=== multicast_stream_fork ===
$ cat src/rtl/multicast_stream_fork.sv
// Registered one-to-many stream fork: holds one request and offers it to every output selected by its mask.
// Optional MULTICAST_FORK_SERIAL_EN serves pending outputs one at a time in ascending index order.
module multicast_stream_fork #(
  parameter int unsigned NoOutputs = 32'd2,
  parameter type         data_t    = logic
) (
  input  logic                 clk_i,
  input  logic                 rst_ni,
  input  logic                 valid_i,
  output logic                 ready_o,
  input  data_t                data_i,
  input  logic [NoOutputs-1:0] mask_i,
  output logic                 drop_o,
  output logic                 busy_o,
  output logic [NoOutputs-1:0] valid_o,
  input  logic [NoOutputs-1:0] ready_i,
  output data_t                data_o
);

  typedef enum logic {
    EMPTY,
    FORK
  } state_e;

  state_e               state_q, state_d;
  logic [NoOutputs-1:0] pend_q, pend_d;
  data_t                data_q, data_d;
  logic [NoOutputs-1:0] sel;
  logic [NoOutputs-1:0] hs;
  logic [NoOutputs-1:0] rem;
  logic                 last;

`ifdef MULTICAST_FORK_SERIAL_EN
  // Offer only the lowest-index pending output.
  always_comb begin
    logic found;
    sel   = '0;
    found = 1'b0;
    for (int unsigned j = 0; j < NoOutputs; j++) begin
      if (pend_q[j] && !found) begin
        sel[j] = 1'b1;
        found  = 1'b1;
      end
    end
  end
`else
  assign sel = pend_q;
`endif

  assign valid_o = (state_q == FORK) ? sel : '0;
  assign hs      = valid_o & ready_i;
  assign rem     = pend_q & ~hs;
  assign last    = (rem == '0);
  assign busy_o  = (state_q == FORK);
  assign data_o  = data_q;

  always_comb begin
    state_d = state_q;
    pend_d  = pend_q;
    data_d  = data_q;
    ready_o = 1'b0;
    drop_o  = 1'b0;
    unique case (state_q)
      EMPTY: begin
        ready_o = 1'b1;
        if (valid_i) begin
          if (mask_i != '0) begin
            data_d  = data_i;
            pend_d  = mask_i;
            state_d = FORK;
          end else begin
            drop_o = 1'b1;
          end
        end
      end
      FORK: begin
        pend_d = rem;
        if (last) begin
          // Freed this cycle: a new request may overwrite the register with no bubble.
          ready_o = 1'b1;
          state_d = EMPTY;
          if (valid_i) begin
            if (mask_i != '0) begin
              data_d  = data_i;
              pend_d  = mask_i;
              state_d = FORK;
            end else begin
              drop_o = 1'b1;
            end
          end
        end
      end
      default: state_d = EMPTY;
    endcase
  end

  always_ff @(posedge clk_i) begin
    if (!rst_ni) begin
      state_q <= EMPTY;
      pend_q  <= '0;
      data_q  <= '0;
    end else begin
      state_q <= state_d;
      pend_q  <= pend_d;
      data_q  <= data_d;
    end
  end

endmodule
$ cat config.mk
export PLATFORM = sky130hd
export DESIGN_NAME = multicast_stream_fork
export DESIGN_NICKNAME = d
export VERILOG_FILES = /design/src/rtl/multicast_stream_fork.sv
export SDC_FILE = /design/constraint.sdc
export NUM_CORES = 1
export LEC_CHECK = 0
export CORE_AREA = 2 2 39 41
export DETAILED_ROUTE_END_ITERATION = 10
export DIE_AREA = 0 0 41 43
export PLACE_DENSITY = 0.47
export SYNTH_ARGS = -nofsm -noshare
export SYNTH_HDL_FRONTEND = slang
export SYNTH_SLANG_ARGS = --single-unit
$ cat constraint.sdc
create_clock -name clk_i -period 1 [get_ports clk_i]
set_input_delay 0.2 -clock clk_i [delete_from_list [all_inputs] [get_ports clk_i]]
set_output_delay 0.2 -clock clk_i [all_outputs]
set_load 0.01 [all_outputs]
multicast_stream_fork, M3 wires:
(6 px per um)
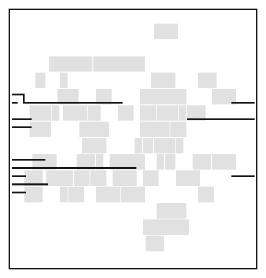
The wires run mostly horizontal. The longest straight run is 20.5 um. 12 nets have wire on it. The layer carries 79.9 um of wire. The layer holds 13% of the routed length.
via count: 287
GR Util met3: 6.806%
final wirelength: 600 um

multicast_stream_fork, wiring heat map:
(8 px per um) 8 x 9 tiles, from dark blue (low) to red (high), scaled to the fullest tile. Values are wire area over tile area, all layers added.
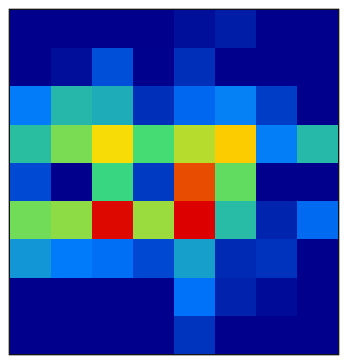
The mean over all tiles is 0.058. The fullest tile reaches 0.28. The emptiest ninth of the die: bottom right. 17% of the tiles are over half the peak. 39% of the tiles are nearly empty. The densest ninth of the die: middle.

==> job_summary.md <==
## Implementation flow summary

| Metric | Value |
|---|---|
| Most instantiated logic cells after routing | buf_6 (9), nand2_1 (5), buf_4 (5), dlygate4sd2_1 (4), clkbuf_4 (3) |
| Floorplan Utilization | ~18% |
| Status | finished, violations left |
| Antenna violation net count after detailed routing | 0 |
| Drt drc | 0 |
| YS chip area | 246.5 um^2 |
| Total power | 0.5346 mW |
| Final setup violation count | 7 |
| Critical path peak fanout | 2 |
| Width of the die | 41 um |
| Core footprint | about 0.0014 mm^2 |
| Setup ws final | -0.3067 ns |
| Hold path depth | 4 |
| Buf/Inv on CP | 1 |
| Mi-comb count | 23 |
| Yosys aoi share | 24.87% |
| Failing checks | negative setup slack |
| Post-synth EDFFs | 0 |
multicast_stream_fork, routed metal, one color a layer:
(8 px per um) Only two layers are drawn.
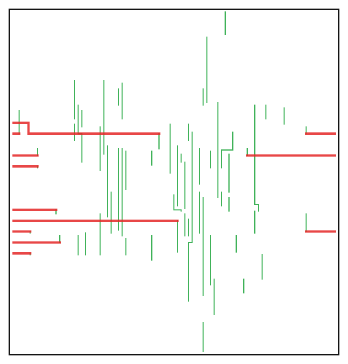
Key: M3 = red [wire length 79.9 um]; M2 = green [wire length 265 um]


=== video_framebuffer_reader ===
video_framebuffer_reader, routed metal, one color a layer:
(2 px per um) Only two layers are drawn.
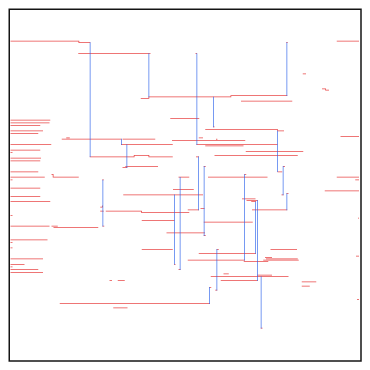
## config.mk

```make
export PLATFORM = sky130hd
export DESIGN_NAME = video_framebuffer_reader
export DESIGN_NICKNAME = d
export VERILOG_FILES = /design/src/rtl/video_framebuffer_reader_pkg.sv /design/src/rtl/video_fifo_sync.sv /design/src/rtl/video_framebuffer_reader.sv
export SDC_FILE = /design/constraint.sdc
export NUM_CORES = 1
export LEC_CHECK = 0
export ABC_AREA = 1
export CELL_PAD_IN_SITES_DETAIL_PLACEMENT = 0
export CELL_PAD_IN_SITES_GLOBAL_PLACEMENT = 1
export CORE_MARGIN = 10
export CORE_UTILIZATION = 48
export CTS_CLUSTER_DIAMETER = 100
export DETAILED_ROUTE_END_ITERATION = 10
export PLACE_DENSITY_LB_ADDON = 0.1
export SETUP_SLACK_MARGIN = 0.02
export SYNTH_ARGS = -nofsm -noshare
export SYNTH_HDL_FRONTEND = slang
export SYNTH_SLANG_ARGS = --single-unit
```

## constraint.sdc

```tcl
create_clock -name sys_clk -period 3.4 [get_ports sys_clk]
set_clock_uncertainty 0.15 [all_clocks]
set_input_delay 0.85 -clock sys_clk [delete_from_list [all_inputs] [get_ports sys_clk]]
set_output_delay 0.85 -clock sys_clk [all_outputs]
set_load 0.05 [all_outputs]
```

## src/rtl/video_framebuffer_reader_pkg.sv

```systemverilog
// Shared types and defaults for the framebuffer read path.
// Carries the VGA geometry/colour macros and the reader FSM encoding.
`ifndef VGA_SVH
`define VGA_SVH
`define R_SIZE 4
`define G_SIZE 4
`define B_SIZE 4
`define RGB_SIZE (`R_SIZE + `G_SIZE + `B_SIZE)
`define H_DISPLAY 640
`define V_DISPLAY 480
`endif

package video_framebuffer_reader_pkg;

  localparam int RGB_W         = `RGB_SIZE;
  localparam int DEF_H_DISPLAY = `H_DISPLAY;
  localparam int DEF_V_DISPLAY = `V_DISPLAY;

  typedef enum logic [1:0] {IDLE, FETCH, DRAIN} fb_rd_state_t;

  // Counter width able to hold 0..n-1, never narrower than one bit.
  function automatic int cnt_w(input int n);
    return (n > 1) ? $clog2(n) : 1;
  endfunction

endpackage

```

## src/rtl/video_fifo_sync.sv

```systemverilog
// Synchronous show-ahead FIFO: rd_data always presents the head entry.
// DEPTH must be a power of two so the pointers wrap naturally.
module video_fifo_sync
  import video_framebuffer_reader_pkg::*;
#(
  parameter  int WIDTH = RGB_W,
  parameter  int DEPTH = 16,
  localparam int AW    = $clog2(DEPTH),
  localparam int CW    = AW + 1
) (
  input  logic             clk,
  input  logic             rst_n,
  input  logic             wr_en,
  input  logic [WIDTH-1:0] wr_data,
  input  logic             rd_en,
  output logic [WIDTH-1:0] rd_data,
  output logic [CW-1:0]    count,
  output logic             full,
  output logic             empty
);

  logic [WIDTH-1:0] mem [DEPTH];
  logic [AW-1:0]    wr_ptr;
  logic [AW-1:0]    rd_ptr;
  logic             wr_ok;
  logic             rd_ok;

  assign empty   = (count == '0);
  assign full    = (count == CW'(DEPTH));
  assign rd_ok   = rd_en && !empty;
  // A full FIFO still accepts a write when the head leaves on the same edge.
  assign wr_ok   = wr_en && (!full || rd_en);
  assign rd_data = mem[rd_ptr];

  // NOTE: the storage array has no reset; only pointers and count need a known state.
  always_ff @(posedge clk) begin
    if (wr_ok) mem[wr_ptr] <= wr_data;
  end

  // NOTE: sequential state always uses non-blocking assignments.
  always_ff @(posedge clk or negedge rst_n) begin
    if (!rst_n) begin
      wr_ptr <= '0;
      rd_ptr <= '0;
      count  <= '0;
    end else begin
      if (wr_ok) wr_ptr <= wr_ptr + AW'(1);
      if (rd_ok) rd_ptr <= rd_ptr + AW'(1);
      unique case ({wr_ok, rd_ok})
        2'b10:   count <= count + CW'(1);
        2'b01:   count <= count - CW'(1);
        default: count <= count;
      endcase
    end
  end

endmodule

```

## src/rtl/video_framebuffer_reader.sv

```systemverilog
// Avalon-MM read master streaming a framebuffer in raster order as valid/ready pixels.
// Reads are credit-limited so every returning datum is guaranteed a buffer slot.
module video_framebuffer_reader
  import video_framebuffer_reader_pkg::*;
#(
  parameter int          AVN_AW    = 19,
  parameter int          AVN_DW    = 16,
  parameter int          H_DISPLAY = DEF_H_DISPLAY,
  parameter int          V_DISPLAY = DEF_V_DISPLAY,
  parameter int unsigned FB_BASE   = 0,
  parameter int          BUF_SIZE  = 16
) (
  input  logic                sys_clk,
  input  logic                sys_rst,
  input  logic                enable,
  output logic                avn_read,
  output logic [AVN_AW-1:0]   avn_address,
  output logic [AVN_DW/8-1:0] avn_byteenable,
  input  logic                avn_waitrequest,
  input  logic [AVN_DW-1:0]   avn_readdata,
  input  logic                avn_readdatavalid,
  output logic                pix_vld,
  input  logic                pix_rdy,
  output logic [RGB_W-1:0]    pix_rgb,
  output logic                pix_sof,
  output logic                pix_eol,
  output logic                busy,
  output logic                err
);

  localparam int                CW        = $clog2(BUF_SIZE) + 1;
  localparam int                HW        = cnt_w(H_DISPLAY);
  localparam int                VW        = cnt_w(V_DISPLAY);
  localparam logic [AVN_AW-1:0] BASE_ADDR = AVN_AW'(FB_BASE);
  localparam logic [AVN_AW-1:0] LAST_ADDR = AVN_AW'(FB_BASE + H_DISPLAY * V_DISPLAY - 1);
  localparam logic [CW:0]       BUF_LIMIT = (CW + 1)'(BUF_SIZE);

  fb_rd_state_t      state_q, state_d;
  logic              read_d;
  logic [AVN_AW-1:0] addr_d;
  logic [CW-1:0]     outstanding;
  logic [CW-1:0]     buf_count;
  logic              buf_full;
  logic              buf_empty;
  logic [RGB_W-1:0]  head_rgb;
  logic [HW-1:0]     ohc;
  logic [VW-1:0]     ovc;
  logic              accept;
  logic              last_accept;
  logic              push;
  logic              pop;
  logic [CW:0]       committed;
  logic              credit_ok;
  logic              unused_bits;

  assign accept      = avn_read && !avn_waitrequest;
  assign last_accept = accept && (avn_address == LAST_ADDR);
  // Data arriving with nothing outstanding is dropped instead of underflowing.
  assign push        = avn_readdatavalid && (outstanding != '0);
  assign pop         = pix_vld && pix_rdy;
  assign committed   = {1'b0, outstanding} + {1'b0, buf_count} + (CW + 1)'(accept);
  assign credit_ok   = committed < BUF_LIMIT;

  assign avn_byteenable = '1;
  assign busy           = (state_q != IDLE);
  assign pix_vld        = !buf_empty;
  assign pix_rgb        = pix_vld ? head_rgb : '0;
  assign pix_sof        = pix_vld && (ohc == '0) && (ovc == '0);
  assign pix_eol        = pix_vld && (ohc == HW'(H_DISPLAY - 1));
  assign unused_bits    = ^{avn_readdata[AVN_DW-1:RGB_W], buf_full};

  video_fifo_sync #(
    .WIDTH (RGB_W),
    .DEPTH (BUF_SIZE)
  ) u_fifo (
    .clk     (sys_clk),
    .rst_n   (sys_rst),
    .wr_en   (push),
    .wr_data (avn_readdata[RGB_W-1:0]),
    .rd_en   (pop),
    .rd_data (head_rgb),
    .count   (buf_count),
    .full    (buf_full),
    .empty   (buf_empty)
  );

  always_comb begin
    // NOTE: every output gets a default first so no path can infer a latch.
    state_d = state_q;
    read_d  = 1'b0;
    addr_d  = avn_address;
    unique case (state_q)
      IDLE: begin
        if (enable) begin
          state_d = FETCH;
          addr_d  = BASE_ADDR;
          read_d  = credit_ok;
        end
      end
      FETCH: begin
        if (accept) addr_d = last_accept ? BASE_ADDR : avn_address + AVN_AW'(1);
        if (last_accept && !enable) begin
          state_d = DRAIN;
        end else begin
          // A stalled request must stay up until the slave takes it.
          read_d = (avn_read && avn_waitrequest) || credit_ok;
        end
      end
      DRAIN: begin
        if (outstanding == '0 && buf_empty) state_d = IDLE;
      end
      default: state_d = IDLE;
    endcase
  end

  always_ff @(posedge sys_clk or negedge sys_rst) begin
    if (!sys_rst) begin
      state_q     <= IDLE;
      avn_read    <= 1'b0;
      avn_address <= BASE_ADDR;
      outstanding <= '0;
      err         <= 1'b0;
    end else begin
      state_q     <= state_d;
      avn_read    <= read_d;
      avn_address <= addr_d;
      unique case ({accept, push})
        2'b10:   outstanding <= outstanding + CW'(1);
        2'b01:   outstanding <= outstanding - CW'(1);
        default: outstanding <= outstanding;
      endcase
      if (avn_readdatavalid && outstanding == '0) err <= 1'b1;
    end
  end

  // Output tags follow the consumer, so frames stay aligned across IDLE.
  always_ff @(posedge sys_clk or negedge sys_rst) begin
    if (!sys_rst) begin
      ohc <= '0;
      ovc <= '0;
    end else if (pop) begin
      if (ohc == HW'(H_DISPLAY - 1)) begin
        ohc <= '0;
        ovc <= (ovc == VW'(V_DISPLAY - 1)) ? '0 : ovc + VW'(1);
      end else begin
        ohc <= ohc + HW'(1);
      end
    end
  end

endmodule
```

==> job_summary.md <==
## Implementation flow summary

| Metric | Value |
|---|---|
| Placed Area | 0.01283 mm^2 |
| Comb. pwr | 5.51 mW |
| Tool Warnings | 36 |
| Multi-input combinational area share | 27.62% |
| Flip-flops | between 200 and 300 |
| Sequential area share after synthesis | 62.96% |
| Die Size | 0.03065 mm^2 |
| Setup crit end kind | primary output |
| H-tree Lvls | 1 |
| Largest cell class | sequential cells |
| # rows | between 50 and 60 |
| Invs w/o clock | 89 |
| Status | complete, no violations |
| Die Y-Extent | 175.1 um |
| Xor/xnor share | 1.669% |
| Mi-comb count | 750 |
| Post-synth mux share | 0% |
| Post-route setup TNS | 0 ns |
| Internal Power | 7.420 mW |
| Buf/Inv on CP | 4 |
| Via/cell ratio | around 5.2 |
| WHS | 0.2457 ns |
| Setup crit start kind | flip-flop |
| Setup ws final | 0.09033 ns |
| Non-clock buffers, area share | 8.332% |
| Most instantiated logic cells after routing | nand2_1 (308), edfxtp_1 (192), nand3_1 (128), inv_1 (82), nor2_1 (77) |
| Util after Layout | 58.62% |
| Max-slew violations | 0 |
| Clk Latency, worst-skew pair | about 0.52 ns |
| Crit-path max cell delay | 0.52 ns |
| Sw power | 4.940 mW |
| Reg area | approximately 0.0073 mm^2 |
| Biggest register | u_fifo.mem |
| Antenna violation net count after detailed routing | 0 |
| Clk pwr share | 22.2% |
| Cell Type Count | 40 |
About 'routed metal, one color a layer' of video_framebuffer_reader:
Key: M4 = blue [wire length 552 um]; M3 = red [wire length 1480 um]
GRT Resource Usage Total: 18.50%
WL/cell: 18.16 um
via count: 8151
final wirelength: 28.36 mm


=== sfp_los_debounce ===
## config.mk

```make
export PLATFORM = sky130hd
export DESIGN_NAME = sfp_los_debounce
export DESIGN_NICKNAME = d
export VERILOG_FILES = /design/src/rtl/sfp_los_debounce.sv
export SDC_FILE = /design/constraint.sdc
export NUM_CORES = 1
export LEC_CHECK = 0
export CORE_MARGIN = 4
export CORE_UTILIZATION = 40
export DETAILED_ROUTE_END_ITERATION = 8
export GPL_TIMING_DRIVEN = 0
export PLACE_DENSITY_LB_ADDON = 0.05
export SLEW_MARGIN = 20
export SYNTH_ARGS = -nofsm -noshare
export SYNTH_HDL_FRONTEND = slang
export SYNTH_SLANG_ARGS = --single-unit
```

## constraint.sdc

```tcl
create_clock -name iCLK_100M -period 3.92 [get_ports iCLK_100M]
set_input_delay 0.392 -clock iCLK_100M [delete_from_list [all_inputs] [get_ports iCLK_100M]]
set_output_delay 0.392 -clock iCLK_100M [all_outputs]
set_load 0.02 [all_outputs]
```

## src/rtl/sfp_los_debounce.sv

```systemverilog
// Synchronises and debounces per-channel SFP LOS pins, with sticky change flags and an event pulse.
// Optional per-channel 8-bit transition counters are built only when SFP_LOS_CHANGE_CNT_EN is defined.
module sfp_los_debounce #(
  parameter int pNUM_CH      = 24,
  parameter int pSYNC_STAGES = 2
) (
  input  logic                   iCLK_100M,
  input  logic                   iRST_100M_n,
  input  logic [pNUM_CH-1:0]     iSFP_LOS_RAW,
  input  logic [15:0]            iREG_LOS_DEBOUNCE_CYCLES,
  input  logic [pNUM_CH-1:0]     iREG_LOS_CHANGE_CLR,
  output logic [pNUM_CH-1:0]     oSFP_LOS,
  output logic [pNUM_CH-1:0]     oLOS_CHANGE,
  output logic                   oLOS_EVENT,
  output logic [8*pNUM_CH-1:0]   oLOS_CHANGE_CNT
);

  logic [pNUM_CH-1:0] sync_q [pSYNC_STAGES];
  logic [pNUM_CH-1:0] syn;
  logic [pNUM_CH-1:0] tgl;
  logic [16:0]        thr;
  logic               tgl_any_q;

  // Synchronizer resets to "signal lost" so an unplugged port never looks up.
  always_ff @(posedge iCLK_100M or negedge iRST_100M_n) begin
    if (!iRST_100M_n) begin
      for (int s = 0; s < pSYNC_STAGES; s++) begin
        sync_q[s] <= '1;
      end
    end else begin
      sync_q[0] <= iSFP_LOS_RAW;
      for (int s = 1; s < pSYNC_STAGES; s++) begin
        sync_q[s] <= sync_q[s-1];
      end
    end
  end

  assign syn = sync_q[pSYNC_STAGES-1];

  // A zero threshold is treated as one; 17 bits keep cnt+1 from wrapping at 16'hFFFF.
  assign thr = (iREG_LOS_DEBOUNCE_CYCLES == 16'd0) ? 17'd1 : {1'b0, iREG_LOS_DEBOUNCE_CYCLES};

  for (genvar n = 0; n < pNUM_CH; n++) begin : g_ch
    logic [15:0] cnt_q;
    logic [16:0] cnt_inc;
    logic        differ;

    assign cnt_inc = {1'b0, cnt_q} + 17'd1;
    assign differ  = syn[n] ^ oSFP_LOS[n];
    assign tgl[n]  = differ && (cnt_inc >= thr);

    always_ff @(posedge iCLK_100M or negedge iRST_100M_n) begin
      if (!iRST_100M_n) begin
        cnt_q       <= 16'd0;
        oSFP_LOS[n] <= 1'b1;
      end else if (!differ || tgl[n]) begin
        cnt_q <= 16'd0;
        if (tgl[n]) begin
          oSFP_LOS[n] <= syn[n];
        end
      end else begin
        cnt_q <= cnt_inc[15:0];
      end
    end

    // Set beats clear so a toggle landing on a clear strobe is never lost.
    always_ff @(posedge iCLK_100M or negedge iRST_100M_n) begin
      if (!iRST_100M_n) begin
        oLOS_CHANGE[n] <= 1'b0;
      end else if (tgl[n]) begin
        oLOS_CHANGE[n] <= 1'b1;
      end else if (iREG_LOS_CHANGE_CLR[n]) begin
        oLOS_CHANGE[n] <= 1'b0;
      end
    end

`ifdef SFP_LOS_CHANGE_CNT_EN
    logic [7:0] tcnt_q;

    always_ff @(posedge iCLK_100M or negedge iRST_100M_n) begin
      if (!iRST_100M_n) begin
        tcnt_q <= 8'd0;
      end else if (tgl[n]) begin
        if (iREG_LOS_CHANGE_CLR[n]) begin
          tcnt_q <= 8'd1;
        end else if (tcnt_q != 8'hFF) begin
          tcnt_q <= tcnt_q + 8'd1;
        end
      end else if (iREG_LOS_CHANGE_CLR[n]) begin
        tcnt_q <= 8'd0;
      end
    end

    assign oLOS_CHANGE_CNT[8*n +: 8] = tcnt_q;
`endif
  end

`ifndef SFP_LOS_CHANGE_CNT_EN
  assign oLOS_CHANGE_CNT = '0;
`endif

  // Event fires the cycle after the new oSFP_LOS value becomes visible.
  always_ff @(posedge iCLK_100M or negedge iRST_100M_n) begin
    if (!iRST_100M_n) begin
      tgl_any_q  <= 1'b0;
      oLOS_EVENT <= 1'b0;
    end else begin
      tgl_any_q  <= |tgl;
      oLOS_EVENT <= tgl_any_q;
    end
  end

endmodule

```

==> job_summary.md <==
## Implementation flow summary

| Metric | Value |
|---|---|
| Simple share | 20.92% |
| Initial DRC count | 1695 |
| Part of the cycle the worst path needs | 100.3% |
| Util after Layout | 48.57% |
| H-tree Lvls | 2 |
| Width of the die | 291.1 um |
| Commonest flop | dfrtp_1 |
| Max layer used | met4 |
| Logic area | 0.01887 mm^2 |
| Internal Power | about 9 mW |
| Ys async rst share | 100.0% |
| Top power group | clock |
| Top cell excl fill/tap | dfrtp_1 |
| Setup crit start kind | input port |
| Sequential area share after synthesis | 37.90% |
| RePlAce Congestion | 0.8283 |
| Yosys warnings | 0 |
| Maxcap violations | 0 |
| Net count, final | 4115 |
| Clock Power | 5.61 mW |
| Top-area cell share | 32.00% |
| Hold path depth | 1 |
| Post-synth mux share | 1.034% |
| Buf/Inv on CP | 4 |
| Hold Path Origin | iSFP_LOS_RAW[16] |
| Setup ws final | -0.01122 ns |
| Flop2flop setup slack | approximately 0.080 ns |
| Met1 Use GR | 29.92% |
| Cell mode on critical path | nand3_1 |
| Seq area share | 31.57% |
| Invs w/o clock | 124 |
| Status | finished, violations left |
| Yosys Instances | approximately 3300 |
| Max clock buf depth | 3 |
| Largest net degree at the start of global routing | around 89 |
| Yosys reg bits | between 400 and 500 |
| Layout cell share with drive strength beyond 1 | 15.36% |
| Post-synth EDFFs | 0 |
| Worst slew pin tran | 1.011 ns |
| Crit path max-delay family | AND-OR/OR-AND gates |
| IO buf count | 112 |
| Critical path depth in cells | 17 |
| Tool Warnings | 28 |
| Most frequent cells after synthesis | dfrtp_1 (410), ha_1 (315), nor2_1 (261) |
| Grt met2 use | 35.43% |
| Most Used Layer, Global Route | met2 |
| Cell Type Count | 96 |
| Clk pwr share | 45.6% |
| Failing checks | negative setup slack |
| Final setup violation count | 1 |
| LEAKAGE | 19.22 nW |
| Mi-comb count | ~2600 |
| Hold_buf cts | 1 |
| Detail Route met2 WL | 43.00 mm |
| # clk buffers | 80 |
| YS chip area | 0.03206 mm^2 |
| WHS | between 0.15 and 0.2 ns |
sfp_los_debounce, wiring heat map:
(1 px per um) 29 x 29 tiles, from dark blue (low) to red (high), scaled to the fullest tile. Values are wire area over tile area, all layers added.
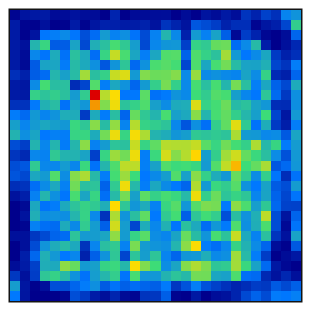
17% of the tiles are over half the peak. The fullest tile reaches 0.56. The densest ninth of the die: middle. 4.3% of the tiles are nearly empty.


=== snoop_bus_arbiter ===
File: config.mk
export PLATFORM = sky130hd
export DESIGN_NAME = snoop_bus_arbiter
export DESIGN_NICKNAME = d
export VERILOG_FILES = /design/src/rtl/snoop_bus_arbiter.sv
export SDC_FILE = /design/constraint.sdc
export NUM_CORES = 1
export LEC_CHECK = 0
export CAP_MARGIN = 30
export CORE_AREA = 2 2 167 169
export DETAILED_ROUTE_END_ITERATION = 7
export DIE_AREA = 0 0 169 171
export PLACE_DENSITY = 0.65
export SYNTH_ARGS = -nofsm -noshare
export SYNTH_HDL_FRONTEND = slang
export SYNTH_SLANG_ARGS = --single-unit
File: constraint.sdc
create_clock -name clk -period 2.01 [get_ports clk]
set_input_delay 0.3015 -clock clk [delete_from_list [all_inputs] [get_ports clk]]
set_output_delay 0.3015 -clock clk [all_outputs]
set_load 0.01 [all_outputs]
File: src/rtl/snoop_bus_arbiter.sv
// snoop_bus_arbiter: round-robin snoop-bus controller; grants one coherence request,
// broadcasts the snoop, sequences cache or memory data, and returns the MOESI install state.
module snoop_bus_arbiter #(
  parameter int NUM_CORES = 4,
  parameter int ADDR_W = 64,
  localparam int IDX_W = $clog2(NUM_CORES)
) (
  input  logic                        clk,
  input  logic                        rst_n,
  input  logic [NUM_CORES-1:0]        req_valid,
  input  logic [NUM_CORES*2-1:0]      req_type,
  input  logic [NUM_CORES*ADDR_W-1:0] req_addr,
  output logic [NUM_CORES-1:0]        req_grant,
  output logic                        snoop_valid,
  output logic [1:0]                  snoop_type,
  output logic [ADDR_W-1:0]           snoop_addr,
  output logic [NUM_CORES-1:0]        snoop_target,
  input  logic [NUM_CORES-1:0]        snp_provide_data,
  input  logic [NUM_CORES-1:0]        snp_hit,
  output logic                        data_from_cache,
  output logic [IDX_W-1:0]            data_src,
  output logic                        mem_req,
  output logic [ADDR_W-1:0]           mem_addr,
  input  logic                        mem_done,
  output logic [NUM_CORES-1:0]        resp_valid,
  output logic [2:0]                  resp_state,
  output logic                        protocol_err,
  output logic                        busy
);
  typedef enum logic [2:0] {IDLE, SNOOP, XFER, MEM, RESP} state_e;
  state_e state_q, state_d;
  logic [IDX_W-1:0] rr_q, rr_d, win_q, win_d, src_q, src_d, pick, low, j;
  logic [1:0] type_q, type_d;
  logic [ADDR_W-1:0] addr_q, addr_d;
  logic shr_q, shr_d, perr_q, perr_d, found;
  logic [NUM_CORES-1:0] win_oh, elig, prov, shr;
  logic [1:0] typ [NUM_CORES];
  logic [ADDR_W-1:0] adr [NUM_CORES];
  int k;
  assign win_oh = {{(NUM_CORES-1){1'b0}}, 1'b1} << win_q;
  assign prov = snp_provide_data & ~win_oh;
  assign shr = snp_hit & ~win_oh;
  always_comb begin
    for (int i = 0; i < NUM_CORES; i++) begin
      typ[i] = req_type[2*i +: 2];
      adr[i] = req_addr[ADDR_W*i +: ADDR_W];
      elig[i] = req_valid[i] & |req_type[2*i +: 2];
    end
  end
  // Scan from the highest offset down so the core nearest rr_q is the last one written.
  always_comb begin
    found = 1'b0;
    pick = '0;
    k = 0;
    j = '0;
    for (int i = NUM_CORES-1; i >= 0; i--) begin
      k = int'(rr_q) + i;
      k = (k >= NUM_CORES) ? k - NUM_CORES : k;
      j = IDX_W'(k);
      if (elig[j]) begin
        found = 1'b1;
        pick = j;
      end
    end
  end
  always_comb begin
    low = '0;
    for (int i = NUM_CORES-1; i >= 0; i--)
      if (prov[i]) low = IDX_W'(i);
  end
  always_comb begin
    state_d = state_q;
    rr_d = rr_q;
    win_d = win_q;
    type_d = type_q;
    addr_d = addr_q;
    shr_d = shr_q;
    src_d = src_q;
    perr_d = 1'b0;
    case (state_q)
      IDLE: if (found) begin
        win_d = pick;
        type_d = typ[pick];
        addr_d = adr[pick];
        rr_d = (pick == IDX_W'(NUM_CORES-1)) ? '0 : pick + 1'b1;
        state_d = SNOOP;
      end
      SNOOP: begin
        shr_d = |shr;
        src_d = low;
        perr_d = $countones(prov) > 1;
        state_d = (type_q == 2'b11) ? RESP : (|prov ? XFER : MEM);
      end
      XFER: state_d = RESP;
      MEM: state_d = mem_done ? RESP : MEM;
      RESP: state_d = IDLE;
      default: state_d = IDLE;
    endcase
  end
  always_ff @(posedge clk or negedge rst_n) begin
    if (!rst_n) begin
      state_q <= IDLE;
      rr_q <= '0;
      win_q <= '0;
      type_q <= '0;
      addr_q <= '0;
      shr_q <= 1'b0;
      src_q <= '0;
      perr_q <= 1'b0;
    end else begin
      state_q <= state_d;
      rr_q <= rr_d;
      win_q <= win_d;
      type_q <= type_d;
      addr_q <= addr_d;
      shr_q <= shr_d;
      src_q <= src_d;
      perr_q <= perr_d;
    end
  end
  assign req_grant = (state_q == SNOOP) ? win_oh : '0;
  assign snoop_valid = state_q == SNOOP;
  assign snoop_type = type_q;
  assign snoop_addr = addr_q;
  assign snoop_target = (state_q == SNOOP) ? ~win_oh : '0;
  assign data_from_cache = state_q == XFER;
  assign data_src = src_q;
  assign mem_req = state_q == MEM;
  assign mem_addr = addr_q;
  assign resp_valid = (state_q == RESP) ? win_oh : '0;
  assign resp_state = (state_q != RESP) ? 3'b000 : (type_q == 2'b01) ? (shr_q ? 3'b101 : 3'b100) : 3'b001;
  assign protocol_err = perr_q;
  assign busy = state_q != IDLE;
endmodule

snoop_bus_arbiter, wires at chosen ports, followed through buffers:
(3 px per um)
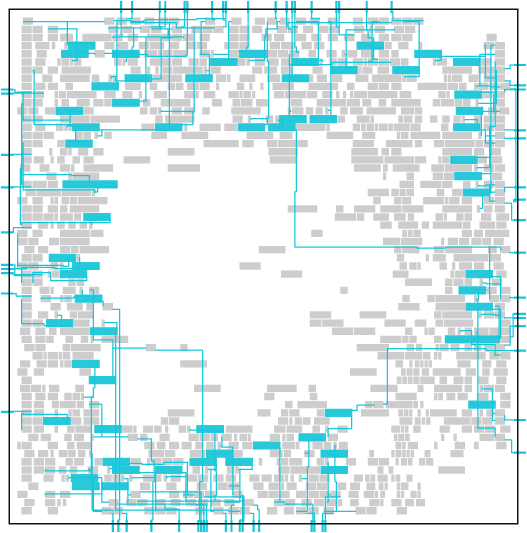
Key: snoop_addr = cyan [bits 64, direction output, edge 19 top, 19 bottom, 16 right, 10 left, end cells 64, wire 3260 um]

snoop_bus_arbiter, routed metal, one color a layer:
(2 px per um) Only two layers are drawn.
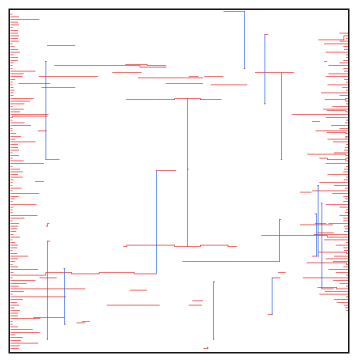
Key: M3 = red [wire length 1970 um]; M4 = blue [wire length 526 um]
WL/cell: 20.23 um
final wirelength: 30.12 mm

snoop_bus_arbiter, sequential cells colored by netlist name:
(3 px per um) Other sequential cells in the stronger gray, the rest of the logic in the fainter gray.
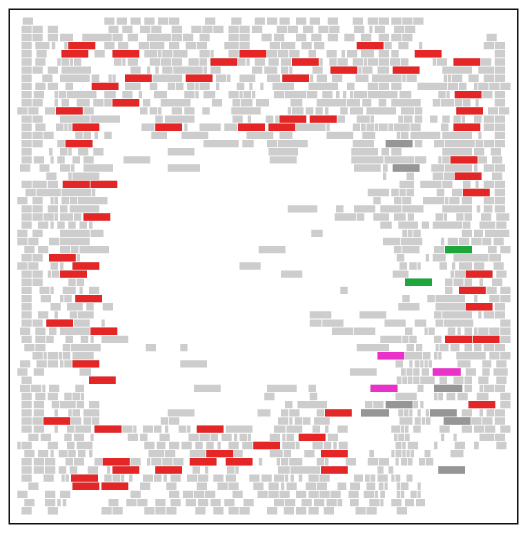
Key: snoop_type = green [placed flops 2]; state_q = magenta [placed flops 3]; mem_addr = red [placed flops 64, where widely spread]

==> job_summary.md <==
## Implementation flow summary

| Metric | Value |
|---|---|
| Core footprint | approximately 0.027 mm^2 |
| Failing checks | negative setup slack |
| Logic area | 0.004297 mm^2 |
| DR pass1 iterations | 4 |
| Yosys Instances | approximately 700 |
| Tool Warnings | 29 |
| Post-Synthesis Cell Area | 0.006027 mm^2 |
| Setup crit start kind | input port |
| # rows | 61 |
| Clock Tree Root | clkbuf_16 |
| Switching share of power | 41.68% |
| Max clock buf depth | 2 |
| Yosys warnings | 0 |
| Fmax | around 0.5 GHz |
| Final setup violation count | 10 |
| Yosys aoi share | 29.89% |
| Non-filler cells, final | roughly 1500 |
| Min-Delay Path Class | input port to flip-flop |
| Clk pwr share | a little under an eighth |
| Pre-CTS WS | -0.7665 ns |
| Sequential power share | 18.8% |
| Minimum clock period | 2.045 ns |
| Initial DRC count | 325 |
| Mapped Nets | approximately 1000 |
| Via count | 7265 |
| Via/cell ratio | a little under 5 |
| Critical path peak fanout | 9 |
| Num ports | roughly 430 |
| Worst setup path end | mem_addr[15] |
| Flop2flop setup slack | -0.03 ns |
| Met3 wire length | 1.972 mm |
| H-tree Lvls | 3 |
| Critical path depth in cells | 9 |
| Sw power | 6.983 mW |
| CTS tree | yes |
| Commonest flop | dfrtp_1 |
| Max-slew violations | 0 |
| Setup ws final | -0.03476 ns |
| RSZ-0062 raised after global routing | yes |
| Post-synth mux share | 11.13% |
| Status | finished, violations left |
| Top cell excl fill/tap | clkdlybuf4s50_1 |
| Die Y-Extent | roughly 170 um |
| RePlAce Congestion | between 0.7 and 0.8 |
| Largest cells by area | dfrtp_1 (32%), a211oi_1 (17%), mux2i_1 (11%) |
| Maxcap violations | 0 |
| Die Size | 0.02890 mm^2 |
| Critical R2R Launch | rr_q[1] |
| Setup crit end kind | flip-flop |
| Yosys adder share | 0.5398% |
| Critical path class | input port to flip-flop |
| Internal Power | 9.773 mW |
| Post-synth EDFFs | 0 |
| # resized after CTS | 157 |
| Net count, final | between 1000 and 1500 |
| CP Data Required Time | 2.22 ns |
| Grt met2 use | 33.45% |
| Top-area cell share | 31.97% |
| Mi-comb count | 429 |
| Top power group | combinational cells |
| Met1 wire length | 12.31 mm |
| Crit-path max cell delay | between 0.5 and 0.6 ns |
| WHS | around 0.48 ns |
| Hold path depth | 3 |
| Clk cell area share | 2.538% |
| Bufs w/o clock | between 500 and 600 |
| Area Overhead vs Synth | 115.9% |
| Slowest CP cell | clkdlybuf4s50_1 |
| Finished Cell Area | 0.01302 mm^2 |
| Layout cell share with drive strength beyond 1 | between 20 and 25% |

=== dreg_pipe ===
File: config.mk
export PLATFORM = sky130hd
export DESIGN_NAME = dreg_pipe
export DESIGN_NICKNAME = d
export VERILOG_FILES = /design/src/rtl/dreg_pipe.sv
export SDC_FILE = /design/constraint.sdc
export NUM_CORES = 1
export LEC_CHECK = 0
export CAP_MARGIN = 20
export CORE_UTILIZATION = 35
export CTS_CLUSTER_SIZE = 30
export DETAILED_ROUTE_END_ITERATION = 12
export PLACE_DENSITY = 0.62
export SYNTH_ARGS = -nofsm -noshare
export SYNTH_HDL_FRONTEND = slang
export SYNTH_SLANG_ARGS = --single-unit
File: constraint.sdc
create_clock -name clk50m -period 4.79 [get_ports clk50m]
set_clock_uncertainty 0.05 [all_clocks]
set_input_delay 0.958 -clock clk50m [delete_from_list [all_inputs] [get_ports clk50m]]
set_output_delay 0.958 -clock clk50m [all_outputs]
set_load 0.1 [all_outputs]
File: src/rtl/dreg_pipe.sv
// rtl/dreg_pipe.sv - parametrised delay-line register chain with per-stage valid, flush and occupancy count (optional DREG_PIPE_ZEROGATE_EN)
module dreg_pipe #(
   parameter int W     = 16,
   parameter int DEPTH = 4
) (
   input  logic                         clk50m,
   input  logic                         rst_n,
   input  logic                         load,
   input  logic                         clr,
   input  logic [W-1:0]                 d,
   input  logic                         d_valid,
   output logic [W-1:0]                 q,
   output logic                         q_valid,
   output logic [$clog2(DEPTH+1)-1:0]   occ
);

   localparam int OW = $clog2(DEPTH+1);

   logic [W-1:0]     stage [DEPTH];
   logic [DEPTH-1:0] vld;
   logic [W-1:0]     d_in;
   logic [OW-1:0]    occ_next;

   // Data entering stage 0; the gated build forces invalid entries to zero
   always_comb begin
`ifdef DREG_PIPE_ZEROGATE_EN
      d_in = d_valid ? d : '0;
`else
      d_in = d;
`endif
   end

   // Running count: one word enters and the last-stage word leaves per shift
   always_comb begin
      occ_next = occ + OW'(d_valid) - OW'(vld[DEPTH-1]);
   end

   // Stage chain: reset/flush clear everything, load shifts by one, else hold
   always_ff @(posedge clk50m) begin
      if (!rst_n || clr) begin
         for (int i = 0; i < DEPTH; i++) begin
            stage[i] <= '0;
         end
         vld <= '0;
         occ <= '0;
      end else if (load) begin
         stage[0] <= d_in;
         vld[0]   <= d_valid;
         for (int i = 1; i < DEPTH; i++) begin
            stage[i] <= stage[i-1];
            vld[i]   <= vld[i-1];
         end
         occ <= occ_next;
      end
   end

   assign q       = stage[DEPTH-1];
   assign q_valid = vld[DEPTH-1];

endmodule

dreg_pipe, placement view:
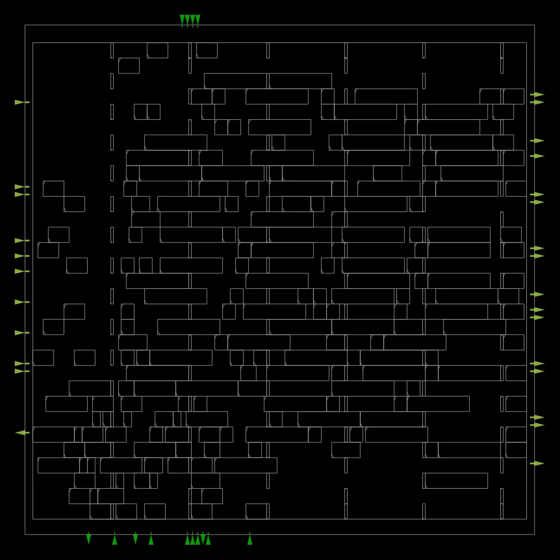
Util after Layout: 46.66%
flip-flops: 71
# rows: 31

dreg_pipe, wires at chosen ports, followed through buffers:
(4 px per um)
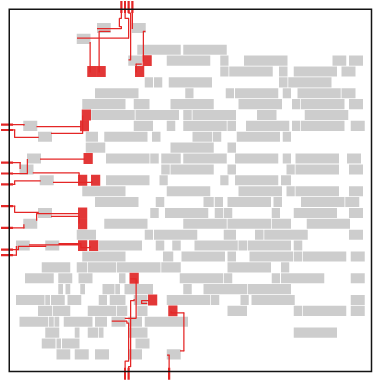
Key: d = red [bits 16, direction input, edge 9 left, 4 top, 3 bottom, end cells 16, wire 309 um]
num ports: 41
IO buf count: 40

==> job_summary.md <==
## Implementation flow summary

| Metric | Value |
|---|---|
| Initial DRC count | 36 |
| Most frequent cells after synthesis | and2_1 (64), edfxtp_1 (64), dfxtp_1 (7), nor2_1 (7), clkbuf_2 (6) |
| DR pass1 iterations | 4 |
| Finished Cell Area | 0.003438 mm^2 |
| Hold worst-path end | vld[3] |
| YS chip area | 0.002721 mm^2 |
| Biggest register | stage |
| Status | complete, no violations |
| Critical path class | flip-flop to primary output |
| Clk Latency, worst-skew pair | 0.33 ns |
| First-pass GRT wire length | 5.451 mm |
| Hold_buf cts | 0 |
| Worst R2R End | occ[2] |
| Clock Tree Root | clkbuf_8 |
| Post-synth EDFFs | 64 |
| Largest cell class | sequential cells |
| Crit path DAT | 1.92 ns |
| R2R depth | 9 |
| Mapped Nets | 194 |
| Core footprint | 0.007370 mm^2 |
| Simple share | 17.38% |
| PwrDens | roughly 390 mW/mm^2 |
| Sequential area share after synthesis | 75.77% |
| Setup crit start kind | flip-flop |
| Non-clock buffers, area share | 12.08% |
| Switching share of power | 22.87% |
| Most instantiated logic cells after routing | and2_1 (64), edfxtp_1 (64), clkdlybuf4s50_1 (40), clkbuf_8 (9) |
| # resized after CTS | 0 |
| LEAKAGE | 1.344 nW |
| Hold Path Origin | vld[2] |
| # clk buffers | 9 |
| Slowest CP cell | clkdlybuf4s50_1 |
| CP startpoint | occ[1] |
| Max-slew violations | 0 |
| Clock Power | roughly 0.53 mW |
| Top non-seq family | simple AND/OR/NAND/NOR gates |
| WL/cell | 9.893 um |
| Detailed Place HPWL | 1.948 mm |
| Internal Power | 1.033 mW |
| Post-Synthesis Cell Area | 0.002721 mm^2 |
| Clock sinks | between 70 and 80 |
| Largest net degree at the start of global routing | roughly 65 |
| Clk cell area share | roughly 6.6% |
| Max-slew headroom | between 30% and 40% |
| CTS tree | yes |
| Top power group | sequential cells |
| Min-Delay Path Class | flip-flop to flip-flop |
| Mi-comb count | slightly below 90 |
| Setup crit end kind | primary output |
| Via count | 1280 |
| Bufs w/o clock | 42 |
| Reg area | 0.002062 mm^2 |
| Biggest regs | stage: 64 flops, vld: 4 flops, occ: 3 flops |
| Part of the cycle the worst path needs | 61.09% |
| Commonest flop | edfxtp_1 |
| Largest area contributor in the netlist | edfxtp_1 |
| GR Util met3 | 5.076% |
| Detail Route met2 WL | 1.521 mm |
| Crit path max-delay family | buffers and inverters |
| Maxcap violations | 0 |
| Post-CTS Setup Bufs | 0 |
| Clk slew on worst S/H paths | 0.07 ns |
| Sequential power share | 52.7% |
| Final setup violation count | 0 |

=== ones_counter_15 ===
ones_counter_15, placement view:
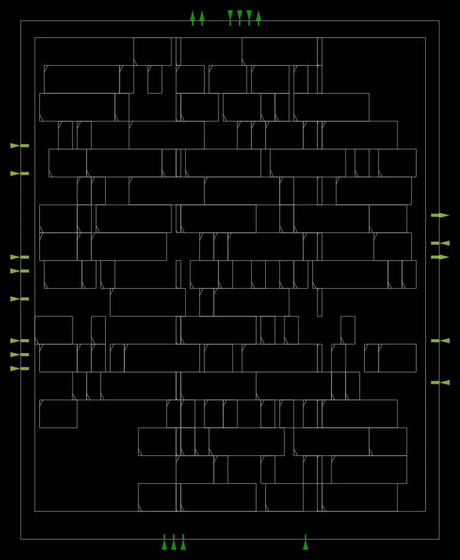
===== config.mk =====
export PLATFORM = sky130hd
export DESIGN_NAME = ones_counter_15
export DESIGN_NICKNAME = d
export VERILOG_FILES = /design/src/rtl/ones_counter_15.sv
export SDC_FILE = /design/constraint.sdc
export NUM_CORES = 1
export LEC_CHECK = 0
export ABC_AREA = 1
export CAP_MARGIN = 20
export CORE_ASPECT_RATIO = 1.25
export CORE_UTILIZATION = 46
export CTS_CLUSTER_SIZE = 28
export DETAILED_ROUTE_END_ITERATION = 12
export PLACE_DENSITY = 0.76
export SKIP_CTS_REPAIR_TIMING = 1
export SYNTH_ARGS = -nofsm -noshare
export SYNTH_HDL_FRONTEND = slang
export SYNTH_SLANG_ARGS = --single-unit

===== constraint.sdc =====
create_clock -name clk -period 3.5 [get_ports clk]
set_clock_uncertainty 0.1 [all_clocks]
set_input_delay 0.7 -clock clk [delete_from_list [all_inputs] [get_ports clk]]
set_output_delay 0.7 -clock clk [all_outputs]
set_load 0.01 [all_outputs]

===== src/rtl/ones_counter_15.sv =====
// Registered 15-input population counter built from a full-adder tree, with an optional input register stage.
// Optional none_set/all_set flag outputs are enabled by defining ONES_COUNTER_FLAGS_EN.
module ones_counter_15 #(
  parameter int unsigned REG_INPUT = 1
) (
  input  logic        clk,
  input  logic        rst_n,
  input  logic [14:0] in_vec,
  input  logic        in_valid,
  output logic        cnt3,
  output logic        cnt2,
  output logic        cnt1,
  output logic        cnt0,
  output logic        out_valid
`ifdef ONES_COUNTER_FLAGS_EN
  ,
  output logic        none_set,
  output logic        all_set
`endif
);

  // Returns {carry, sum}.
  function automatic logic [1:0] fa(input logic a, input logic b, input logic c);
    return {(a & b) | (a & c) | (b & c), a ^ b ^ c};
  endfunction

  logic [14:0] tree_vec;
  logic        tree_valid;

  if (REG_INPUT != 0) begin : g_in_reg
    always_ff @(posedge clk) begin
      if (!rst_n) begin
        tree_vec   <= '0;
        tree_valid <= 1'b0;
      end else begin
        tree_vec   <= in_vec;
        tree_valid <= in_valid;
      end
    end
  end else begin : g_no_in_reg
    assign tree_vec   = in_vec;
    assign tree_valid = in_valid;
  end

  // Weight-1 column: five FAs on the raw bits produce five sums (weight 1) and five carries (weight 2).
  logic [4:0] w1_sum;
  logic [4:0] w2_bit;
  for (genvar i = 0; i < 5; i++) begin : g_first_rank
    assign {w2_bit[i], w1_sum[i]} = fa(tree_vec[3*i], tree_vec[3*i+1], tree_vec[3*i+2]);
  end

  logic       w1_tmp;
  logic [1:0] w2_extra;
  logic       w2_tmp0;
  logic       w2_tmp1;
  logic [2:0] w4_bit;
  logic [3:0] count;

  assign {w2_extra[0], w1_tmp}   = fa(w1_sum[0], w1_sum[1], w1_sum[2]);
  assign {w2_extra[1], count[0]} = fa(w1_sum[3], w1_sum[4], w1_tmp);

  // Seven weight-2 bits reduce to one result bit plus three weight-4 carries.
  assign {w4_bit[0], w2_tmp0}  = fa(w2_bit[0], w2_bit[1], w2_bit[2]);
  assign {w4_bit[1], w2_tmp1}  = fa(w2_bit[3], w2_bit[4], w2_extra[0]);
  assign {w4_bit[2], count[1]} = fa(w2_tmp0, w2_tmp1, w2_extra[1]);

  assign {count[3], count[2]}  = fa(w4_bit[0], w4_bit[1], w4_bit[2]);

  logic [3:0] cnt_q;

  always_ff @(posedge clk) begin
    if (!rst_n) begin
      cnt_q     <= 4'd0;
      out_valid <= 1'b0;
    end else begin
      cnt_q     <= count;
      out_valid <= tree_valid;
    end
  end

  assign {cnt3, cnt2, cnt1, cnt0} = cnt_q;

`ifdef ONES_COUNTER_FLAGS_EN
  always_ff @(posedge clk) begin
    if (!rst_n) begin
      none_set <= 1'b0;
      all_set  <= 1'b0;
    end else begin
      none_set <= (count == 4'd0);
      all_set  <= (count == 4'd15);
    end
  end
`endif

endmodule


==> job_summary.md <==
## Implementation flow summary

| Metric | Value |
|---|---|
| Post-synth mux share | 0% |
| Part of the cycle the worst path needs | 85.87% |
| WHS | 0.3246 ns |
| LEAKAGE | 0.6350 nW |
| Largest area contributor in the netlist | dfxtp_1 |
| H-tree Lvls | 1 |
| Total power | 0.5157 mW |
| CTS tree | yes |
| Cell mode on critical path | fa_1 |
| Largest net degree at the start of global routing | 22 |
| Seq area share | ~38% |
| Crit-path max cell delay | 0.50 ns |
| Core footprint | ~0.0018 mm^2 |
| Max reg flops | 15 |
| Bufs w/o clock | 22 |
| Clock Power | about 0.11 mW |
| Min-Delay Path Class | flip-flop to flip-flop |
| Final Hold Viols | 0 |
| Non-clock buffers, area share | 19.69% |
| Layout cell share with drive strength beyond 1 | 3.540% |
| Flop2flop setup slack | approximately 0.5 ns |
| Largest cells by area | dfxtp_1 (48%), fa_1 (25%), inv_1 (15%) |
| Fmax | between 0.3 and 0.4 GHz |
| Cell Type Count | 6 |
| GR Util met3 | 2.655% |
| Most Used Layer, Global Route | met2 |
| R2R depth | 9 |
| Yosys adder share | about a quarter |
| Sequential area share after synthesis | 48.35% |
| Buf/Inv on CP | 3 |
| Max clock buf depth | 2 |
| Multi-input combinational area share | between 20% and 30% |
| Detail Route met2 WL | 630 um |
| Grt met2 use | 23.70% |
| # clk buffers | 3 |
| Clk slew on worst S/H paths | 0.11 ns |
| Grt total ovfl | 0 |
| VDD IR max | 0.0003177 V |
| Finished Cell Area | 0.001119 mm^2 |
| Invs w/o clock | 34 |
| Setup ws final | just under 0.5 ns |
| Status | complete, no violations |
| # rows | 17 |
| Via/cell ratio | 4.189 |
| Yosys Instances | about 89 |
| Worst R2R End | cnt_q[2] |
| Post-route setup TNS | 0 ns |
| TritonCTS buffer count | 3 |
| Detailed Place HPWL | 904.3 um |
| Met3 wire length | 47 um |
| Pre-CTS WS | 0.4910 ns |
| Top cell excl fill/tap | inv_1 |
| Setup crit end kind | flip-flop |
| Via count | around 550 |
| Minimum clock period | 3.005 ns |
| Ant diodes | 0 |
| CP Data Required Time | 3.65 ns |
| Clk pwr share | 21.4% |
| Mapped Cells | approximately 89 |
| Drt drc | 0 |
| Crit path max-delay family | adder cells |
| Sw power | 0.1340 mW |
| IO buf count | 22 |
| Clk Latency, worst-skew pair | around 0.30 ns |
| Width of the die | between 40 and 50 um |
| Commonest flop | dfxtp_1 |
| Syn_area_per_cell | 9.771 um^2 |
| Final setup violation count | 0 |
| Antenna violation net count after detailed routing | 0 |
| Yosys reg bits | 21 |
Notes on 'placement view' of ones_counter_15 above:
non-filler cells, final: 132
Filler Cell Count: 157


=== instr_sequencer_flat ===
===== src/rtl/instr_sequencer_if.sv =====
// Program-load and control_unit handshake bundle for instr_sequencer.
// master = sequencer side (drives run/instruction), slave = loader and control_unit side.
interface instr_sequencer_if #(
  parameter int ADDR_W = 4
);
  logic              wr_en;
  logic [ADDR_W-1:0] wr_addr;
  logic [15:0]       wr_data;
  logic [ADDR_W:0]   prog_len;
  logic              start;
  logic              cu_done;
  logic              run;
  logic [15:0]       instruction;
  logic [ADDR_W-1:0] pc;
  logic              busy;
  logic              finished;
  logic              err;

  modport master (
    input  wr_en, wr_addr, wr_data, prog_len, start, cu_done,
    output run, instruction, pc, busy, finished, err
  );

  modport slave (
    output wr_en, wr_addr, wr_data, prog_len, start, cu_done,
    input  run, instruction, pc, busy, finished, err
  );
endinterface


===== src/rtl/instr_sequencer.sv =====
// Issues a small instruction memory to control_unit over run/instruction/done, one GAP cycle between issues.
// Optional WATCHDOG_EN macro adds an ISSUE-stall timeout that aborts the program and raises err.
module instr_sequencer #(
  parameter int ADDR_W  = 4,
  parameter int TIMEOUT = 15
) (
  input  logic              clk,
  input  logic              reset,
  instr_sequencer_if.master bus
);
  localparam int DEPTH = 2**ADDR_W;

  localparam logic [1:0] S_IDLE  = 2'd0;
  localparam logic [1:0] S_GAP   = 2'd1;
  localparam logic [1:0] S_ISSUE = 2'd2;
  localparam logic [1:0] S_FIN   = 2'd3;

  if (TIMEOUT < 1) begin : g_timeout_range
    $error("instr_sequencer: TIMEOUT must be at least 1");
  end

  logic [1:0]        state_q, state_d;
  logic [ADDR_W-1:0] pc_q, pc_d;
  logic [ADDR_W-1:0] last_q, last_d;
  logic [15:0]       instr_q, instr_d;
  logic              run_q, busy_q, fin_q;
  logic [15:0]       mem_q [DEPTH];

`ifdef WATCHDOG_EN
  localparam int WD_W = $clog2(TIMEOUT + 1);
  logic [WD_W-1:0] wd_q, wd_d;
  logic            err_q, err_d;
`endif

  always_comb begin
    state_d = state_q;
    pc_d    = pc_q;
    last_d  = last_q;
    instr_d = instr_q;
`ifdef WATCHDOG_EN
    wd_d    = wd_q;
    err_d   = err_q;
`endif
    case (state_q)
      S_IDLE: begin
        if (bus.start) begin
`ifdef WATCHDOG_EN
          err_d = 1'b0;
`endif
          if (bus.prog_len == '0) begin
            state_d = S_FIN;
          end else begin
            state_d = S_GAP;
            pc_d    = '0;
            // prog_len = DEPTH has zero low bits, so this wraps to DEPTH-1 as wanted
            last_d  = bus.prog_len[ADDR_W-1:0] - ADDR_W'(1);
          end
        end
      end
      S_GAP: begin
        state_d = S_ISSUE;
        instr_d = mem_q[pc_q];
`ifdef WATCHDOG_EN
        wd_d    = '0;
`endif
      end
      S_ISSUE: begin
        if (bus.cu_done) begin
          if (pc_q == last_q) begin
            state_d = S_FIN;
          end else begin
            pc_d    = pc_q + ADDR_W'(1);
            state_d = S_GAP;
          end
        end
`ifdef WATCHDOG_EN
        else if (wd_q == WD_W'(TIMEOUT - 1)) begin
          state_d = S_FIN;
          err_d   = 1'b1;
        end else begin
          wd_d = wd_q + WD_W'(1);
        end
`endif
      end
      default: state_d = S_IDLE;
    endcase
  end

  // Outputs are registered from the next state so they line up with the state they describe
  always_ff @(posedge clk or negedge reset) begin
    if (!reset) begin
      state_q <= S_IDLE;
      pc_q    <= '0;
      last_q  <= '0;
      instr_q <= 16'h0000;
      run_q   <= 1'b0;
      busy_q  <= 1'b0;
      fin_q   <= 1'b0;
`ifdef WATCHDOG_EN
      wd_q    <= '0;
      err_q   <= 1'b0;
`endif
    end else begin
      state_q <= state_d;
      pc_q    <= pc_d;
      last_q  <= last_d;
      instr_q <= instr_d;
      run_q   <= (state_d == S_ISSUE);
      busy_q  <= (state_d != S_IDLE);
      fin_q   <= (state_d == S_FIN);
`ifdef WATCHDOG_EN
      wd_q    <= wd_d;
      err_q   <= err_d;
`endif
    end
  end

  // Program memory survives reset
  always_ff @(posedge clk) begin
    if (bus.wr_en && !busy_q) begin
      mem_q[bus.wr_addr] <= bus.wr_data;
    end
  end

  assign bus.run         = run_q;
  assign bus.instruction = instr_q;
  assign bus.pc          = pc_q;
  assign bus.busy        = busy_q;
  assign bus.finished    = fin_q;
`ifdef WATCHDOG_EN
  assign bus.err         = err_q;
`else
  assign bus.err         = 1'b0;
`endif
endmodule


===== src/flat_wrapper.sv =====
// flat-port wrapper written by rule: the top's interface ports become plain ports
module instr_sequencer_flat 
#(
  parameter int ADDR_W  = 4,
  parameter int TIMEOUT = 15
)
  (clk, reset, bus_wr_en, bus_wr_addr, bus_wr_data, bus_prog_len, bus_start, bus_cu_done, bus_run, bus_instruction, bus_pc, bus_busy, bus_finished, bus_err);
  instr_sequencer_if #(.ADDR_W(ADDR_W)) bus_i ();
  input  logic clk;
  input  logic reset;
  input wire logic [$bits(bus_i.wr_en)-1:0] bus_wr_en;
  input wire logic [$bits(bus_i.wr_addr)-1:0] bus_wr_addr;
  input wire logic [$bits(bus_i.wr_data)-1:0] bus_wr_data;
  input wire logic [$bits(bus_i.prog_len)-1:0] bus_prog_len;
  input wire logic [$bits(bus_i.start)-1:0] bus_start;
  input wire logic [$bits(bus_i.cu_done)-1:0] bus_cu_done;
  output wire logic [$bits(bus_i.run)-1:0] bus_run;
  output wire logic [$bits(bus_i.instruction)-1:0] bus_instruction;
  output wire logic [$bits(bus_i.pc)-1:0] bus_pc;
  output wire logic [$bits(bus_i.busy)-1:0] bus_busy;
  output wire logic [$bits(bus_i.finished)-1:0] bus_finished;
  output wire logic [$bits(bus_i.err)-1:0] bus_err;
  assign bus_i.wr_en = bus_wr_en;
  assign bus_i.wr_addr = bus_wr_addr;
  assign bus_i.wr_data = bus_wr_data;
  assign bus_i.prog_len = bus_prog_len;
  assign bus_i.start = bus_start;
  assign bus_i.cu_done = bus_cu_done;
  assign bus_run = bus_i.run;
  assign bus_instruction = bus_i.instruction;
  assign bus_pc = bus_i.pc;
  assign bus_busy = bus_i.busy;
  assign bus_finished = bus_i.finished;
  assign bus_err = bus_i.err;
  instr_sequencer #(.ADDR_W(ADDR_W), .TIMEOUT(TIMEOUT)) u_core (.clk(clk), .reset(reset), .bus(bus_i));
endmodule

===== config.mk =====
export PLATFORM = sky130hd
export DESIGN_NAME = instr_sequencer_flat
export DESIGN_NICKNAME = d
export VERILOG_FILES = /design/src/rtl/instr_sequencer_if.sv /design/src/rtl/instr_sequencer.sv /design/src/flat_wrapper.sv
export SDC_FILE = /design/constraint.sdc
export NUM_CORES = 1
export LEC_CHECK = 0
export CAP_MARGIN = 40
export CELL_PAD_IN_SITES_DETAIL_PLACEMENT = 1
export CELL_PAD_IN_SITES_GLOBAL_PLACEMENT = 1
export CORE_MARGIN = 8
export CORE_UTILIZATION = 51
export CTS_CLUSTER_SIZE = 10
export DETAILED_ROUTE_END_ITERATION = 6
export GPL_ROUTABILITY_DRIVEN = 0
export PLACE_DENSITY_LB_ADDON = 0.1
export SLEW_MARGIN = 10
export SYNTH_ARGS = -nofsm -noshare
export SYNTH_HDL_FRONTEND = slang
export SYNTH_SLANG_ARGS = --single-unit

===== constraint.sdc =====
create_clock -name clk -period 3.3 [get_ports clk]
set_clock_uncertainty 0.15 [all_clocks]
set_input_delay 0.99 -clock clk [delete_from_list [all_inputs] [get_ports clk]]
set_output_delay 0.99 -clock clk [all_outputs]
set_load 0.01 [all_outputs]

==> job_summary.md <==
## Implementation flow summary

| Metric | Value |
|---|---|
| Met1 Use GR | between 20% and 30% |
| Met3 wire length | 1.366 mm |
| Top power group | sequential cells |
| Multi-input combinational area share | roughly a fifth |
| Top non-seq family | multiplexers |
| Worst R2R End | u_core.bus.finished |
| # resized after CTS | 0 |
| Commonest flop | edfxtp_1 |
| GR Util met3 | ~3.5% |
| Yosys top cell by instances | edfxtp_1 |
| Setup crit start kind | flip-flop |
| Bufs w/o clock | 84 |
| Grt total ovfl | 0 |
| Pre-CTS WS | 0.1223 ns |
| VDD IR max | ~0.0007 V |
| CP Data Required Time | 2.16 ns |
| Most Used Layer, Global Route | met2 |
| Largest area contributor in the netlist | edfxtp_1 |
| Worst setup path end | bus_pc[0] |
| Flop2flop setup slack | between 0.9 and 1 ns |
| RSZ-0062 raised after global routing | no |
| Mapped Nets | 707 |
| Antenna violation net count after detailed routing | 0 |
| Detail Route met2 WL | 13.39 mm |
| Post-synth mux share | about an eighth |
| Crit-path cells | clkdlybuf4s50_1 |
| Status | complete, no violations |
| Max-slew headroom | 32.62% |
| # clk buffers | about 60 |
| Width of the die | 163.9 um |
| Largest cells by area | edfxtp_1 (69%), mux2i_1 (12%), dfrtp_1 (6.5%) |
| IO buf count | 52 |
| Yosys adder share | less than 1% |
| Logic area | ~0.0026 mm^2 |
| Filler Cell Count | 1957 |
| Max layer used | met5 |
| Grt met2 use | 34.41% |
| Switching share of power | between 20% and 30% |
| LEAKAGE | 4.306 nW |
| Xor/xnor share | less than 1% |
| Internal Power | 7.049 mW |
| R2R depth | 5 |
| Clock Tree Root | clkbuf_16 |
| Part of the cycle the worst path needs | a little over four fifths |
| Comb. pwr | 1.94 mW |
| Initial DRC count | 401 |
| Crit-path max cell delay | 0.61 ns |
| Total power | 9.658 mW |
| Crit path max-delay family | buffers and inverters |
| Yosys warnings | 0 |
| Non-filler cells, final | 1062 |
| Critical path class | flip-flop to primary output |
| Flip-flops | roughly 290 |
instr_sequencer_flat, wiring heat map:
(2 px per um) 33 x 33 tiles, from dark blue (low) to red (high), scaled to the fullest tile. Values are wire area over tile area, all layers added.
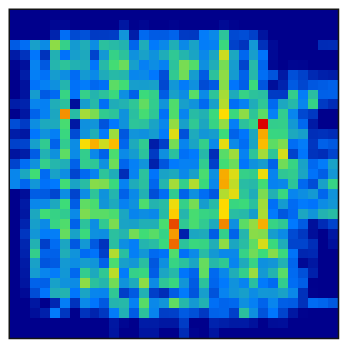
The mean over all tiles is 0.16. The emptiest ninth of the die: top right. The fullest tile reaches 0.60. 11% of the tiles are over half the peak.
final wirelength: 27.40 mm
GRT Resource Usage Total: 20.69%
WL/cell: 25.80 um
via count: 6212

instr_sequencer_flat, sequential cells colored by netlist name:
(3 px per um) Other sequential cells in the stronger gray, the rest of the logic in the fainter gray.
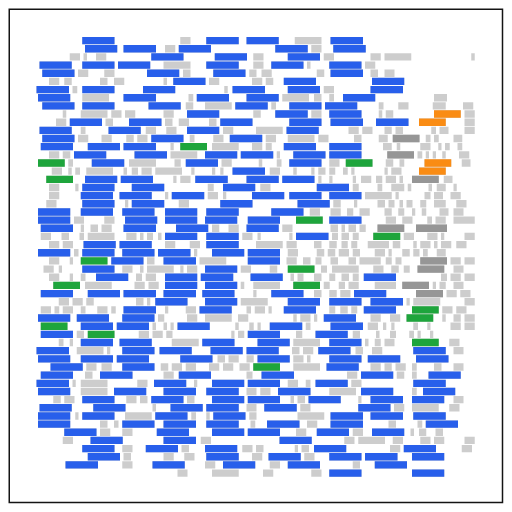
Key: u_core.last_q = orange [placed flops 4, where top right]; u_core.mem_q = blue [placed flops 256]; u_core.bus.instruction = green [placed flops 16]
Seq power: 4.31 mW
Reg area: 0.008417 mm^2
Seq area share: 63.76%
Util after Layout: 61.05%


=== uart_fifo_core ===
uart_fifo_core, placement view:
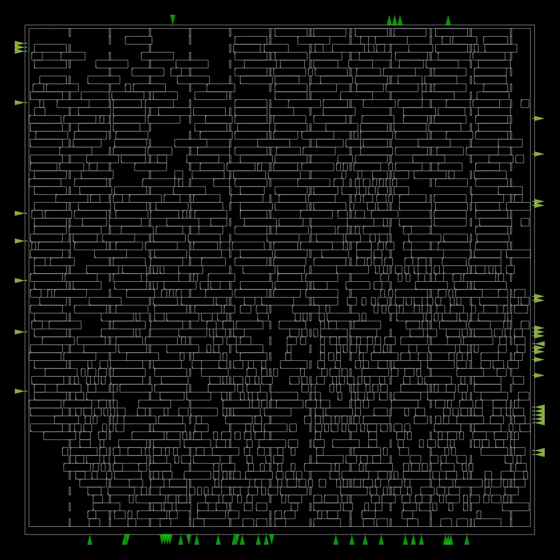
uart_fifo_core, wires at chosen ports, followed through buffers:
(3 px per um)
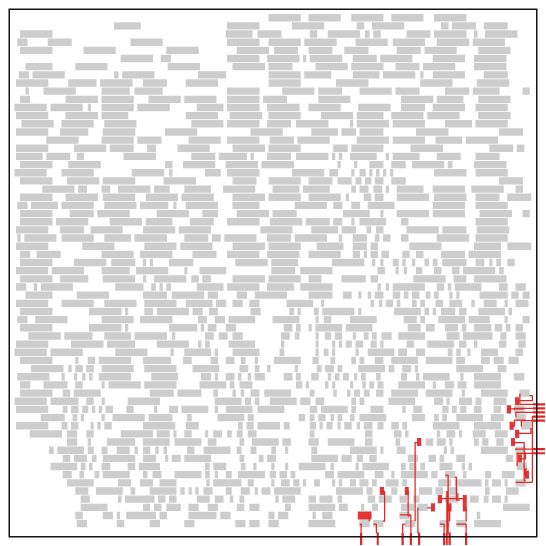
File: config.mk
export PLATFORM = sky130hd
export DESIGN_NAME = uart_fifo_core
export DESIGN_NICKNAME = d
export VERILOG_FILES = /design/src/rtl/uart_fifo_core.sv
export SDC_FILE = /design/constraint.sdc
export NUM_CORES = 1
export LEC_CHECK = 0
export CELL_PAD_IN_SITES_DETAIL_PLACEMENT = 1
export CELL_PAD_IN_SITES_GLOBAL_PLACEMENT = 1
export CORE_UTILIZATION = 49
export CTS_CLUSTER_SIZE = 30
export DETAILED_ROUTE_END_ITERATION = 10
export PLACE_DENSITY_LB_ADDON = 0.1
export SLEW_MARGIN = 20
export SYNTH_ARGS = -nofsm -noshare
export SYNTH_HDL_FRONTEND = slang
export SYNTH_SLANG_ARGS = --single-unit
File: constraint.sdc
create_clock -name clk -period 4.45 [get_ports clk]
set_clock_uncertainty 0.1 [all_clocks]
set_input_delay 0.445 -clock clk [delete_from_list [all_inputs] [get_ports clk]]
set_output_delay 0.445 -clock clk [all_outputs]
set_load 0.1 [all_outputs]
File: src/rtl/uart_fifo_core.sv
// Full-duplex UART core: oversampling baud divider, TX/RX FIFOs, run-time frame format,
// sticky error capture and internal loopback.
module uart_fifo_core #(
  parameter int unsigned SAMPLING_RATE = 16,
  parameter int unsigned FIFO_DEPTH    = 16,
  parameter int unsigned DIV_WIDTH     = 16,
  localparam int unsigned LW           = $clog2(FIFO_DEPTH) + 1
) (
  input  logic                 clk,
  input  logic                 reset_n,
  input  logic [DIV_WIDTH-1:0] baud_div_i,
  input  logic [1:0]           data_bit_num_i,
  input  logic                 stop_bit_num_i,
  input  logic                 parity_en_i,
  input  logic                 parity_type_i,
  input  logic                 tx_en_i,
  input  logic                 rx_en_i,
  input  logic                 loopback_i,
  input  logic [7:0]           tx_data_i,
  input  logic                 tx_valid_i,
  output logic                 tx_ready_o,
  output logic [7:0]           rx_data_o,
  output logic                 rx_valid_o,
  input  logic                 rx_ready_i,
  input  logic                 rx_i,
  output logic                 tx_o,
  output logic                 tx_busy_o,
  output logic [LW-1:0]        tx_level_o,
  output logic [LW-1:0]        rx_level_o,
  output logic                 parity_err_o,
  output logic                 frame_err_o,
  output logic                 overrun_o,
  input  logic                 err_clr_i
);

  localparam int unsigned AW  = $clog2(FIFO_DEPTH);
  localparam int unsigned TCW = $clog2(SAMPLING_RATE);
  localparam logic [TCW-1:0] TickLast = TCW'(SAMPLING_RATE - 1);
  localparam logic [TCW-1:0] TickHalf = TCW'(SAMPLING_RATE / 2 - 1);

  typedef enum logic [2:0] {TxIdle, TxStart, TxData, TxParity, TxStop} tx_state_e;
  typedef enum logic [2:0] {RxIdle, RxStart, RxData, RxParity, RxStop} rx_state_e;

  // Baud divider
  logic [DIV_WIDTH-1:0] div_cnt_q, div_cnt_d;
  logic                 tick;

  always_comb begin
    tick      = (div_cnt_q >= baud_div_i);
    div_cnt_d = tick ? '0 : div_cnt_q + DIV_WIDTH'(1);
  end

  // Frame format
  logic [2:0] last_data_idx;
  logic [7:0] data_mask;
  assign last_data_idx = {1'b0, data_bit_num_i} + 3'd4;
  assign data_mask     = 8'hFF >> (2'd3 - data_bit_num_i);

  // TX FIFO
  logic [7:0]    tx_mem_q [FIFO_DEPTH];
  logic [LW-1:0] tx_wptr_q, tx_rptr_q;
  logic          tx_full, tx_empty, tx_push, tx_pop;
  logic [7:0]    tx_head;

  assign tx_level_o = tx_wptr_q - tx_rptr_q;
  assign tx_full    = (tx_level_o == LW'(FIFO_DEPTH));
  assign tx_empty   = (tx_level_o == '0);
  assign tx_ready_o = ~tx_full;
  assign tx_push    = tx_valid_i & ~tx_full;
  assign tx_head    = tx_mem_q[tx_rptr_q[AW-1:0]];

  always_ff @(posedge clk) begin
    if (tx_push) tx_mem_q[tx_wptr_q[AW-1:0]] <= tx_data_i;
  end

  // TX FSM
  tx_state_e      tx_state_q, tx_state_d;
  logic [TCW-1:0] tx_tick_q, tx_tick_d;
  logic [2:0]     tx_bit_q, tx_bit_d;
  logic [7:0]     tx_shift_q, tx_shift_d;
  logic           tx_par_q, tx_par_d;
  logic           tx_line, tx_load, tx_bit_end, tx_start_ok;

  assign tx_start_ok = tick & tx_en_i & ~tx_empty;
  assign tx_pop      = tx_load;

  always_comb begin
    tx_state_d = tx_state_q;
    tx_tick_d  = tx_tick_q;
    tx_bit_d   = tx_bit_q;
    tx_shift_d = tx_shift_q;
    tx_par_d   = tx_par_q;
    tx_line    = 1'b1;
    tx_load    = 1'b0;
    tx_bit_end = tick && (tx_tick_q == TickLast);
    if (tx_state_q != TxIdle && tick) tx_tick_d = tx_bit_end ? '0 : tx_tick_q + TCW'(1);
    case (tx_state_q)
      TxIdle: tx_load = tx_start_ok;
      TxStart: begin
        tx_line = 1'b0;
        if (tx_bit_end) begin
          tx_state_d = TxData;
          tx_bit_d   = '0;
        end
      end
      TxData: begin
        tx_line = tx_shift_q[0];
        if (tx_bit_end) begin
          tx_shift_d = tx_shift_q >> 1;
          tx_bit_d   = tx_bit_q + 3'd1;
          if (tx_bit_q == last_data_idx) begin
            tx_bit_d   = '0;
            tx_state_d = parity_en_i ? TxParity : TxStop;
          end
        end
      end
      TxParity: begin
        tx_line = tx_par_q;
        if (tx_bit_end) begin
          tx_state_d = TxStop;
          tx_bit_d   = '0;
        end
      end
      TxStop: begin
        if (tx_bit_end) begin
          if (tx_bit_q[0] == stop_bit_num_i) begin
            tx_state_d = TxIdle;
            // Chain straight into the next frame so back-to-back frames have no gap
            tx_load    = tx_start_ok;
          end else begin
            tx_bit_d = 3'd1;
          end
        end
      end
      default: tx_state_d = TxIdle;
    endcase
    if (tx_load) begin
      tx_state_d = TxStart;
      tx_tick_d  = '0;
      tx_shift_d = tx_head & data_mask;
      tx_par_d   = ^(tx_head & data_mask) ^ parity_type_i;
    end
  end

  assign tx_o      = loopback_i ? 1'b1 : tx_line;
  assign tx_busy_o = (tx_state_q != TxIdle);

  // RX input path
  logic rx_meta_q, rx_sync_q, rx_in;
  assign rx_in = loopback_i ? tx_line : rx_sync_q;

  // RX FSM
  rx_state_e      rx_state_q, rx_state_d;
  logic [TCW-1:0] rx_tick_q, rx_tick_d;
  logic [2:0]     rx_bit_q, rx_bit_d;
  logic [7:0]     rx_shift_q, rx_shift_d;
  logic           rx_sample, rx_push, par_evt, frm_evt;

  always_comb begin
    rx_state_d = rx_state_q;
    rx_tick_d  = rx_tick_q;
    rx_bit_d   = rx_bit_q;
    rx_shift_d = rx_shift_q;
    rx_push    = 1'b0;
    par_evt    = 1'b0;
    frm_evt    = 1'b0;
    rx_sample  = tick && (rx_tick_q == TickLast);
    if (rx_state_q inside {RxData, RxParity, RxStop} && tick) begin
      rx_tick_d = rx_sample ? '0 : rx_tick_q + TCW'(1);
    end
    case (rx_state_q)
      RxIdle: begin
        if (tick && !rx_in) begin
          rx_state_d = RxStart;
          rx_tick_d  = '0;
        end
      end
      RxStart: begin
        if (tick) begin
          rx_tick_d = rx_tick_q + TCW'(1);
          if (rx_tick_q == TickHalf) begin
            rx_tick_d  = '0;
            rx_bit_d   = '0;
            rx_shift_d = '0;
            rx_state_d = rx_in ? RxIdle : RxData;
          end
        end
      end
      RxData: begin
        if (rx_sample) begin
          rx_shift_d[rx_bit_q] = rx_in;
          rx_bit_d = rx_bit_q + 3'd1;
          if (rx_bit_q == last_data_idx) begin
            rx_bit_d   = '0;
            rx_state_d = parity_en_i ? RxParity : RxStop;
          end
        end
      end
      RxParity: begin
        if (rx_sample) begin
          par_evt    = (^rx_shift_q) ^ rx_in ^ parity_type_i;
          rx_state_d = RxStop;
        end
      end
      RxStop: begin
        if (rx_sample) begin
          frm_evt = ~rx_in;
          if (rx_bit_q[0] == stop_bit_num_i) begin
            rx_push    = 1'b1;
            rx_state_d = RxIdle;
          end else begin
            rx_bit_d = 3'd1;
          end
        end
      end
      default: rx_state_d = RxIdle;
    endcase
    if (!rx_en_i) begin
      rx_state_d = RxIdle;
      rx_tick_d  = '0;
      rx_push    = 1'b0;
      par_evt    = 1'b0;
      frm_evt    = 1'b0;
    end
  end

  // RX FIFO
  logic [7:0]    rx_mem_q [FIFO_DEPTH];
  logic [LW-1:0] rx_wptr_q, rx_rptr_q;
  logic          rx_full, rx_pop, rx_push_ok, ovr_evt;

  assign rx_level_o = rx_wptr_q - rx_rptr_q;
  assign rx_full    = (rx_level_o == LW'(FIFO_DEPTH));
  assign rx_valid_o = (rx_level_o != '0);
  assign rx_data_o  = rx_mem_q[rx_rptr_q[AW-1:0]];
  assign rx_pop     = rx_ready_i & rx_valid_o;
  // A same-cycle pop frees the slot, so a push into a full FIFO still lands
  assign rx_push_ok = rx_push & (~rx_full | rx_pop);
  assign ovr_evt    = rx_push & rx_full & ~rx_pop;

  always_ff @(posedge clk) begin
    if (rx_push_ok) rx_mem_q[rx_wptr_q[AW-1:0]] <= rx_shift_d;
  end

  always_ff @(posedge clk or negedge reset_n) begin
    if (!reset_n) begin
      div_cnt_q    <= '0;
      tx_wptr_q    <= '0;
      tx_rptr_q    <= '0;
      tx_state_q   <= TxIdle;
      tx_tick_q    <= '0;
      tx_bit_q     <= '0;
      tx_shift_q   <= '0;
      tx_par_q     <= 1'b0;
      rx_meta_q    <= 1'b1;
      rx_sync_q    <= 1'b1;
      rx_state_q   <= RxIdle;
      rx_tick_q    <= '0;
      rx_bit_q     <= '0;
      rx_shift_q   <= '0;
      rx_wptr_q    <= '0;
      rx_rptr_q    <= '0;
      parity_err_o <= 1'b0;
      frame_err_o  <= 1'b0;
      overrun_o    <= 1'b0;
    end else begin
      div_cnt_q    <= div_cnt_d;
      tx_wptr_q    <= tx_wptr_q + LW'(tx_push);
      tx_rptr_q    <= tx_rptr_q + LW'(tx_pop);
      tx_state_q   <= tx_state_d;
      tx_tick_q    <= tx_tick_d;
      tx_bit_q     <= tx_bit_d;
      tx_shift_q   <= tx_shift_d;
      tx_par_q     <= tx_par_d;
      rx_meta_q    <= rx_i;
      rx_sync_q    <= rx_meta_q;
      rx_state_q   <= rx_state_d;
      rx_tick_q    <= rx_tick_d;
      rx_bit_q     <= rx_bit_d;
      rx_shift_q   <= rx_shift_d;
      rx_wptr_q    <= rx_wptr_q + LW'(rx_push_ok);
      rx_rptr_q    <= rx_rptr_q + LW'(rx_pop);
      parity_err_o <= (parity_err_o & ~err_clr_i) | par_evt;
      frame_err_o  <= (frame_err_o & ~err_clr_i) | frm_evt;
      overrun_o    <= (overrun_o & ~err_clr_i) | ovr_evt;
    end
  end

endmodule

==> job_summary.md <==
## Implementation flow summary

| Metric | Value |
|---|---|
| Die Size | 0.03073 mm^2 |
| Yosys top cell by instances | edfxtp_1 |
| Flop2flop setup slack | 0.74 ns |
| Simple share | ~7.6% |
| Post-synth EDFFs | 256 |
| Top cell excl fill/tap | edfxtp_1 |
| Cell Type Count | between 50 and 60 |
| Largest area contributor in the netlist | edfxtp_1 |
| Critical path class | flip-flop to flip-flop |
| Placed cells | 1388 |
| # clk buffers | 49 |
| Fmax | approximately 0.27 GHz |
| Worst R2R End | tx_rptr_q[4] |
| Post-Synthesis Cell Area | 0.01472 mm^2 |
| Antenna violation net count after detailed routing | 0 |
| Detail Route met2 WL | around 17 mm |
| Logic area | 0.004872 mm^2 |
| Mi-comb count | 519 |
| Most Used Layer, Global Route | met2 |
| # resized after CTS | 0 |
| Yosys aoi share | 4.421% |
| Largest cell class | sequential cells |
| Status | complete, no violations |
| Initial antenna violation count | 0 |
| Syn_area_per_cell | 15.76 um^2 |
| Combinational power share | 14.6% |
| Slowest CP cell | dfrtp_1 |
| Post-route setup TNS | 0 ns |
| Seq area share | 56.26% |
| Ant diodes | 0 |
| CP startpoint | tx_rptr_q[2] |
| Max-slew headroom | between 30% and 40% |
| Met1 Use GR | between 30% and 40% |
| Top power group | sequential cells |
| Hold_buf cts | 1 |
| Min-Delay Path Class | input port to flip-flop |
| Setup crit end kind | flip-flop |
| Mapped Nets | 1011 |
| GRT Resource Usage Total | 22.81% |
| Met1 wire length | around 14 mm |
| Non-filler cells, final | 1453 |
| Critical path peak fanout | 13 |
| Total power | between 7 and 8 mW |
| Bufs w/o clock | 104 |
| Width of the die | 175.3 um |
| Hold path depth | 1 |
| LEAKAGE | slightly below 6 nW |
| Grt met2 use | 39.58% |
| Switching share of power | between 20 and 30% |
| Worst setup path end | tx_rptr_q[4] |
## Picture notes: 'placement view' of uart_fifo_core
Util after Layout: 57.99%
Filler Cell Count: 2754
core footprint: 0.02956 mm^2
# rows: 63
n_taps: 390

## Picture notes: 'wires at chosen ports, followed through buffers' of uart_fifo_core
Key: baud_div_i = red [bits 16, direction input, edge 9 bottom, 7 right, end cells 16, wire 286 um]


=== inst_mem_loader ===
inst_mem_loader, wires at chosen ports, followed through buffers:
(2 px per um)
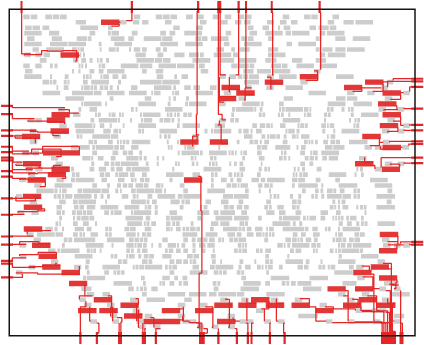
inst_mem_loader, sequential cells colored by netlist name:
(3 px per um) Other sequential cells in the stronger gray, the rest of the logic in the fainter gray.
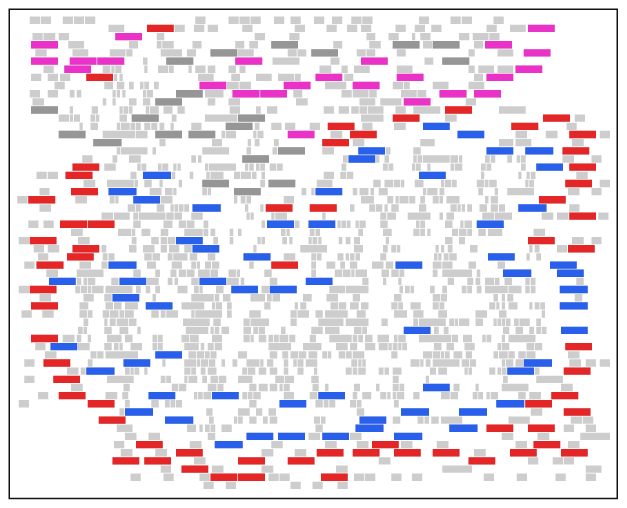
--- config.mk ---
export PLATFORM = sky130hd
export DESIGN_NAME = inst_mem_loader
export DESIGN_NICKNAME = d
export VERILOG_FILES = /design/src/rtl/inst_mem_loader.sv
export SDC_FILE = /design/constraint.sdc
export NUM_CORES = 1
export LEC_CHECK = 0
export CAP_MARGIN = 25
export CORE_ASPECT_RATIO = 0.8
export CORE_MARGIN = 2
export CORE_UTILIZATION = 30
export DETAILED_ROUTE_END_ITERATION = 7
export GPL_TIMING_DRIVEN = 0
export MAX_ROUTING_LAYER = met4
export PLACE_DENSITY_LB_ADDON = 0.05
export SETUP_SLACK_MARGIN = 0.02
export SLEW_MARGIN = 20
export SYNTH_ARGS = -nofsm -noshare
export SYNTH_HDL_FRONTEND = slang
export SYNTH_SLANG_ARGS = --single-unit
--- constraint.sdc ---
create_clock -name clk -period 3.4 [get_ports clk]
set_input_delay 0.85 -clock clk [delete_from_list [all_inputs] [get_ports clk]]
set_output_delay 0.85 -clock clk [all_outputs]
set_load 0.02 [all_outputs]
--- src/rtl/inst_mem_loader.sv ---
// Instruction loader: accepts 32-bit words and writes them as 4 little-endian bytes over the following 4 cycles.
// A new word is accepted at most every 5 cycles; word_ready is held low while the bytes of a word drain.
module inst_mem_loader #(
  parameter int          MEM_BYTES = 16,
  parameter logic [63:0] BASE_ADDR = 64'd0
) (
  input  logic        clk,
  input  logic        reset_n,
  input  logic        start,
  input  logic        word_valid,
  input  logic [31:0] word_data,
  input  logic        word_last,
  output logic        word_ready,
  output logic        mem_we,
  output logic [63:0] mem_addr,
  output logic [7:0]  mem_wdata,
  output logic        busy,
  output logic        done,
  output logic        overflow,
  output logic [7:0]  word_count
);

  localparam logic [2:0] S_IDLE = 3'd0;
  localparam logic [2:0] S_WAIT = 3'd1;
  localparam logic [2:0] S_WR0  = 3'd2;
  localparam logic [2:0] S_WR1  = 3'd3;
  localparam logic [2:0] S_WR2  = 3'd4;
  localparam logic [2:0] S_WR3  = 3'd5;
  localparam logic [2:0] S_DONE = 3'd6;

  // One extra bit keeps the capacity compare correct near the top of the address space.
  localparam logic [64:0] LIMIT = {1'b0, BASE_ADDR} + 65'(MEM_BYTES);

  logic [2:0]  state;
  logic [63:0] ptr;
  logic [31:0] word_q;
  logic        last_q;
  logic        fits;

  assign fits       = ({1'b0, ptr} + 65'd4) <= LIMIT;
  assign word_ready = (state == S_WAIT);
  assign mem_we     = (state == S_WR0) || (state == S_WR1) ||
                      (state == S_WR2) || (state == S_WR3);
  assign busy       = word_ready || mem_we;

  always_ff @(posedge clk or negedge reset_n) begin
    if (!reset_n) begin
      state      <= S_IDLE;
      ptr        <= BASE_ADDR;
      word_q     <= 32'd0;
      last_q     <= 1'b0;
      mem_addr   <= 64'd0;
      mem_wdata  <= 8'd0;
      done       <= 1'b0;
      overflow   <= 1'b0;
      word_count <= 8'd0;
    end else begin
      case (state)
        S_IDLE, S_DONE: begin
          if (start) begin
            state      <= S_WAIT;
            ptr        <= BASE_ADDR;
            word_count <= 8'd0;
            done       <= 1'b0;
            overflow   <= 1'b0;
          end
        end
        S_WAIT: begin
          if (word_valid) begin
            if (fits) begin
              word_q    <= word_data;
              last_q    <= word_last;
              mem_addr  <= ptr;
              mem_wdata <= word_data[7:0];
              state     <= S_WR0;
            end else begin
              overflow <= 1'b1;
              done     <= 1'b1;
              state    <= S_DONE;
            end
          end
        end
        // Address/data registers are loaded one cycle ahead of the byte strobe.
        S_WR0: begin
          mem_addr  <= ptr + 64'd1;
          mem_wdata <= word_q[15:8];
          state     <= S_WR1;
        end
        S_WR1: begin
          mem_addr  <= ptr + 64'd2;
          mem_wdata <= word_q[23:16];
          state     <= S_WR2;
        end
        S_WR2: begin
          mem_addr  <= ptr + 64'd3;
          mem_wdata <= word_q[31:24];
          state     <= S_WR3;
        end
        S_WR3: begin
          ptr        <= ptr + 64'd4;
          word_count <= word_count + 8'd1;
          if (last_q) begin
            done  <= 1'b1;
            state <= S_DONE;
          end else begin
            state <= S_WAIT;
          end
        end
        default: state <= S_IDLE;
      endcase
    end
  end

endmodule

==> job_summary.md <==
## Implementation flow summary

| Metric | Value |
|---|---|
| LEAKAGE | 5.700 nW |
| Area Overhead vs Synth | 40.95% |
| Initial antenna violation count | 0 |
| Clk cell area share | 4.869% |
| Antenna violation net count after detailed routing | 0 |
| Slowest CP cell | or4b_4 |
| Clock Tree Root | clkbuf_16 |
| Most Used Layer, Global Route | met1 |
| Min-Delay Path Class | input port to asynchronous set/reset pin |
| Top non-seq family | simple AND/OR/NAND/NOR gates |
| Top cell excl fill/tap | dfrtp_1 |
| Logic area | 0.005052 mm^2 |
| Bufs w/o clock | 298 |
| Clk Latency, worst-skew pair | 0.45 ns |
| Largest area contributor in the netlist | dfrtp_1 |
| Max layer used | met4 |
| Cell Type Count | between 70 and 80 |
| # rows | between 50 and 60 |
| Sequential area share after synthesis | 45.66% |
| Buf/Inv on CP | 5 |
| Met1 Use GR | 32.06% |
| Detail Route met2 WL | 15.48 mm |
| Detailed Place HPWL | about 24 mm |
| Initial DRC count | between 600 and 700 |
| Grt total ovfl | 0 |
| H-tree Lvls | 4 |
| Flip-flops | 172 |
| Final setup violation count | 100 |
| Final Hold Viols | 0 |
| Setup crit end kind | flip-flop |
| Top power group | combinational cells |
| Maxcap violations | 0 |
| Failing checks | negative setup slack |
| Finished Cell Area | 0.01329 mm^2 |
| Net count, final | 1241 |
| Most frequent cells after synthesis | dfrtp_1 (172), o21ai_0 (102), nor2_1 (74) |
| Post-route setup TNS | -40.67 ns |
| Pre-CTS WS | -1.176 ns |
| Sequential power share | 32.6% |
| Setup ws final | -0.4737 ns |
| Syn_area_per_cell | 9.698 um^2 |
| Filler Cell Count | 3112 |
| Largest cells by area | dfrtp_1 (46%), mux2_2 (8.1%), o21ai_0 (5.4%) |
| Yosys aoi share | between 10% and 20% |
| Switching share of power | a little over a third |
| Crit path max-delay family | simple AND/OR/NAND/NOR gates |
| Clock skew | 0.01347 ns |
| Critical path peak fanout | 6 |
| Width of the die | 202.2 um |
| RSZ-0062 raised after global routing | yes |
| YS chip area | 0.009427 mm^2 |
| Yosys top cell by instances | dfrtp_1 |
| Mapped Cells | 972 |
| CP startpoint | ptr[25] |
| Part of the cycle the worst path needs | 113.9% |
| Post-Synthesis Cell Area | ~0.0094 mm^2 |
| Hold_buf cts | 0 |
| Via count | ~8800 |
| Largest cell class | combinational gates |
| Crit-path cells | buf_6, and4_4, nand3_4, or3_4, buf_8, or4b_4, a32oi_2, nand4b_1, nor4_4, buf_4, buf_8, nand3_4, clkbuf_16, mux2_4 |
| CP Data Required Time | between 3 and 4 ns |
| Status | finished, violations left |
| DR pass1 iterations | 5 |
## Picture notes: 'wires at chosen ports, followed through buffers' of inst_mem_loader
Key: mem_addr = red [bits 64, direction output, edge 26 bottom, 17 left, 12 right, 9 top, end cells 64, wire 1980 um]
num ports: 122
IO buf count: 121

## Picture notes: 'sequential cells colored by netlist name' of inst_mem_loader
Key: ptr = blue [placed flops 62]; mem_addr = red [placed flops 64, where widely spread]; word_q = magenta [placed flops 24]
Another 22 sequential cells are not colored.
Seq area share: 32.59%
Util after Layout: 42.58%
Reg area: 0.004330 mm^2
Seq power: 2.59 mW


=== lcd_write_arbiter_flat ===
lcd_write_arbiter_flat, wiring heat map:
(4 px per um) 19 x 15 tiles, from dark blue (low) to red (high), scaled to the fullest tile. Values are wire area over tile area, all layers added.
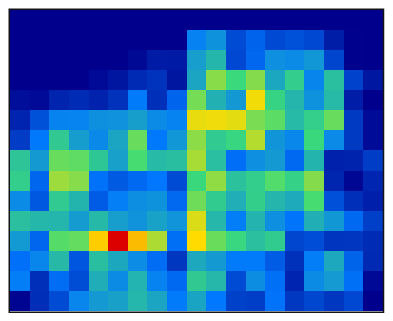
--- config.mk ---
export PLATFORM = sky130hd
export DESIGN_NAME = lcd_write_arbiter_flat
export DESIGN_NICKNAME = d
export VERILOG_FILES = /design/src/rtl/lcd_write_arbiter_if.sv /design/src/rtl/lcd_write_arbiter.sv /design/src/flat_wrapper.sv
export SDC_FILE = /design/constraint.sdc
export NUM_CORES = 1
export LEC_CHECK = 0
export CAP_MARGIN = 20
export CORE_ASPECT_RATIO = 0.8
export CORE_MARGIN = 2
export CORE_UTILIZATION = 40
export CTS_CLUSTER_DIAMETER = 120
export DETAILED_ROUTE_END_ITERATION = 6
export PLACE_DENSITY = 0.68
export SYNTH_ARGS = -nofsm -noshare
export SYNTH_HDL_FRONTEND = slang
export SYNTH_SLANG_ARGS = --single-unit
--- constraint.sdc ---
create_clock -name clk -period 4.7 [get_ports clk]
set_input_delay 0.94 -clock clk [delete_from_list [all_inputs] [get_ports clk]]
set_output_delay 0.94 -clock clk [all_outputs]
set_load 0.005 [all_outputs]
--- src/rtl/lcd_write_arbiter_if.sv ---
// Requester-side and LCD-driver-side handshake bundle for lcd_write_arbiter.
// The slave modport is the arbiter; the master modport is its environment.
interface lcd_write_arbiter_if #(
  parameter int N_REQ = 3
);
  logic [N_REQ-1:0]   req;
  logic [7*N_REQ-1:0] addr;
  logic [N_REQ-1:0]   wr_valid;
  logic [8*N_REQ-1:0] wr_data;
  logic [N_REQ-1:0]   wr_last;
  logic [N_REQ-1:0]   wr_ready;
  logic [N_REQ-1:0]   grant;
  logic               lcd_valid;
  logic               lcd_rs;
  logic [7:0]         lcd_data;
  logic               lcd_ready;
  logic               timeout_err;

  modport master (
    output req, addr, wr_valid, wr_data, wr_last, lcd_ready,
    input  wr_ready, grant, lcd_valid, lcd_rs, lcd_data, timeout_err
  );

  modport slave (
    input  req, addr, wr_valid, wr_data, wr_last, lcd_ready,
    output wr_ready, grant, lcd_valid, lcd_rs, lcd_data, timeout_err
  );
endinterface

--- src/rtl/lcd_write_arbiter.sv ---
// Round-robin arbiter sharing one HD44780 write path between N_REQ producers.
// Each burst is prefixed with a Set-DDRAM-Address command beat.
module lcd_write_arbiter #(
  parameter int N_REQ   = 3,
  parameter int TIMEOUT = 1000,
  parameter int MAX_LEN = 16
) (
  input  logic               clk,
  input  logic               reset_n,
  lcd_write_arbiter_if.slave bus
);
  localparam int PW = (N_REQ > 1) ? $clog2(N_REQ) : 1;
  localparam int CW = $clog2(MAX_LEN + 1);

  typedef enum logic [1:0] {
    IDLE   = 2'd0,
    STREAM = 2'd1,
    DRAIN  = 2'd2
  } state_t;

  state_t           state_r, state_nxt;
  logic [PW-1:0]    ptr_r, own_r, pick_s;
  logic [N_REQ-1:0] grant_r;
  logic             lcd_valid_r, lcd_rs_r, timeout_err_r;
  logic [7:0]       lcd_data_r;
  logic [CW-1:0]    char_cnt_r;
  logic [15:0]      stall_cnt_r;

  logic             own_valid_s, own_last_s;
  logic [7:0]       own_data_s;
  logic [6:0]       pick_addr_s;
  logic             out_free_s, xfer_s, load_cmd_s, end_burst_s, timeout_hit_s;

  // Select the owner's write channel and the candidate's start address.
  always_comb begin
    own_valid_s = 1'b0;
    own_last_s  = 1'b0;
    own_data_s  = 8'h00;
    pick_addr_s = 7'h00;
    for (int i = 0; i < N_REQ; i++) begin
      own_valid_s = (own_r == PW'(i)) ? bus.wr_valid[i] : own_valid_s;
      own_last_s  = (own_r == PW'(i)) ? bus.wr_last[i] : own_last_s;
      own_data_s  = (own_r == PW'(i)) ? bus.wr_data[8*i +: 8] : own_data_s;
      pick_addr_s = (pick_s == PW'(i)) ? bus.addr[7*i +: 7] : pick_addr_s;
    end
  end

  // Round-robin pick: scan downward in offset so the nearest request above the pointer wins.
  always_comb begin
    int j;
    pick_s = {PW{1'b0}};
    j      = 0;
    for (int i = N_REQ - 1; i >= 0; i--) begin
      j      = int'(ptr_r) + i;
      j      = (j >= N_REQ) ? (j - N_REQ) : j;
      pick_s = bus.req[j] ? PW'(j) : pick_s;
    end
  end

  assign out_free_s = !lcd_valid_r || bus.lcd_ready;
  assign xfer_s     = (state_r == STREAM) && own_valid_s && out_free_s;

  // Next-state and burst control strobes.
  always_comb begin
    state_nxt     = state_r;
    load_cmd_s    = 1'b0;
    end_burst_s   = 1'b0;
    timeout_hit_s = 1'b0;
    case (state_r)
      IDLE: begin
        if (|bus.req) begin
          state_nxt  = STREAM;
          load_cmd_s = 1'b1;
        end else begin
          state_nxt = IDLE;
        end
      end
      STREAM: begin
        if (xfer_s) begin
          if (own_last_s || (char_cnt_r == CW'(MAX_LEN - 1))) begin
            state_nxt = DRAIN;
          end else begin
            state_nxt = STREAM;
          end
        end else if (!own_valid_s && (stall_cnt_r == 16'(TIMEOUT - 1))) begin
          state_nxt     = DRAIN;
          timeout_hit_s = 1'b1;
        end else begin
          state_nxt = STREAM;
        end
      end
      DRAIN: begin
        if (out_free_s) begin
          state_nxt   = IDLE;
          end_burst_s = 1'b1;
        end else begin
          state_nxt = DRAIN;
        end
      end
      default: begin
        state_nxt = IDLE;
      end
    endcase
  end

  // FSM state register.
  always_ff @(posedge clk or negedge reset_n) begin
    if (!reset_n) begin
      state_r <= IDLE;
    end else begin
      state_r <= state_nxt;
    end
  end

  // Output beat register, ownership, pointer and counters.
  always_ff @(posedge clk or negedge reset_n) begin
    if (!reset_n) begin
      grant_r       <= {N_REQ{1'b0}};
      own_r         <= {PW{1'b0}};
      ptr_r         <= {PW{1'b0}};
      lcd_valid_r   <= 1'b0;
      lcd_rs_r      <= 1'b0;
      lcd_data_r    <= 8'h00;
      char_cnt_r    <= {CW{1'b0}};
      stall_cnt_r   <= 16'h0000;
      timeout_err_r <= 1'b0;
    end else begin
      timeout_err_r <= timeout_hit_s;
      if (load_cmd_s) begin
        grant_r     <= {{(N_REQ-1){1'b0}}, 1'b1} << pick_s;
        own_r       <= pick_s;
        lcd_valid_r <= 1'b1;
        lcd_rs_r    <= 1'b0;
        lcd_data_r  <= 8'h80 | {1'b0, pick_addr_s};
        char_cnt_r  <= {CW{1'b0}};
        stall_cnt_r <= 16'h0000;
      end else if (xfer_s) begin
        lcd_valid_r <= 1'b1;
        lcd_rs_r    <= 1'b1;
        lcd_data_r  <= own_data_s;
        char_cnt_r  <= char_cnt_r + CW'(1);
        stall_cnt_r <= 16'h0000;
      end else begin
        if (bus.lcd_ready) begin
          lcd_valid_r <= 1'b0;
        end
        // Back-pressure with data waiting is not a stall; only an idle owner is.
        if ((state_r == STREAM) && !own_valid_s) begin
          stall_cnt_r <= stall_cnt_r + 16'd1;
        end
      end
      if (end_burst_s) begin
        grant_r <= {N_REQ{1'b0}};
        ptr_r   <= (own_r == PW'(N_REQ - 1)) ? {PW{1'b0}} : (own_r + PW'(1));
      end
    end
  end

  assign bus.wr_ready    = (state_r == STREAM) ? (grant_r & {N_REQ{out_free_s}}) : {N_REQ{1'b0}};
  assign bus.grant       = grant_r;
  assign bus.lcd_valid   = lcd_valid_r;
  assign bus.lcd_rs      = lcd_rs_r;
  assign bus.lcd_data    = lcd_data_r;
  assign bus.timeout_err = timeout_err_r;
endmodule

--- src/flat_wrapper.sv ---
// flat-port wrapper written by rule: the top's interface ports become plain ports
module lcd_write_arbiter_flat 
#(
  parameter int N_REQ   = 3,
  parameter int TIMEOUT = 1000,
  parameter int MAX_LEN = 16
)
  (clk, reset_n, bus_req, bus_addr, bus_wr_valid, bus_wr_data, bus_wr_last, bus_lcd_ready, bus_wr_ready, bus_grant, bus_lcd_valid, bus_lcd_rs, bus_lcd_data, bus_timeout_err);
  lcd_write_arbiter_if #(.N_REQ(N_REQ)) bus_i ();
  input  logic clk;
  input  logic reset_n;
  input wire logic [$bits(bus_i.req)-1:0] bus_req;
  input wire logic [$bits(bus_i.addr)-1:0] bus_addr;
  input wire logic [$bits(bus_i.wr_valid)-1:0] bus_wr_valid;
  input wire logic [$bits(bus_i.wr_data)-1:0] bus_wr_data;
  input wire logic [$bits(bus_i.wr_last)-1:0] bus_wr_last;
  input wire logic [$bits(bus_i.lcd_ready)-1:0] bus_lcd_ready;
  output wire logic [$bits(bus_i.wr_ready)-1:0] bus_wr_ready;
  output wire logic [$bits(bus_i.grant)-1:0] bus_grant;
  output wire logic [$bits(bus_i.lcd_valid)-1:0] bus_lcd_valid;
  output wire logic [$bits(bus_i.lcd_rs)-1:0] bus_lcd_rs;
  output wire logic [$bits(bus_i.lcd_data)-1:0] bus_lcd_data;
  output wire logic [$bits(bus_i.timeout_err)-1:0] bus_timeout_err;
  assign bus_i.req = bus_req;
  assign bus_i.addr = bus_addr;
  assign bus_i.wr_valid = bus_wr_valid;
  assign bus_i.wr_data = bus_wr_data;
  assign bus_i.wr_last = bus_wr_last;
  assign bus_i.lcd_ready = bus_lcd_ready;
  assign bus_wr_ready = bus_i.wr_ready;
  assign bus_grant = bus_i.grant;
  assign bus_lcd_valid = bus_i.lcd_valid;
  assign bus_lcd_rs = bus_i.lcd_rs;
  assign bus_lcd_data = bus_i.lcd_data;
  assign bus_timeout_err = bus_i.timeout_err;
  lcd_write_arbiter #(.N_REQ(N_REQ), .TIMEOUT(TIMEOUT), .MAX_LEN(MAX_LEN)) u_core (.clk(clk), .reset_n(reset_n), .bus(bus_i));
endmodule
==> job_summary.md <==
## Implementation flow summary

| Metric | Value |
|---|---|
| Status | complete, no violations |
| Final wirelength | 7.194 mm |
| Fmax | 0.2857 GHz |
| Detail Route met2 WL | 3.427 mm |
| Most instantiated logic cells after routing | clkdlybuf4s50_1 (72), dfrtp_1 (41), nand2_1 (31), nor2_1 (30), mux2i_1 (15) |
| VDD IR max | 0.0001986 V |
| Flip-flops | 41 |
| Largest area contributor in the netlist | dfrtp_1 |
| Hold worst-path end | u_core.char_cnt_r[4] |
| First-pass GRT wire length | 11.67 mm |
| Clk pwr share | a little over 20% |
| Ys async rst share | 100.0% |
| Setup crit start kind | input port |
| Filler Cell Count | roughly 560 |
| Crit path DAT | 2.56 ns |
| Grt total ovfl | 0 |
About 'wiring heat map' of lcd_write_arbiter_flat:
The fullest tile reaches 0.61. The densest ninth of the die: middle. 12% of the tiles are over half the peak. 17% of the tiles are nearly empty. The emptiest ninth of the die: top left. The mean over all tiles is 0.16.


=== sgen_phase_det ===
sgen_phase_det, wiring heat map:
(2 px per um) 25 x 30 tiles, from dark blue (low) to red (high), scaled to the fullest tile. Values are wire area over tile area, all layers added.
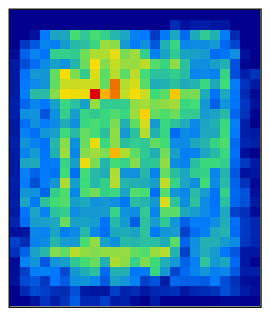
[src/rtl/sgen_pkg.sv]
`default_nettype none
// ---------------------------------------------------------------------------
// sgen_pkg -- phase-detector FSM state type and CORDIC arctangent table.
// Rev 1.0
// ---------------------------------------------------------------------------
package sgen_pkg;

   typedef enum logic [1:0] {
      ST_IDLE   = 2'd0,
      ST_ROTATE = 2'd1,
      ST_DONE   = 2'd2
   } state_t;

   // atan(2^-i) as a fraction of a full circle, scaled to 2^32
   localparam logic [31:0] c_ATAN32 [32] = '{
      32'd536870912, 32'd316933406, 32'd167458907, 32'd85004756,
      32'd42667331,  32'd21354465,  32'd10679838,  32'd5340245,
      32'd2670163,   32'd1335087,   32'd667544,    32'd333772,
      32'd166886,    32'd83443,     32'd41722,     32'd20861,
      32'd10430,     32'd5215,      32'd2608,      32'd1304,
      32'd652,       32'd326,       32'd163,       32'd81,
      32'd41,        32'd20,        32'd10,        32'd5,
      32'd3,         32'd1,         32'd1,         32'd0
   };

   // Table entry rescaled (rounded) to a full circle of 2^frac_bits, frac_bits <= 31.
   function automatic logic [31:0] atan_scaled(input logic [4:0] idx, input int unsigned frac_bits);
      logic [32:0] sum;
      sum = {1'b0, c_ATAN32[idx]} + (33'd1 << (31 - frac_bits));
      return sum[32:1] >> (31 - frac_bits);
   endfunction

endpackage
`default_nettype wire

[src/rtl/sgen_cordic_stage.sv]
`default_nettype none
// ---------------------------------------------------------------------------
// sgen_cordic_stage -- one vectoring-mode CORDIC micro-rotation (add/sub). Rev 1.0
// ---------------------------------------------------------------------------
module sgen_cordic_stage #(
   parameter int gp_xy_width = 19,
   parameter int gp_z_width  = 20,
   parameter int gp_sh_width = 4
) (
   input  logic signed [gp_xy_width-1:0] x_i,
   input  logic signed [gp_xy_width-1:0] y_i,
   input  logic        [gp_z_width-1:0]  z_i,
   input  logic        [gp_z_width-1:0]  atan_i,
   input  logic        [gp_sh_width-1:0] shift_i,
   output logic signed [gp_xy_width-1:0] x_o,
   output logic signed [gp_xy_width-1:0] y_o,
   output logic        [gp_z_width-1:0]  z_o
);

   logic signed [gp_xy_width-1:0] w_xs;
   logic signed [gp_xy_width-1:0] w_ys;

   assign w_xs = x_i >>> shift_i;
   assign w_ys = y_i >>> shift_i;

   always_comb begin
      if (!y_i[gp_xy_width-1]) begin
         x_o = x_i + w_ys;
         y_o = y_i - w_xs;
         z_o = z_i + atan_i;
      end else begin
         x_o = x_i - w_ys;
         y_o = y_i + w_xs;
         z_o = z_i - atan_i;
      end
   end

endmodule
`default_nettype wire

[src/rtl/sgen_phase_det.sv]
`default_nettype none
// ---------------------------------------------------------------------------
// sgen_phase_det -- iterative CORDIC atan2 phase detector; SGEN_PHASE_DET_FCW_EN
// adds o_fcw (phase step between results). Rev 1.0
// ---------------------------------------------------------------------------
module sgen_phase_det
   import sgen_pkg::*;
#(
   parameter int gp_rom_width   = 8,
   parameter int gp_phase_width = 16,
   parameter int gp_iterations  = 14
) (
   input  logic                          i_clk,
   input  logic                          i_rst_an,
   input  logic                          i_ena,
   input  logic                          i_valid,
   input  logic signed [gp_rom_width:0]  i_sin,
   input  logic signed [gp_rom_width:0]  i_cos,
   output logic                          o_ready,
   output logic [gp_phase_width-1:0]     o_phase,
   output logic                          o_valid
`ifdef SGEN_PHASE_DET_FCW_EN
   ,
   output logic [gp_phase_width-1:0]     o_fcw
`endif
);

   // Fractional guard bits below the integer x/y and z ranges keep the
   // residual angle well under one output LSB.
   localparam int c_XY_GUARD = 8;
   localparam int c_Z_GUARD  = 4;
   localparam int c_XYW      = gp_rom_width + 3 + c_XY_GUARD;
   localparam int c_ZW       = gp_phase_width + c_Z_GUARD;
   localparam int c_CW       = $clog2(gp_iterations);
   localparam logic [c_CW-1:0] c_LAST = c_CW'(gp_iterations - 1);

   state_t                    state_q, state_d;
   logic [c_CW-1:0]           cnt_q, cnt_d;
   logic signed [c_XYW-1:0]   x_q, x_d, y_q, y_d;
   logic [c_ZW-1:0]           z_q, z_d;
   logic [gp_phase_width-1:0] phase_q, phase_d;
   logic                      valid_q, valid_d;
   logic                      zero_q, zero_d;

   logic signed [c_XYW-1:0]   w_sin, w_cos, w_x_rot, w_y_rot;
   logic [c_ZW-1:0]           w_z_rot, w_atan;
   logic [gp_phase_width-1:0] w_phase_rnd;

   assign w_sin       = {{2{i_sin[gp_rom_width]}}, i_sin, {c_XY_GUARD{1'b0}}};
   assign w_cos       = {{2{i_cos[gp_rom_width]}}, i_cos, {c_XY_GUARD{1'b0}}};
   assign w_atan      = c_ZW'(atan_scaled(5'(cnt_q), c_ZW));
   assign w_phase_rnd = z_q[c_ZW-1:c_Z_GUARD] + gp_phase_width'(z_q[c_Z_GUARD-1]);

   sgen_cordic_stage #(
      .gp_xy_width (c_XYW),
      .gp_z_width  (c_ZW),
      .gp_sh_width (c_CW)
   ) u_stage (
      .x_i     (x_q),
      .y_i     (y_q),
      .z_i     (z_q),
      .atan_i  (w_atan),
      .shift_i (cnt_q),
      .x_o     (w_x_rot),
      .y_o     (w_y_rot),
      .z_o     (w_z_rot)
   );

   always_comb begin
      state_d = state_q;
      cnt_d   = cnt_q;
      x_d     = x_q;
      y_d     = y_q;
      z_d     = z_q;
      phase_d = phase_q;
      zero_d  = zero_q;
      valid_d = 1'b0;
      o_ready = (state_q == ST_IDLE);
      if (i_ena) begin
         case (state_q)
            ST_IDLE: begin
               if (i_valid) begin
                  state_d = ST_ROTATE;
                  cnt_d   = '0;
                  zero_d  = (i_sin == '0) && (i_cos == '0);
                  // Left half-plane: rotate by 180 deg so the CORDIC converges.
                  if (i_cos[gp_rom_width]) begin
                     x_d = -w_cos;
                     y_d = -w_sin;
                     z_d = {1'b1, {(c_ZW-1){1'b0}}};
                  end else begin
                     x_d = w_cos;
                     y_d = w_sin;
                     z_d = '0;
                  end
               end
            end
            ST_ROTATE: begin
               x_d = w_x_rot;
               y_d = w_y_rot;
               z_d = w_z_rot;
               if (cnt_q == c_LAST) begin
                  state_d = ST_DONE;
               end else begin
                  cnt_d = cnt_q + c_CW'(1);
               end
            end
            ST_DONE: begin
               phase_d = zero_q ? '0 : w_phase_rnd;
               valid_d = 1'b1;
               cnt_d   = '0;
               state_d = ST_IDLE;
            end
            default: state_d = ST_IDLE;
         endcase
      end
   end

   always_ff @(posedge i_clk or negedge i_rst_an) begin
      if (!i_rst_an) begin
         state_q <= ST_IDLE;
         cnt_q   <= '0;
         x_q     <= '0;
         y_q     <= '0;
         z_q     <= '0;
         phase_q <= '0;
         valid_q <= 1'b0;
         zero_q  <= 1'b0;
      end else begin
         state_q <= state_d;
         cnt_q   <= cnt_d;
         x_q     <= x_d;
         y_q     <= y_d;
         z_q     <= z_d;
         phase_q <= phase_d;
         valid_q <= valid_d;
         zero_q  <= zero_d;
      end
   end

   assign o_phase = phase_q;
   assign o_valid = valid_q;

`ifdef SGEN_PHASE_DET_FCW_EN
   logic [gp_phase_width-1:0] prev_q, fcw_q;
   logic                      have_prev_q;

   always_ff @(posedge i_clk or negedge i_rst_an) begin
      if (!i_rst_an) begin
         prev_q      <= '0;
         fcw_q       <= '0;
         have_prev_q <= 1'b0;
      end else if (valid_d) begin
         fcw_q       <= have_prev_q ? (phase_d - prev_q) : '0;
         prev_q      <= phase_d;
         have_prev_q <= 1'b1;
      end
   end

   assign o_fcw = fcw_q;
`endif

endmodule
`default_nettype wire

[config.mk]
export PLATFORM = sky130hd
export DESIGN_NAME = sgen_phase_det
export DESIGN_NICKNAME = d
export VERILOG_FILES = /design/src/rtl/sgen_pkg.sv /design/src/rtl/sgen_cordic_stage.sv /design/src/rtl/sgen_phase_det.sv
export SDC_FILE = /design/constraint.sdc
export NUM_CORES = 1
export LEC_CHECK = 0
export CORE_ASPECT_RATIO = 1.2
export CORE_MARGIN = 5
export CORE_UTILIZATION = 64
export CTS_CLUSTER_DIAMETER = 80
export DETAILED_ROUTE_END_ITERATION = 8
export GPL_TIMING_DRIVEN = 0
export PLACE_DENSITY = 0.83
export SETUP_SLACK_MARGIN = 0.05
export SLEW_MARGIN = 20
export SYNTH_ARGS = -nofsm -noshare
export SYNTH_HDL_FRONTEND = slang
export SYNTH_SLANG_ARGS = --single-unit
[constraint.sdc]
create_clock -name i_clk -period 7.6 [get_ports i_clk]
set_input_delay 1.14 -clock i_clk [delete_from_list [all_inputs] [get_ports i_clk]]
set_output_delay 1.14 -clock i_clk [all_outputs]
set_load 0.05 [all_outputs]
==> job_summary.md <==
## Implementation flow summary

| Metric | Value |
|---|---|
| Post-synth mux share | between 10% and 20% |
| Initial antenna violation count | 0 |
| Invs w/o clock | approximately 40 |
| Yosys reg bits | approximately 80 |
| Antenna violation net count after detailed routing | 0 |
| Top non-seq family | AND-OR/OR-AND gates |
| Area Overhead vs Synth | 9.595% |
| Yosys top cell by instances | nand2_1 |
| Max reg flops | 20 |
| Status | complete, no violations |
| Num ports | 40 |
| Hold_buf cts | 0 |
| N_taps | 208 |
| Critical path peak fanout | 10 |
| Most instantiated logic cells after routing | nand2_1 (162), o21ai_0 (114), nor2_1 (93), a21oi_1 (89), dfrtp_1 (82) |
| Clk Latency, worst-skew pair | roughly 0.36 ns |
| Initial DRC count | 1163 |
| Non-clock buffers, area share | about 6.7% |
| Ys async rst share | 100.0% |
| Crit path max-delay family | AND-OR/OR-AND gates |
| Multi-input combinational area share | 68.31% |
| Mi-comb count | 1062 |
| Critical path depth in cells | 25 |
| CTS tree | yes |
| WHS | 0.4754 ns |
| Width of the die | between 100 and 150 um |
| Max-slew violations | 0 |
| Syn_area_per_cell | 8.122 um^2 |
| Die Size | 0.01855 mm^2 |
| Most Used Layer, Global Route | met2 |
## Picture notes: 'wiring heat map' of sgen_phase_det
The densest ninth of the die: middle. The mean over all tiles is 0.33. The emptiest ninth of the die: bottom right. 18% of the tiles are over half the peak.
GRT Resource Usage Total: 36.30%
via count: 10330
WL/cell: 22.75 um
final wirelength: 34.48 mm


=== alu_seq ===
<file path="config.mk">
export PLATFORM = sky130hd
export DESIGN_NAME = alu_seq
export DESIGN_NICKNAME = d
export VERILOG_FILES = /design/src/rtl/alu_seq.sv
export SDC_FILE = /design/constraint.sdc
export NUM_CORES = 1
export LEC_CHECK = 0
export ABC_CLOCK_PERIOD_IN_PS = 4200
export CAP_MARGIN = 20
export CORE_MARGIN = 3
export CORE_UTILIZATION = 67
export CTS_BUF_LIST = sky130_fd_sc_hd__clkbuf_4 sky130_fd_sc_hd__clkbuf_8
export CTS_CLUSTER_SIZE = 40
export DETAILED_ROUTE_END_ITERATION = 12
export DONT_BUFFER_PORTS = 1
export PLACE_DENSITY = 0.95
export REMOVE_ABC_BUFFERS = 1
export SLEW_MARGIN = 20
export SYNTH_ARGS = -nofsm -noshare
export SYNTH_HDL_FRONTEND = slang
export SYNTH_SLANG_ARGS = --single-unit
</file>
<file path="constraint.sdc">
create_clock -name clk -period 4.2 [get_ports clk]
set_input_delay 0.84 -clock clk [delete_from_list [all_inputs] [get_ports clk]]
set_output_delay 0.84 -clock clk [all_outputs]
set_load 0.02 [all_outputs]
</file>
<file path="src/rtl/alu_seq.sv">
// ---------------------------------------------------------------------------
// alu_seq: registered ALU with an iterative shift-add multiplier.
//
// Ports:
//   clk, rst_           clock, asynchronous active-low reset
//   accum, data         operands (accumulator, bus), sampled with start
//   op                  operation code, sampled with start
//   start               operation request
//   out                 registered result
//   carry               registered carry / borrow / overflow flag
//   res_zero            registered, 1 when out is all zeros
//   err                 one-cycle pulse with done for an illegal op
//   zero                combinational ~|accum, for the controller's skip test
//   busy                high while a multiply iterates
//   done                one-cycle pulse after out/flags were written
//   dbg_state_o         current FSM state (0 = IDLE, 1 = MUL)
//
// Handshake: a request is taken on any rising edge where start=1 and
// busy=0; start while busy=1 is dropped, never queued. Each accepted request
// produces exactly one done pulse: in the cycle right after the accepting
// edge for single-cycle ops, and WIDTH edges after it for MUL. busy is
// already 0 while done is high, so a start in the done cycle is accepted.
// ---------------------------------------------------------------------------
module alu_seq #(
    parameter int WIDTH  = 8,
    parameter bit MUL_EN = 1'b1
) (
    input  logic             clk,
    input  logic             rst_,
    input  logic [WIDTH-1:0] accum,
    input  logic [WIDTH-1:0] data,
    input  logic [3:0]       op,
    input  logic             start,
    output logic [WIDTH-1:0] out,
    output logic             carry,
    output logic             res_zero,
    output logic             err,
    output logic             zero,
    output logic             busy,
    output logic             done,
    output logic             dbg_state_o
);

    localparam int CNT_W = $clog2(WIDTH);

    typedef enum logic {
        S_IDLE = 1'b0,
        S_MUL  = 1'b1
    } state_t;

    state_t                 state_q, state_d;
    logic [WIDTH-1:0]       out_q, out_d;
    logic                   carry_q, carry_d;
    logic                   rz_q, rz_d;
    logic                   err_q, err_d;
    logic                   done_q, done_d;
    logic [2*WIDTH-1:0]     mcand_q, mcand_d;
    logic [WIDTH-1:0]       mplier_q, mplier_d;
    logic [2*WIDTH-1:0]     prod_q, prod_d;
    logic [CNT_W-1:0]       cnt_q, cnt_d;

    logic [WIDTH:0]         sum_w;
    logic [WIDTH:0]         diff_w;
    logic [2*WIDTH-1:0]     prod_nxt;
    logic [WIDTH-1:0]       op_res;
    logic                   op_carry;
    logic                   op_legal;
    logic                   op_is_mul;

    // The extra top bit is the carry-out for ADD and, for SUB, it is set
    // exactly when accum < data (borrow).
    assign sum_w  = {1'b0, accum} + {1'b0, data};
    assign diff_w = {1'b0, accum} - {1'b0, data};

    // Single-cycle result; illegal ops reproduce the held out value.
    always_comb begin
        op_res    = accum;
        op_carry  = 1'b0;
        op_legal  = 1'b1;
        op_is_mul = 1'b0;
        case (op)
            4'd0: op_res = accum;
            4'd1: begin
                op_res   = sum_w[WIDTH-1:0];
                op_carry = sum_w[WIDTH];
            end
            4'd2: begin
                op_res   = diff_w[WIDTH-1:0];
                op_carry = diff_w[WIDTH];
            end
            4'd3: op_res = accum & data;
            4'd4: op_res = accum | data;
            4'd5: op_res = accum ^ data;
            4'd6: op_res = data;
            4'd7: begin
                op_res   = {accum[WIDTH-2:0], 1'b0};
                op_carry = accum[WIDTH-1];
            end
            4'd8: begin
                op_res   = {1'b0, accum[WIDTH-1:1]};
                op_carry = accum[0];
            end
            4'd9: begin
                op_is_mul = MUL_EN;
                op_legal  = MUL_EN;
                op_res    = out_q;
            end
            default: begin
                op_legal = 1'b0;
                op_res   = out_q;
            end
        endcase
    end

    // Partial product including the current multiplier bit; on the last
    // iteration this is the complete product.
    assign prod_nxt = prod_q + (mplier_q[0] ? mcand_q : '0);

    always_comb begin
        state_d  = state_q;
        out_d    = out_q;
        carry_d  = carry_q;
        rz_d     = rz_q;
        err_d    = 1'b0;
        done_d   = 1'b0;
        mcand_d  = mcand_q;
        mplier_d = mplier_q;
        prod_d   = prod_q;
        cnt_d    = cnt_q;
        case (state_q)
            S_IDLE: begin
                if (start) begin
                    if (op_is_mul) begin
                        mcand_d  = {{WIDTH{1'b0}}, accum};
                        mplier_d = data;
                        prod_d   = '0;
                        cnt_d    = '0;
                        state_d  = S_MUL;
                    end else begin
                        out_d   = op_res;
                        carry_d = op_carry;
                        rz_d    = ~|op_res;
                        err_d   = ~op_legal;
                        done_d  = 1'b1;
                    end
                end
            end
            S_MUL: begin
                prod_d   = prod_nxt;
                mcand_d  = {mcand_q[2*WIDTH-2:0], 1'b0};
                mplier_d = {1'b0, mplier_q[WIDTH-1:1]};
                cnt_d    = cnt_q + 1'b1;
                if (cnt_q == CNT_W'(WIDTH - 1)) begin
                    out_d   = prod_nxt[WIDTH-1:0];
                    carry_d = |prod_nxt[2*WIDTH-1:WIDTH];
                    rz_d    = ~|prod_nxt[WIDTH-1:0];
                    done_d  = 1'b1;
                    state_d = S_IDLE;
                end
            end
            default: state_d = S_IDLE;
        endcase
    end

    always_ff @(posedge clk or negedge rst_) begin
        if (!rst_) begin
            state_q  <= S_IDLE;
            out_q    <= '0;
            carry_q  <= 1'b0;
            rz_q     <= 1'b1;
            err_q    <= 1'b0;
            done_q   <= 1'b0;
            mcand_q  <= '0;
            mplier_q <= '0;
            prod_q   <= '0;
            cnt_q    <= '0;
        end else begin
            state_q  <= state_d;
            out_q    <= out_d;
            carry_q  <= carry_d;
            rz_q     <= rz_d;
            err_q    <= err_d;
            done_q   <= done_d;
            mcand_q  <= mcand_d;
            mplier_q <= mplier_d;
            prod_q   <= prod_d;
            cnt_q    <= cnt_d;
        end
    end

    assign out         = out_q;
    assign carry       = carry_q;
    assign res_zero    = rz_q;
    assign err         = err_q;
    assign done        = done_q;
    assign busy        = (state_q == S_MUL);
    assign zero        = ~|accum;
    assign dbg_state_o = state_q;

endmodule

</file>
alu_seq, sequential cells colored by netlist name:
(6 px per um) Other sequential cells in the stronger gray, the rest of the logic in the fainter gray.
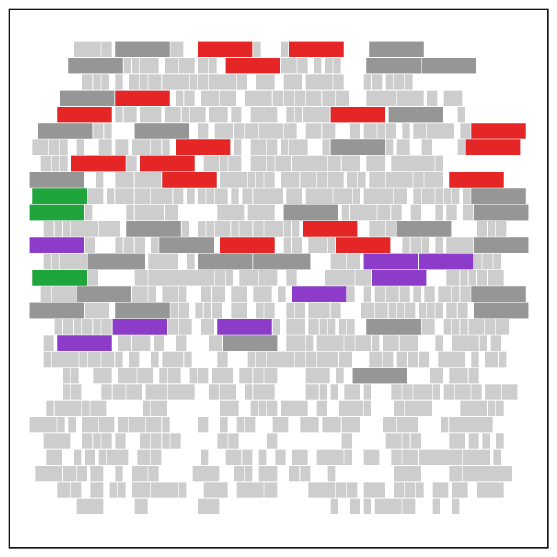
Key: prod_q = red [placed flops 16]; mplier_q = purple [placed flops 8]; cnt_q = green [placed flops 3]
Another 29 sequential cells are not colored.

==> job_summary.md <==
## Implementation flow summary

| Metric | Value |
|---|---|
| Buf/Inv on CP | 0 |
| Max-slew headroom | 41.95% |
| Slowest CP cell | dfrtp_1 |
| Worst R2R End | carry |
| Largest cell class | combinational gates |
| Status | complete, no violations |
| Crit path max-delay family | AND-OR/OR-AND gates |
| Area Overhead vs Synth | 2.918% |
| Critical path depth in cells | 11 |
| Sw power | a little over 1 mW |
| Mi-comb count | around 480 |
| GR Util met3 | 8.387% |
| Core footprint | about 0.0066 mm^2 |
| Clock Tree Root | clkbuf_8 |
| Initial DRC count | 476 |
| Met1 wire length | 5.317 mm |
| Post-CTS Setup Bufs | 0 |
| Yosys top cell by instances | nand2_1 |
| YS chip area | 0.004673 mm^2 |
| Switching share of power | 44.14% |
| Post-synth EDFFs | 0 |
| Detail Route met2 WL | 5.946 mm |
| Hold_buf cts | 0 |
| # rows | 29 |
| Top cell excl fill/tap | nand2_1 |
| Worst slew pin tran | 0.8676 ns |
| Yosys aoi share | 27.15% |
| Crit path DAT | 3.81 ns |
| Drt drc | 0 |
| Met1 Use GR | between 40% and 50% |
| Ys async rst share | 100.0% |
| Biggest regs | mcand_q: 16 flops, prod_q: 16 flops |
| Final setup violation count | 0 |
| Tool Warnings | 41 |
| Max layer used | met4 |
| Largest area contributor in the netlist | dfrtp_1 |
| Critical path peak fanout | 17 |
| Post-route setup TNS | 0 ns |
| Post-Synthesis Cell Area | 0.004673 mm^2 |
| Most Used Layer, Global Route | met2 |
| N_taps | 93 |
| Ant diodes | 0 |
| Multi-input combinational area share | 62.83% |
| Xor/xnor share | 2.249% |
| Part of the cycle the worst path needs | 86.07% |
| Met3 wire length | 1.349 mm |
| Crit-path max cell delay | roughly 0.57 ns |
| Floorplan Utilization | 71.16% |
| Top power group | sequential cells |
| Top non-seq family | AND-OR/OR-AND gates |
| Sequential power share | 45.6% |
| Comb. pwr | 0.872 mW |
| Clk cell area share | roughly 2.5% |
| Invs w/o clock | 31 |
| # clk buffers | 6 |
| Most frequent cells after synthesis | nand2_1 (84), dfrtp_1 (55), a21oi_1 (54) |
| Worst setup path end | carry |
| Layout cell share with drive strength beyond 1 | around 4.4% |
| Non-clock buffers, area share | 0.6243% |
| Post-synth mux share | under 10% |
| Setup ws final | 0.5849 ns |
| Pre-CTS WS | approximately 0.7 ns |
| VDD IR max | ~0.00057 V |
alu_seq, routed metal, one color a layer:
(4 px per um) Only two layers are drawn.
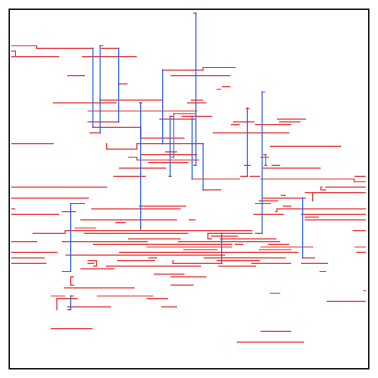
Key: M3 = red [wire length 1350 um]; M4 = blue [wire length 299 um]
via count: 4470
final wirelength: 12.91 mm
WL/cell: 19.36 um



==> screenshots <==
Placement view.
picture 1
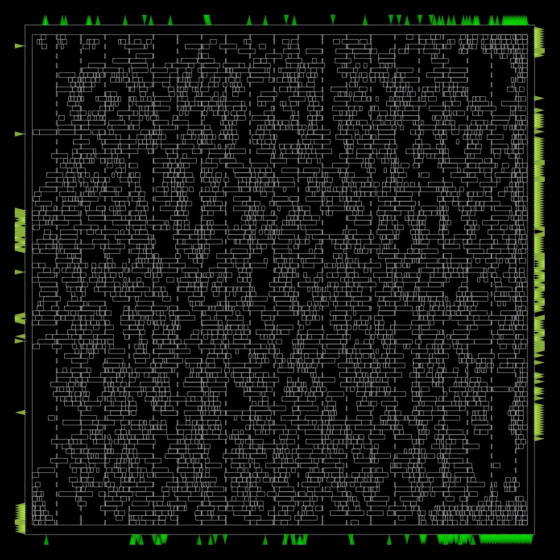
picture 2
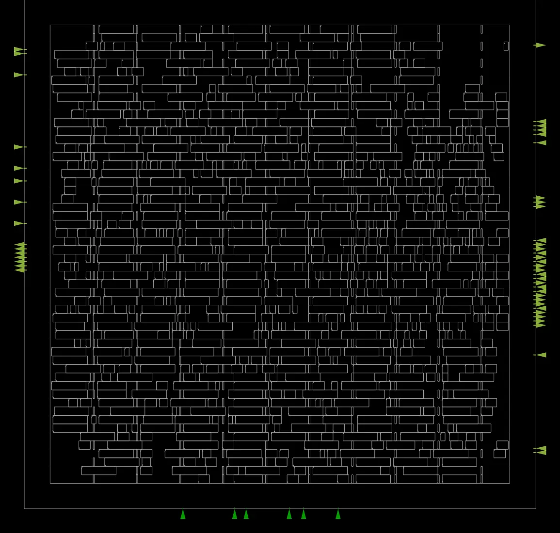
picture 3
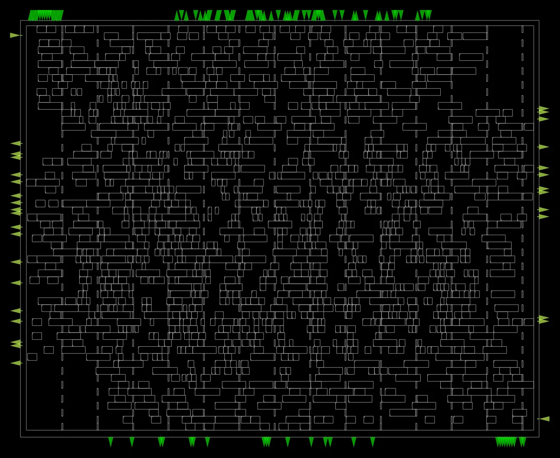
picture 4
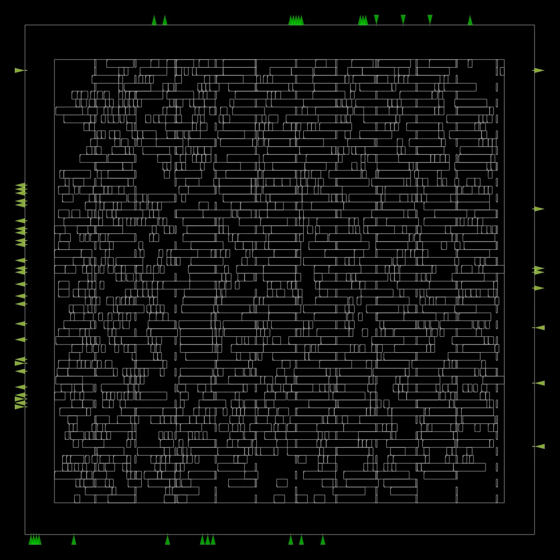
picture 5
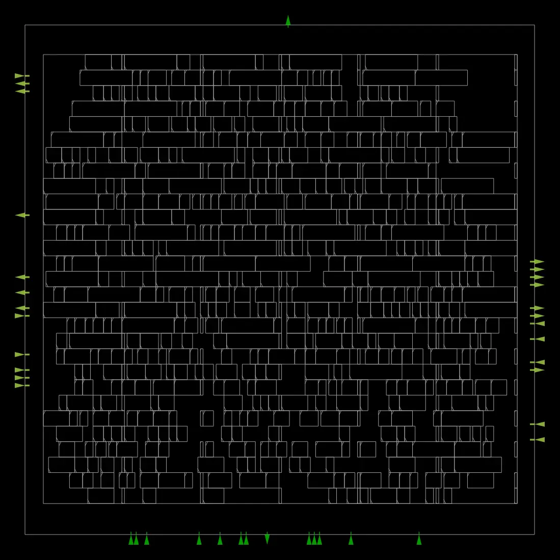
picture 6
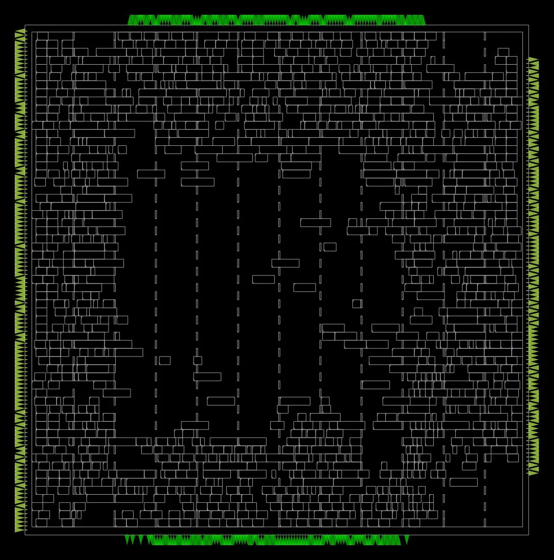
video_framebuffer_reader is picture 4.
instr_sequencer_flat is picture 2.
alu_seq is picture 5.
snoop_bus_arbiter is picture 6.
sfp_los_debounce is picture 1.
inst_mem_loader is picture 3.


## Gallery

Wires at chosen ports, followed through buffers.
shot_01.png
(12 px per um)
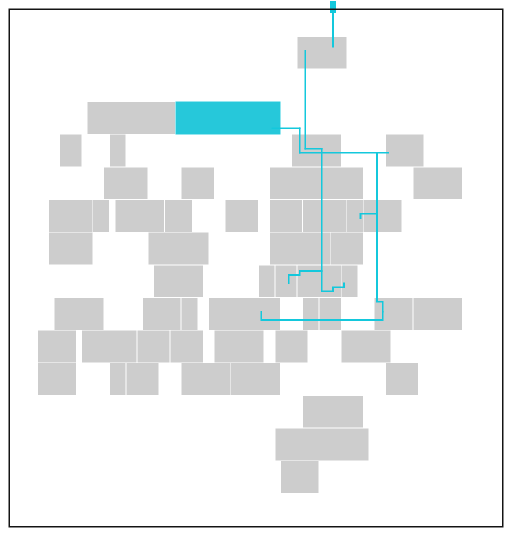
shot_02.png
(3 px per um)
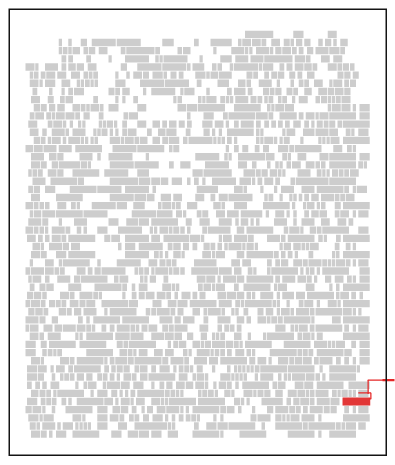
shot_03.png
(3 px per um)
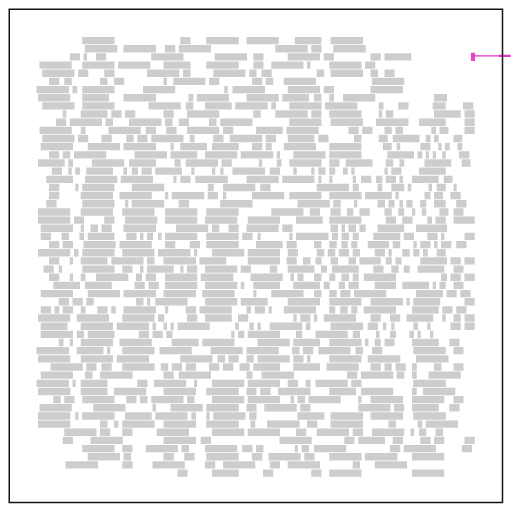
shot_04.png
(3 px per um)
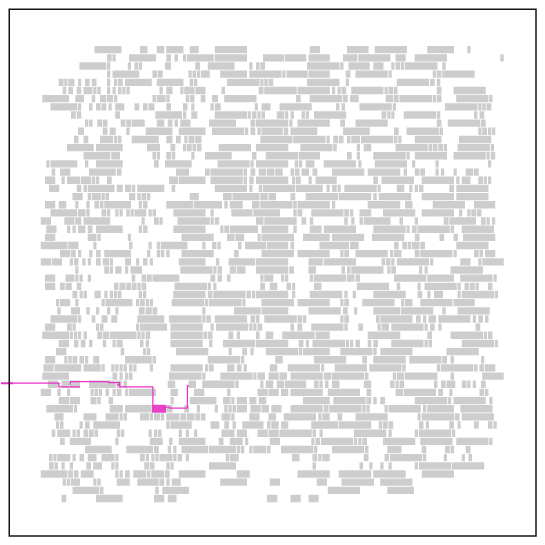
shot_05.png
(6 px per um)
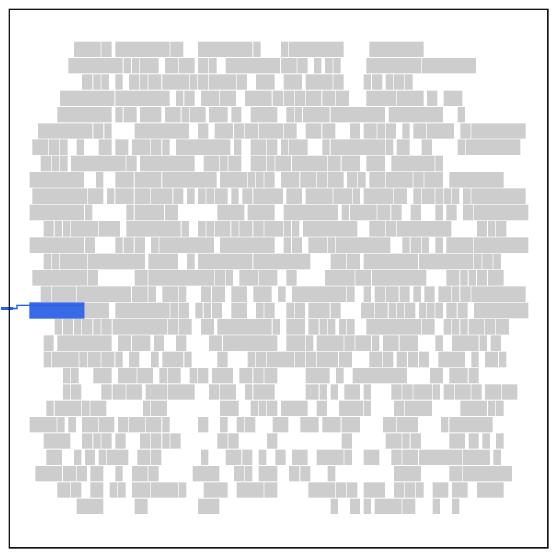
shot_06.png
(4 px per um)
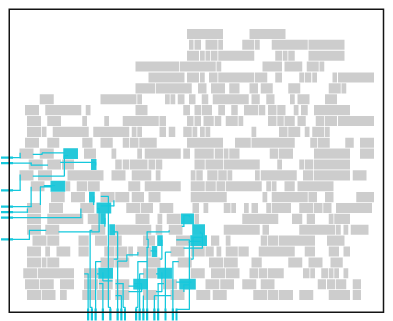
shot_05.png: alu_seq
shot_03.png: instr_sequencer_flat
shot_02.png: sgen_phase_det
shot_04.png: video_framebuffer_reader
shot_06.png: lcd_write_arbiter_flat
shot_01.png: multicast_stream_fork
- fewest cells: shot_01.png
- smallest die: shot_01.png

Key to shot_04.png:
Key: pix_vld = magenta [bits 1, direction output, edge left, end cells 1, wire 80.3 um]

Power figures rest on the tool's default switching activity, not on a simulated workload.
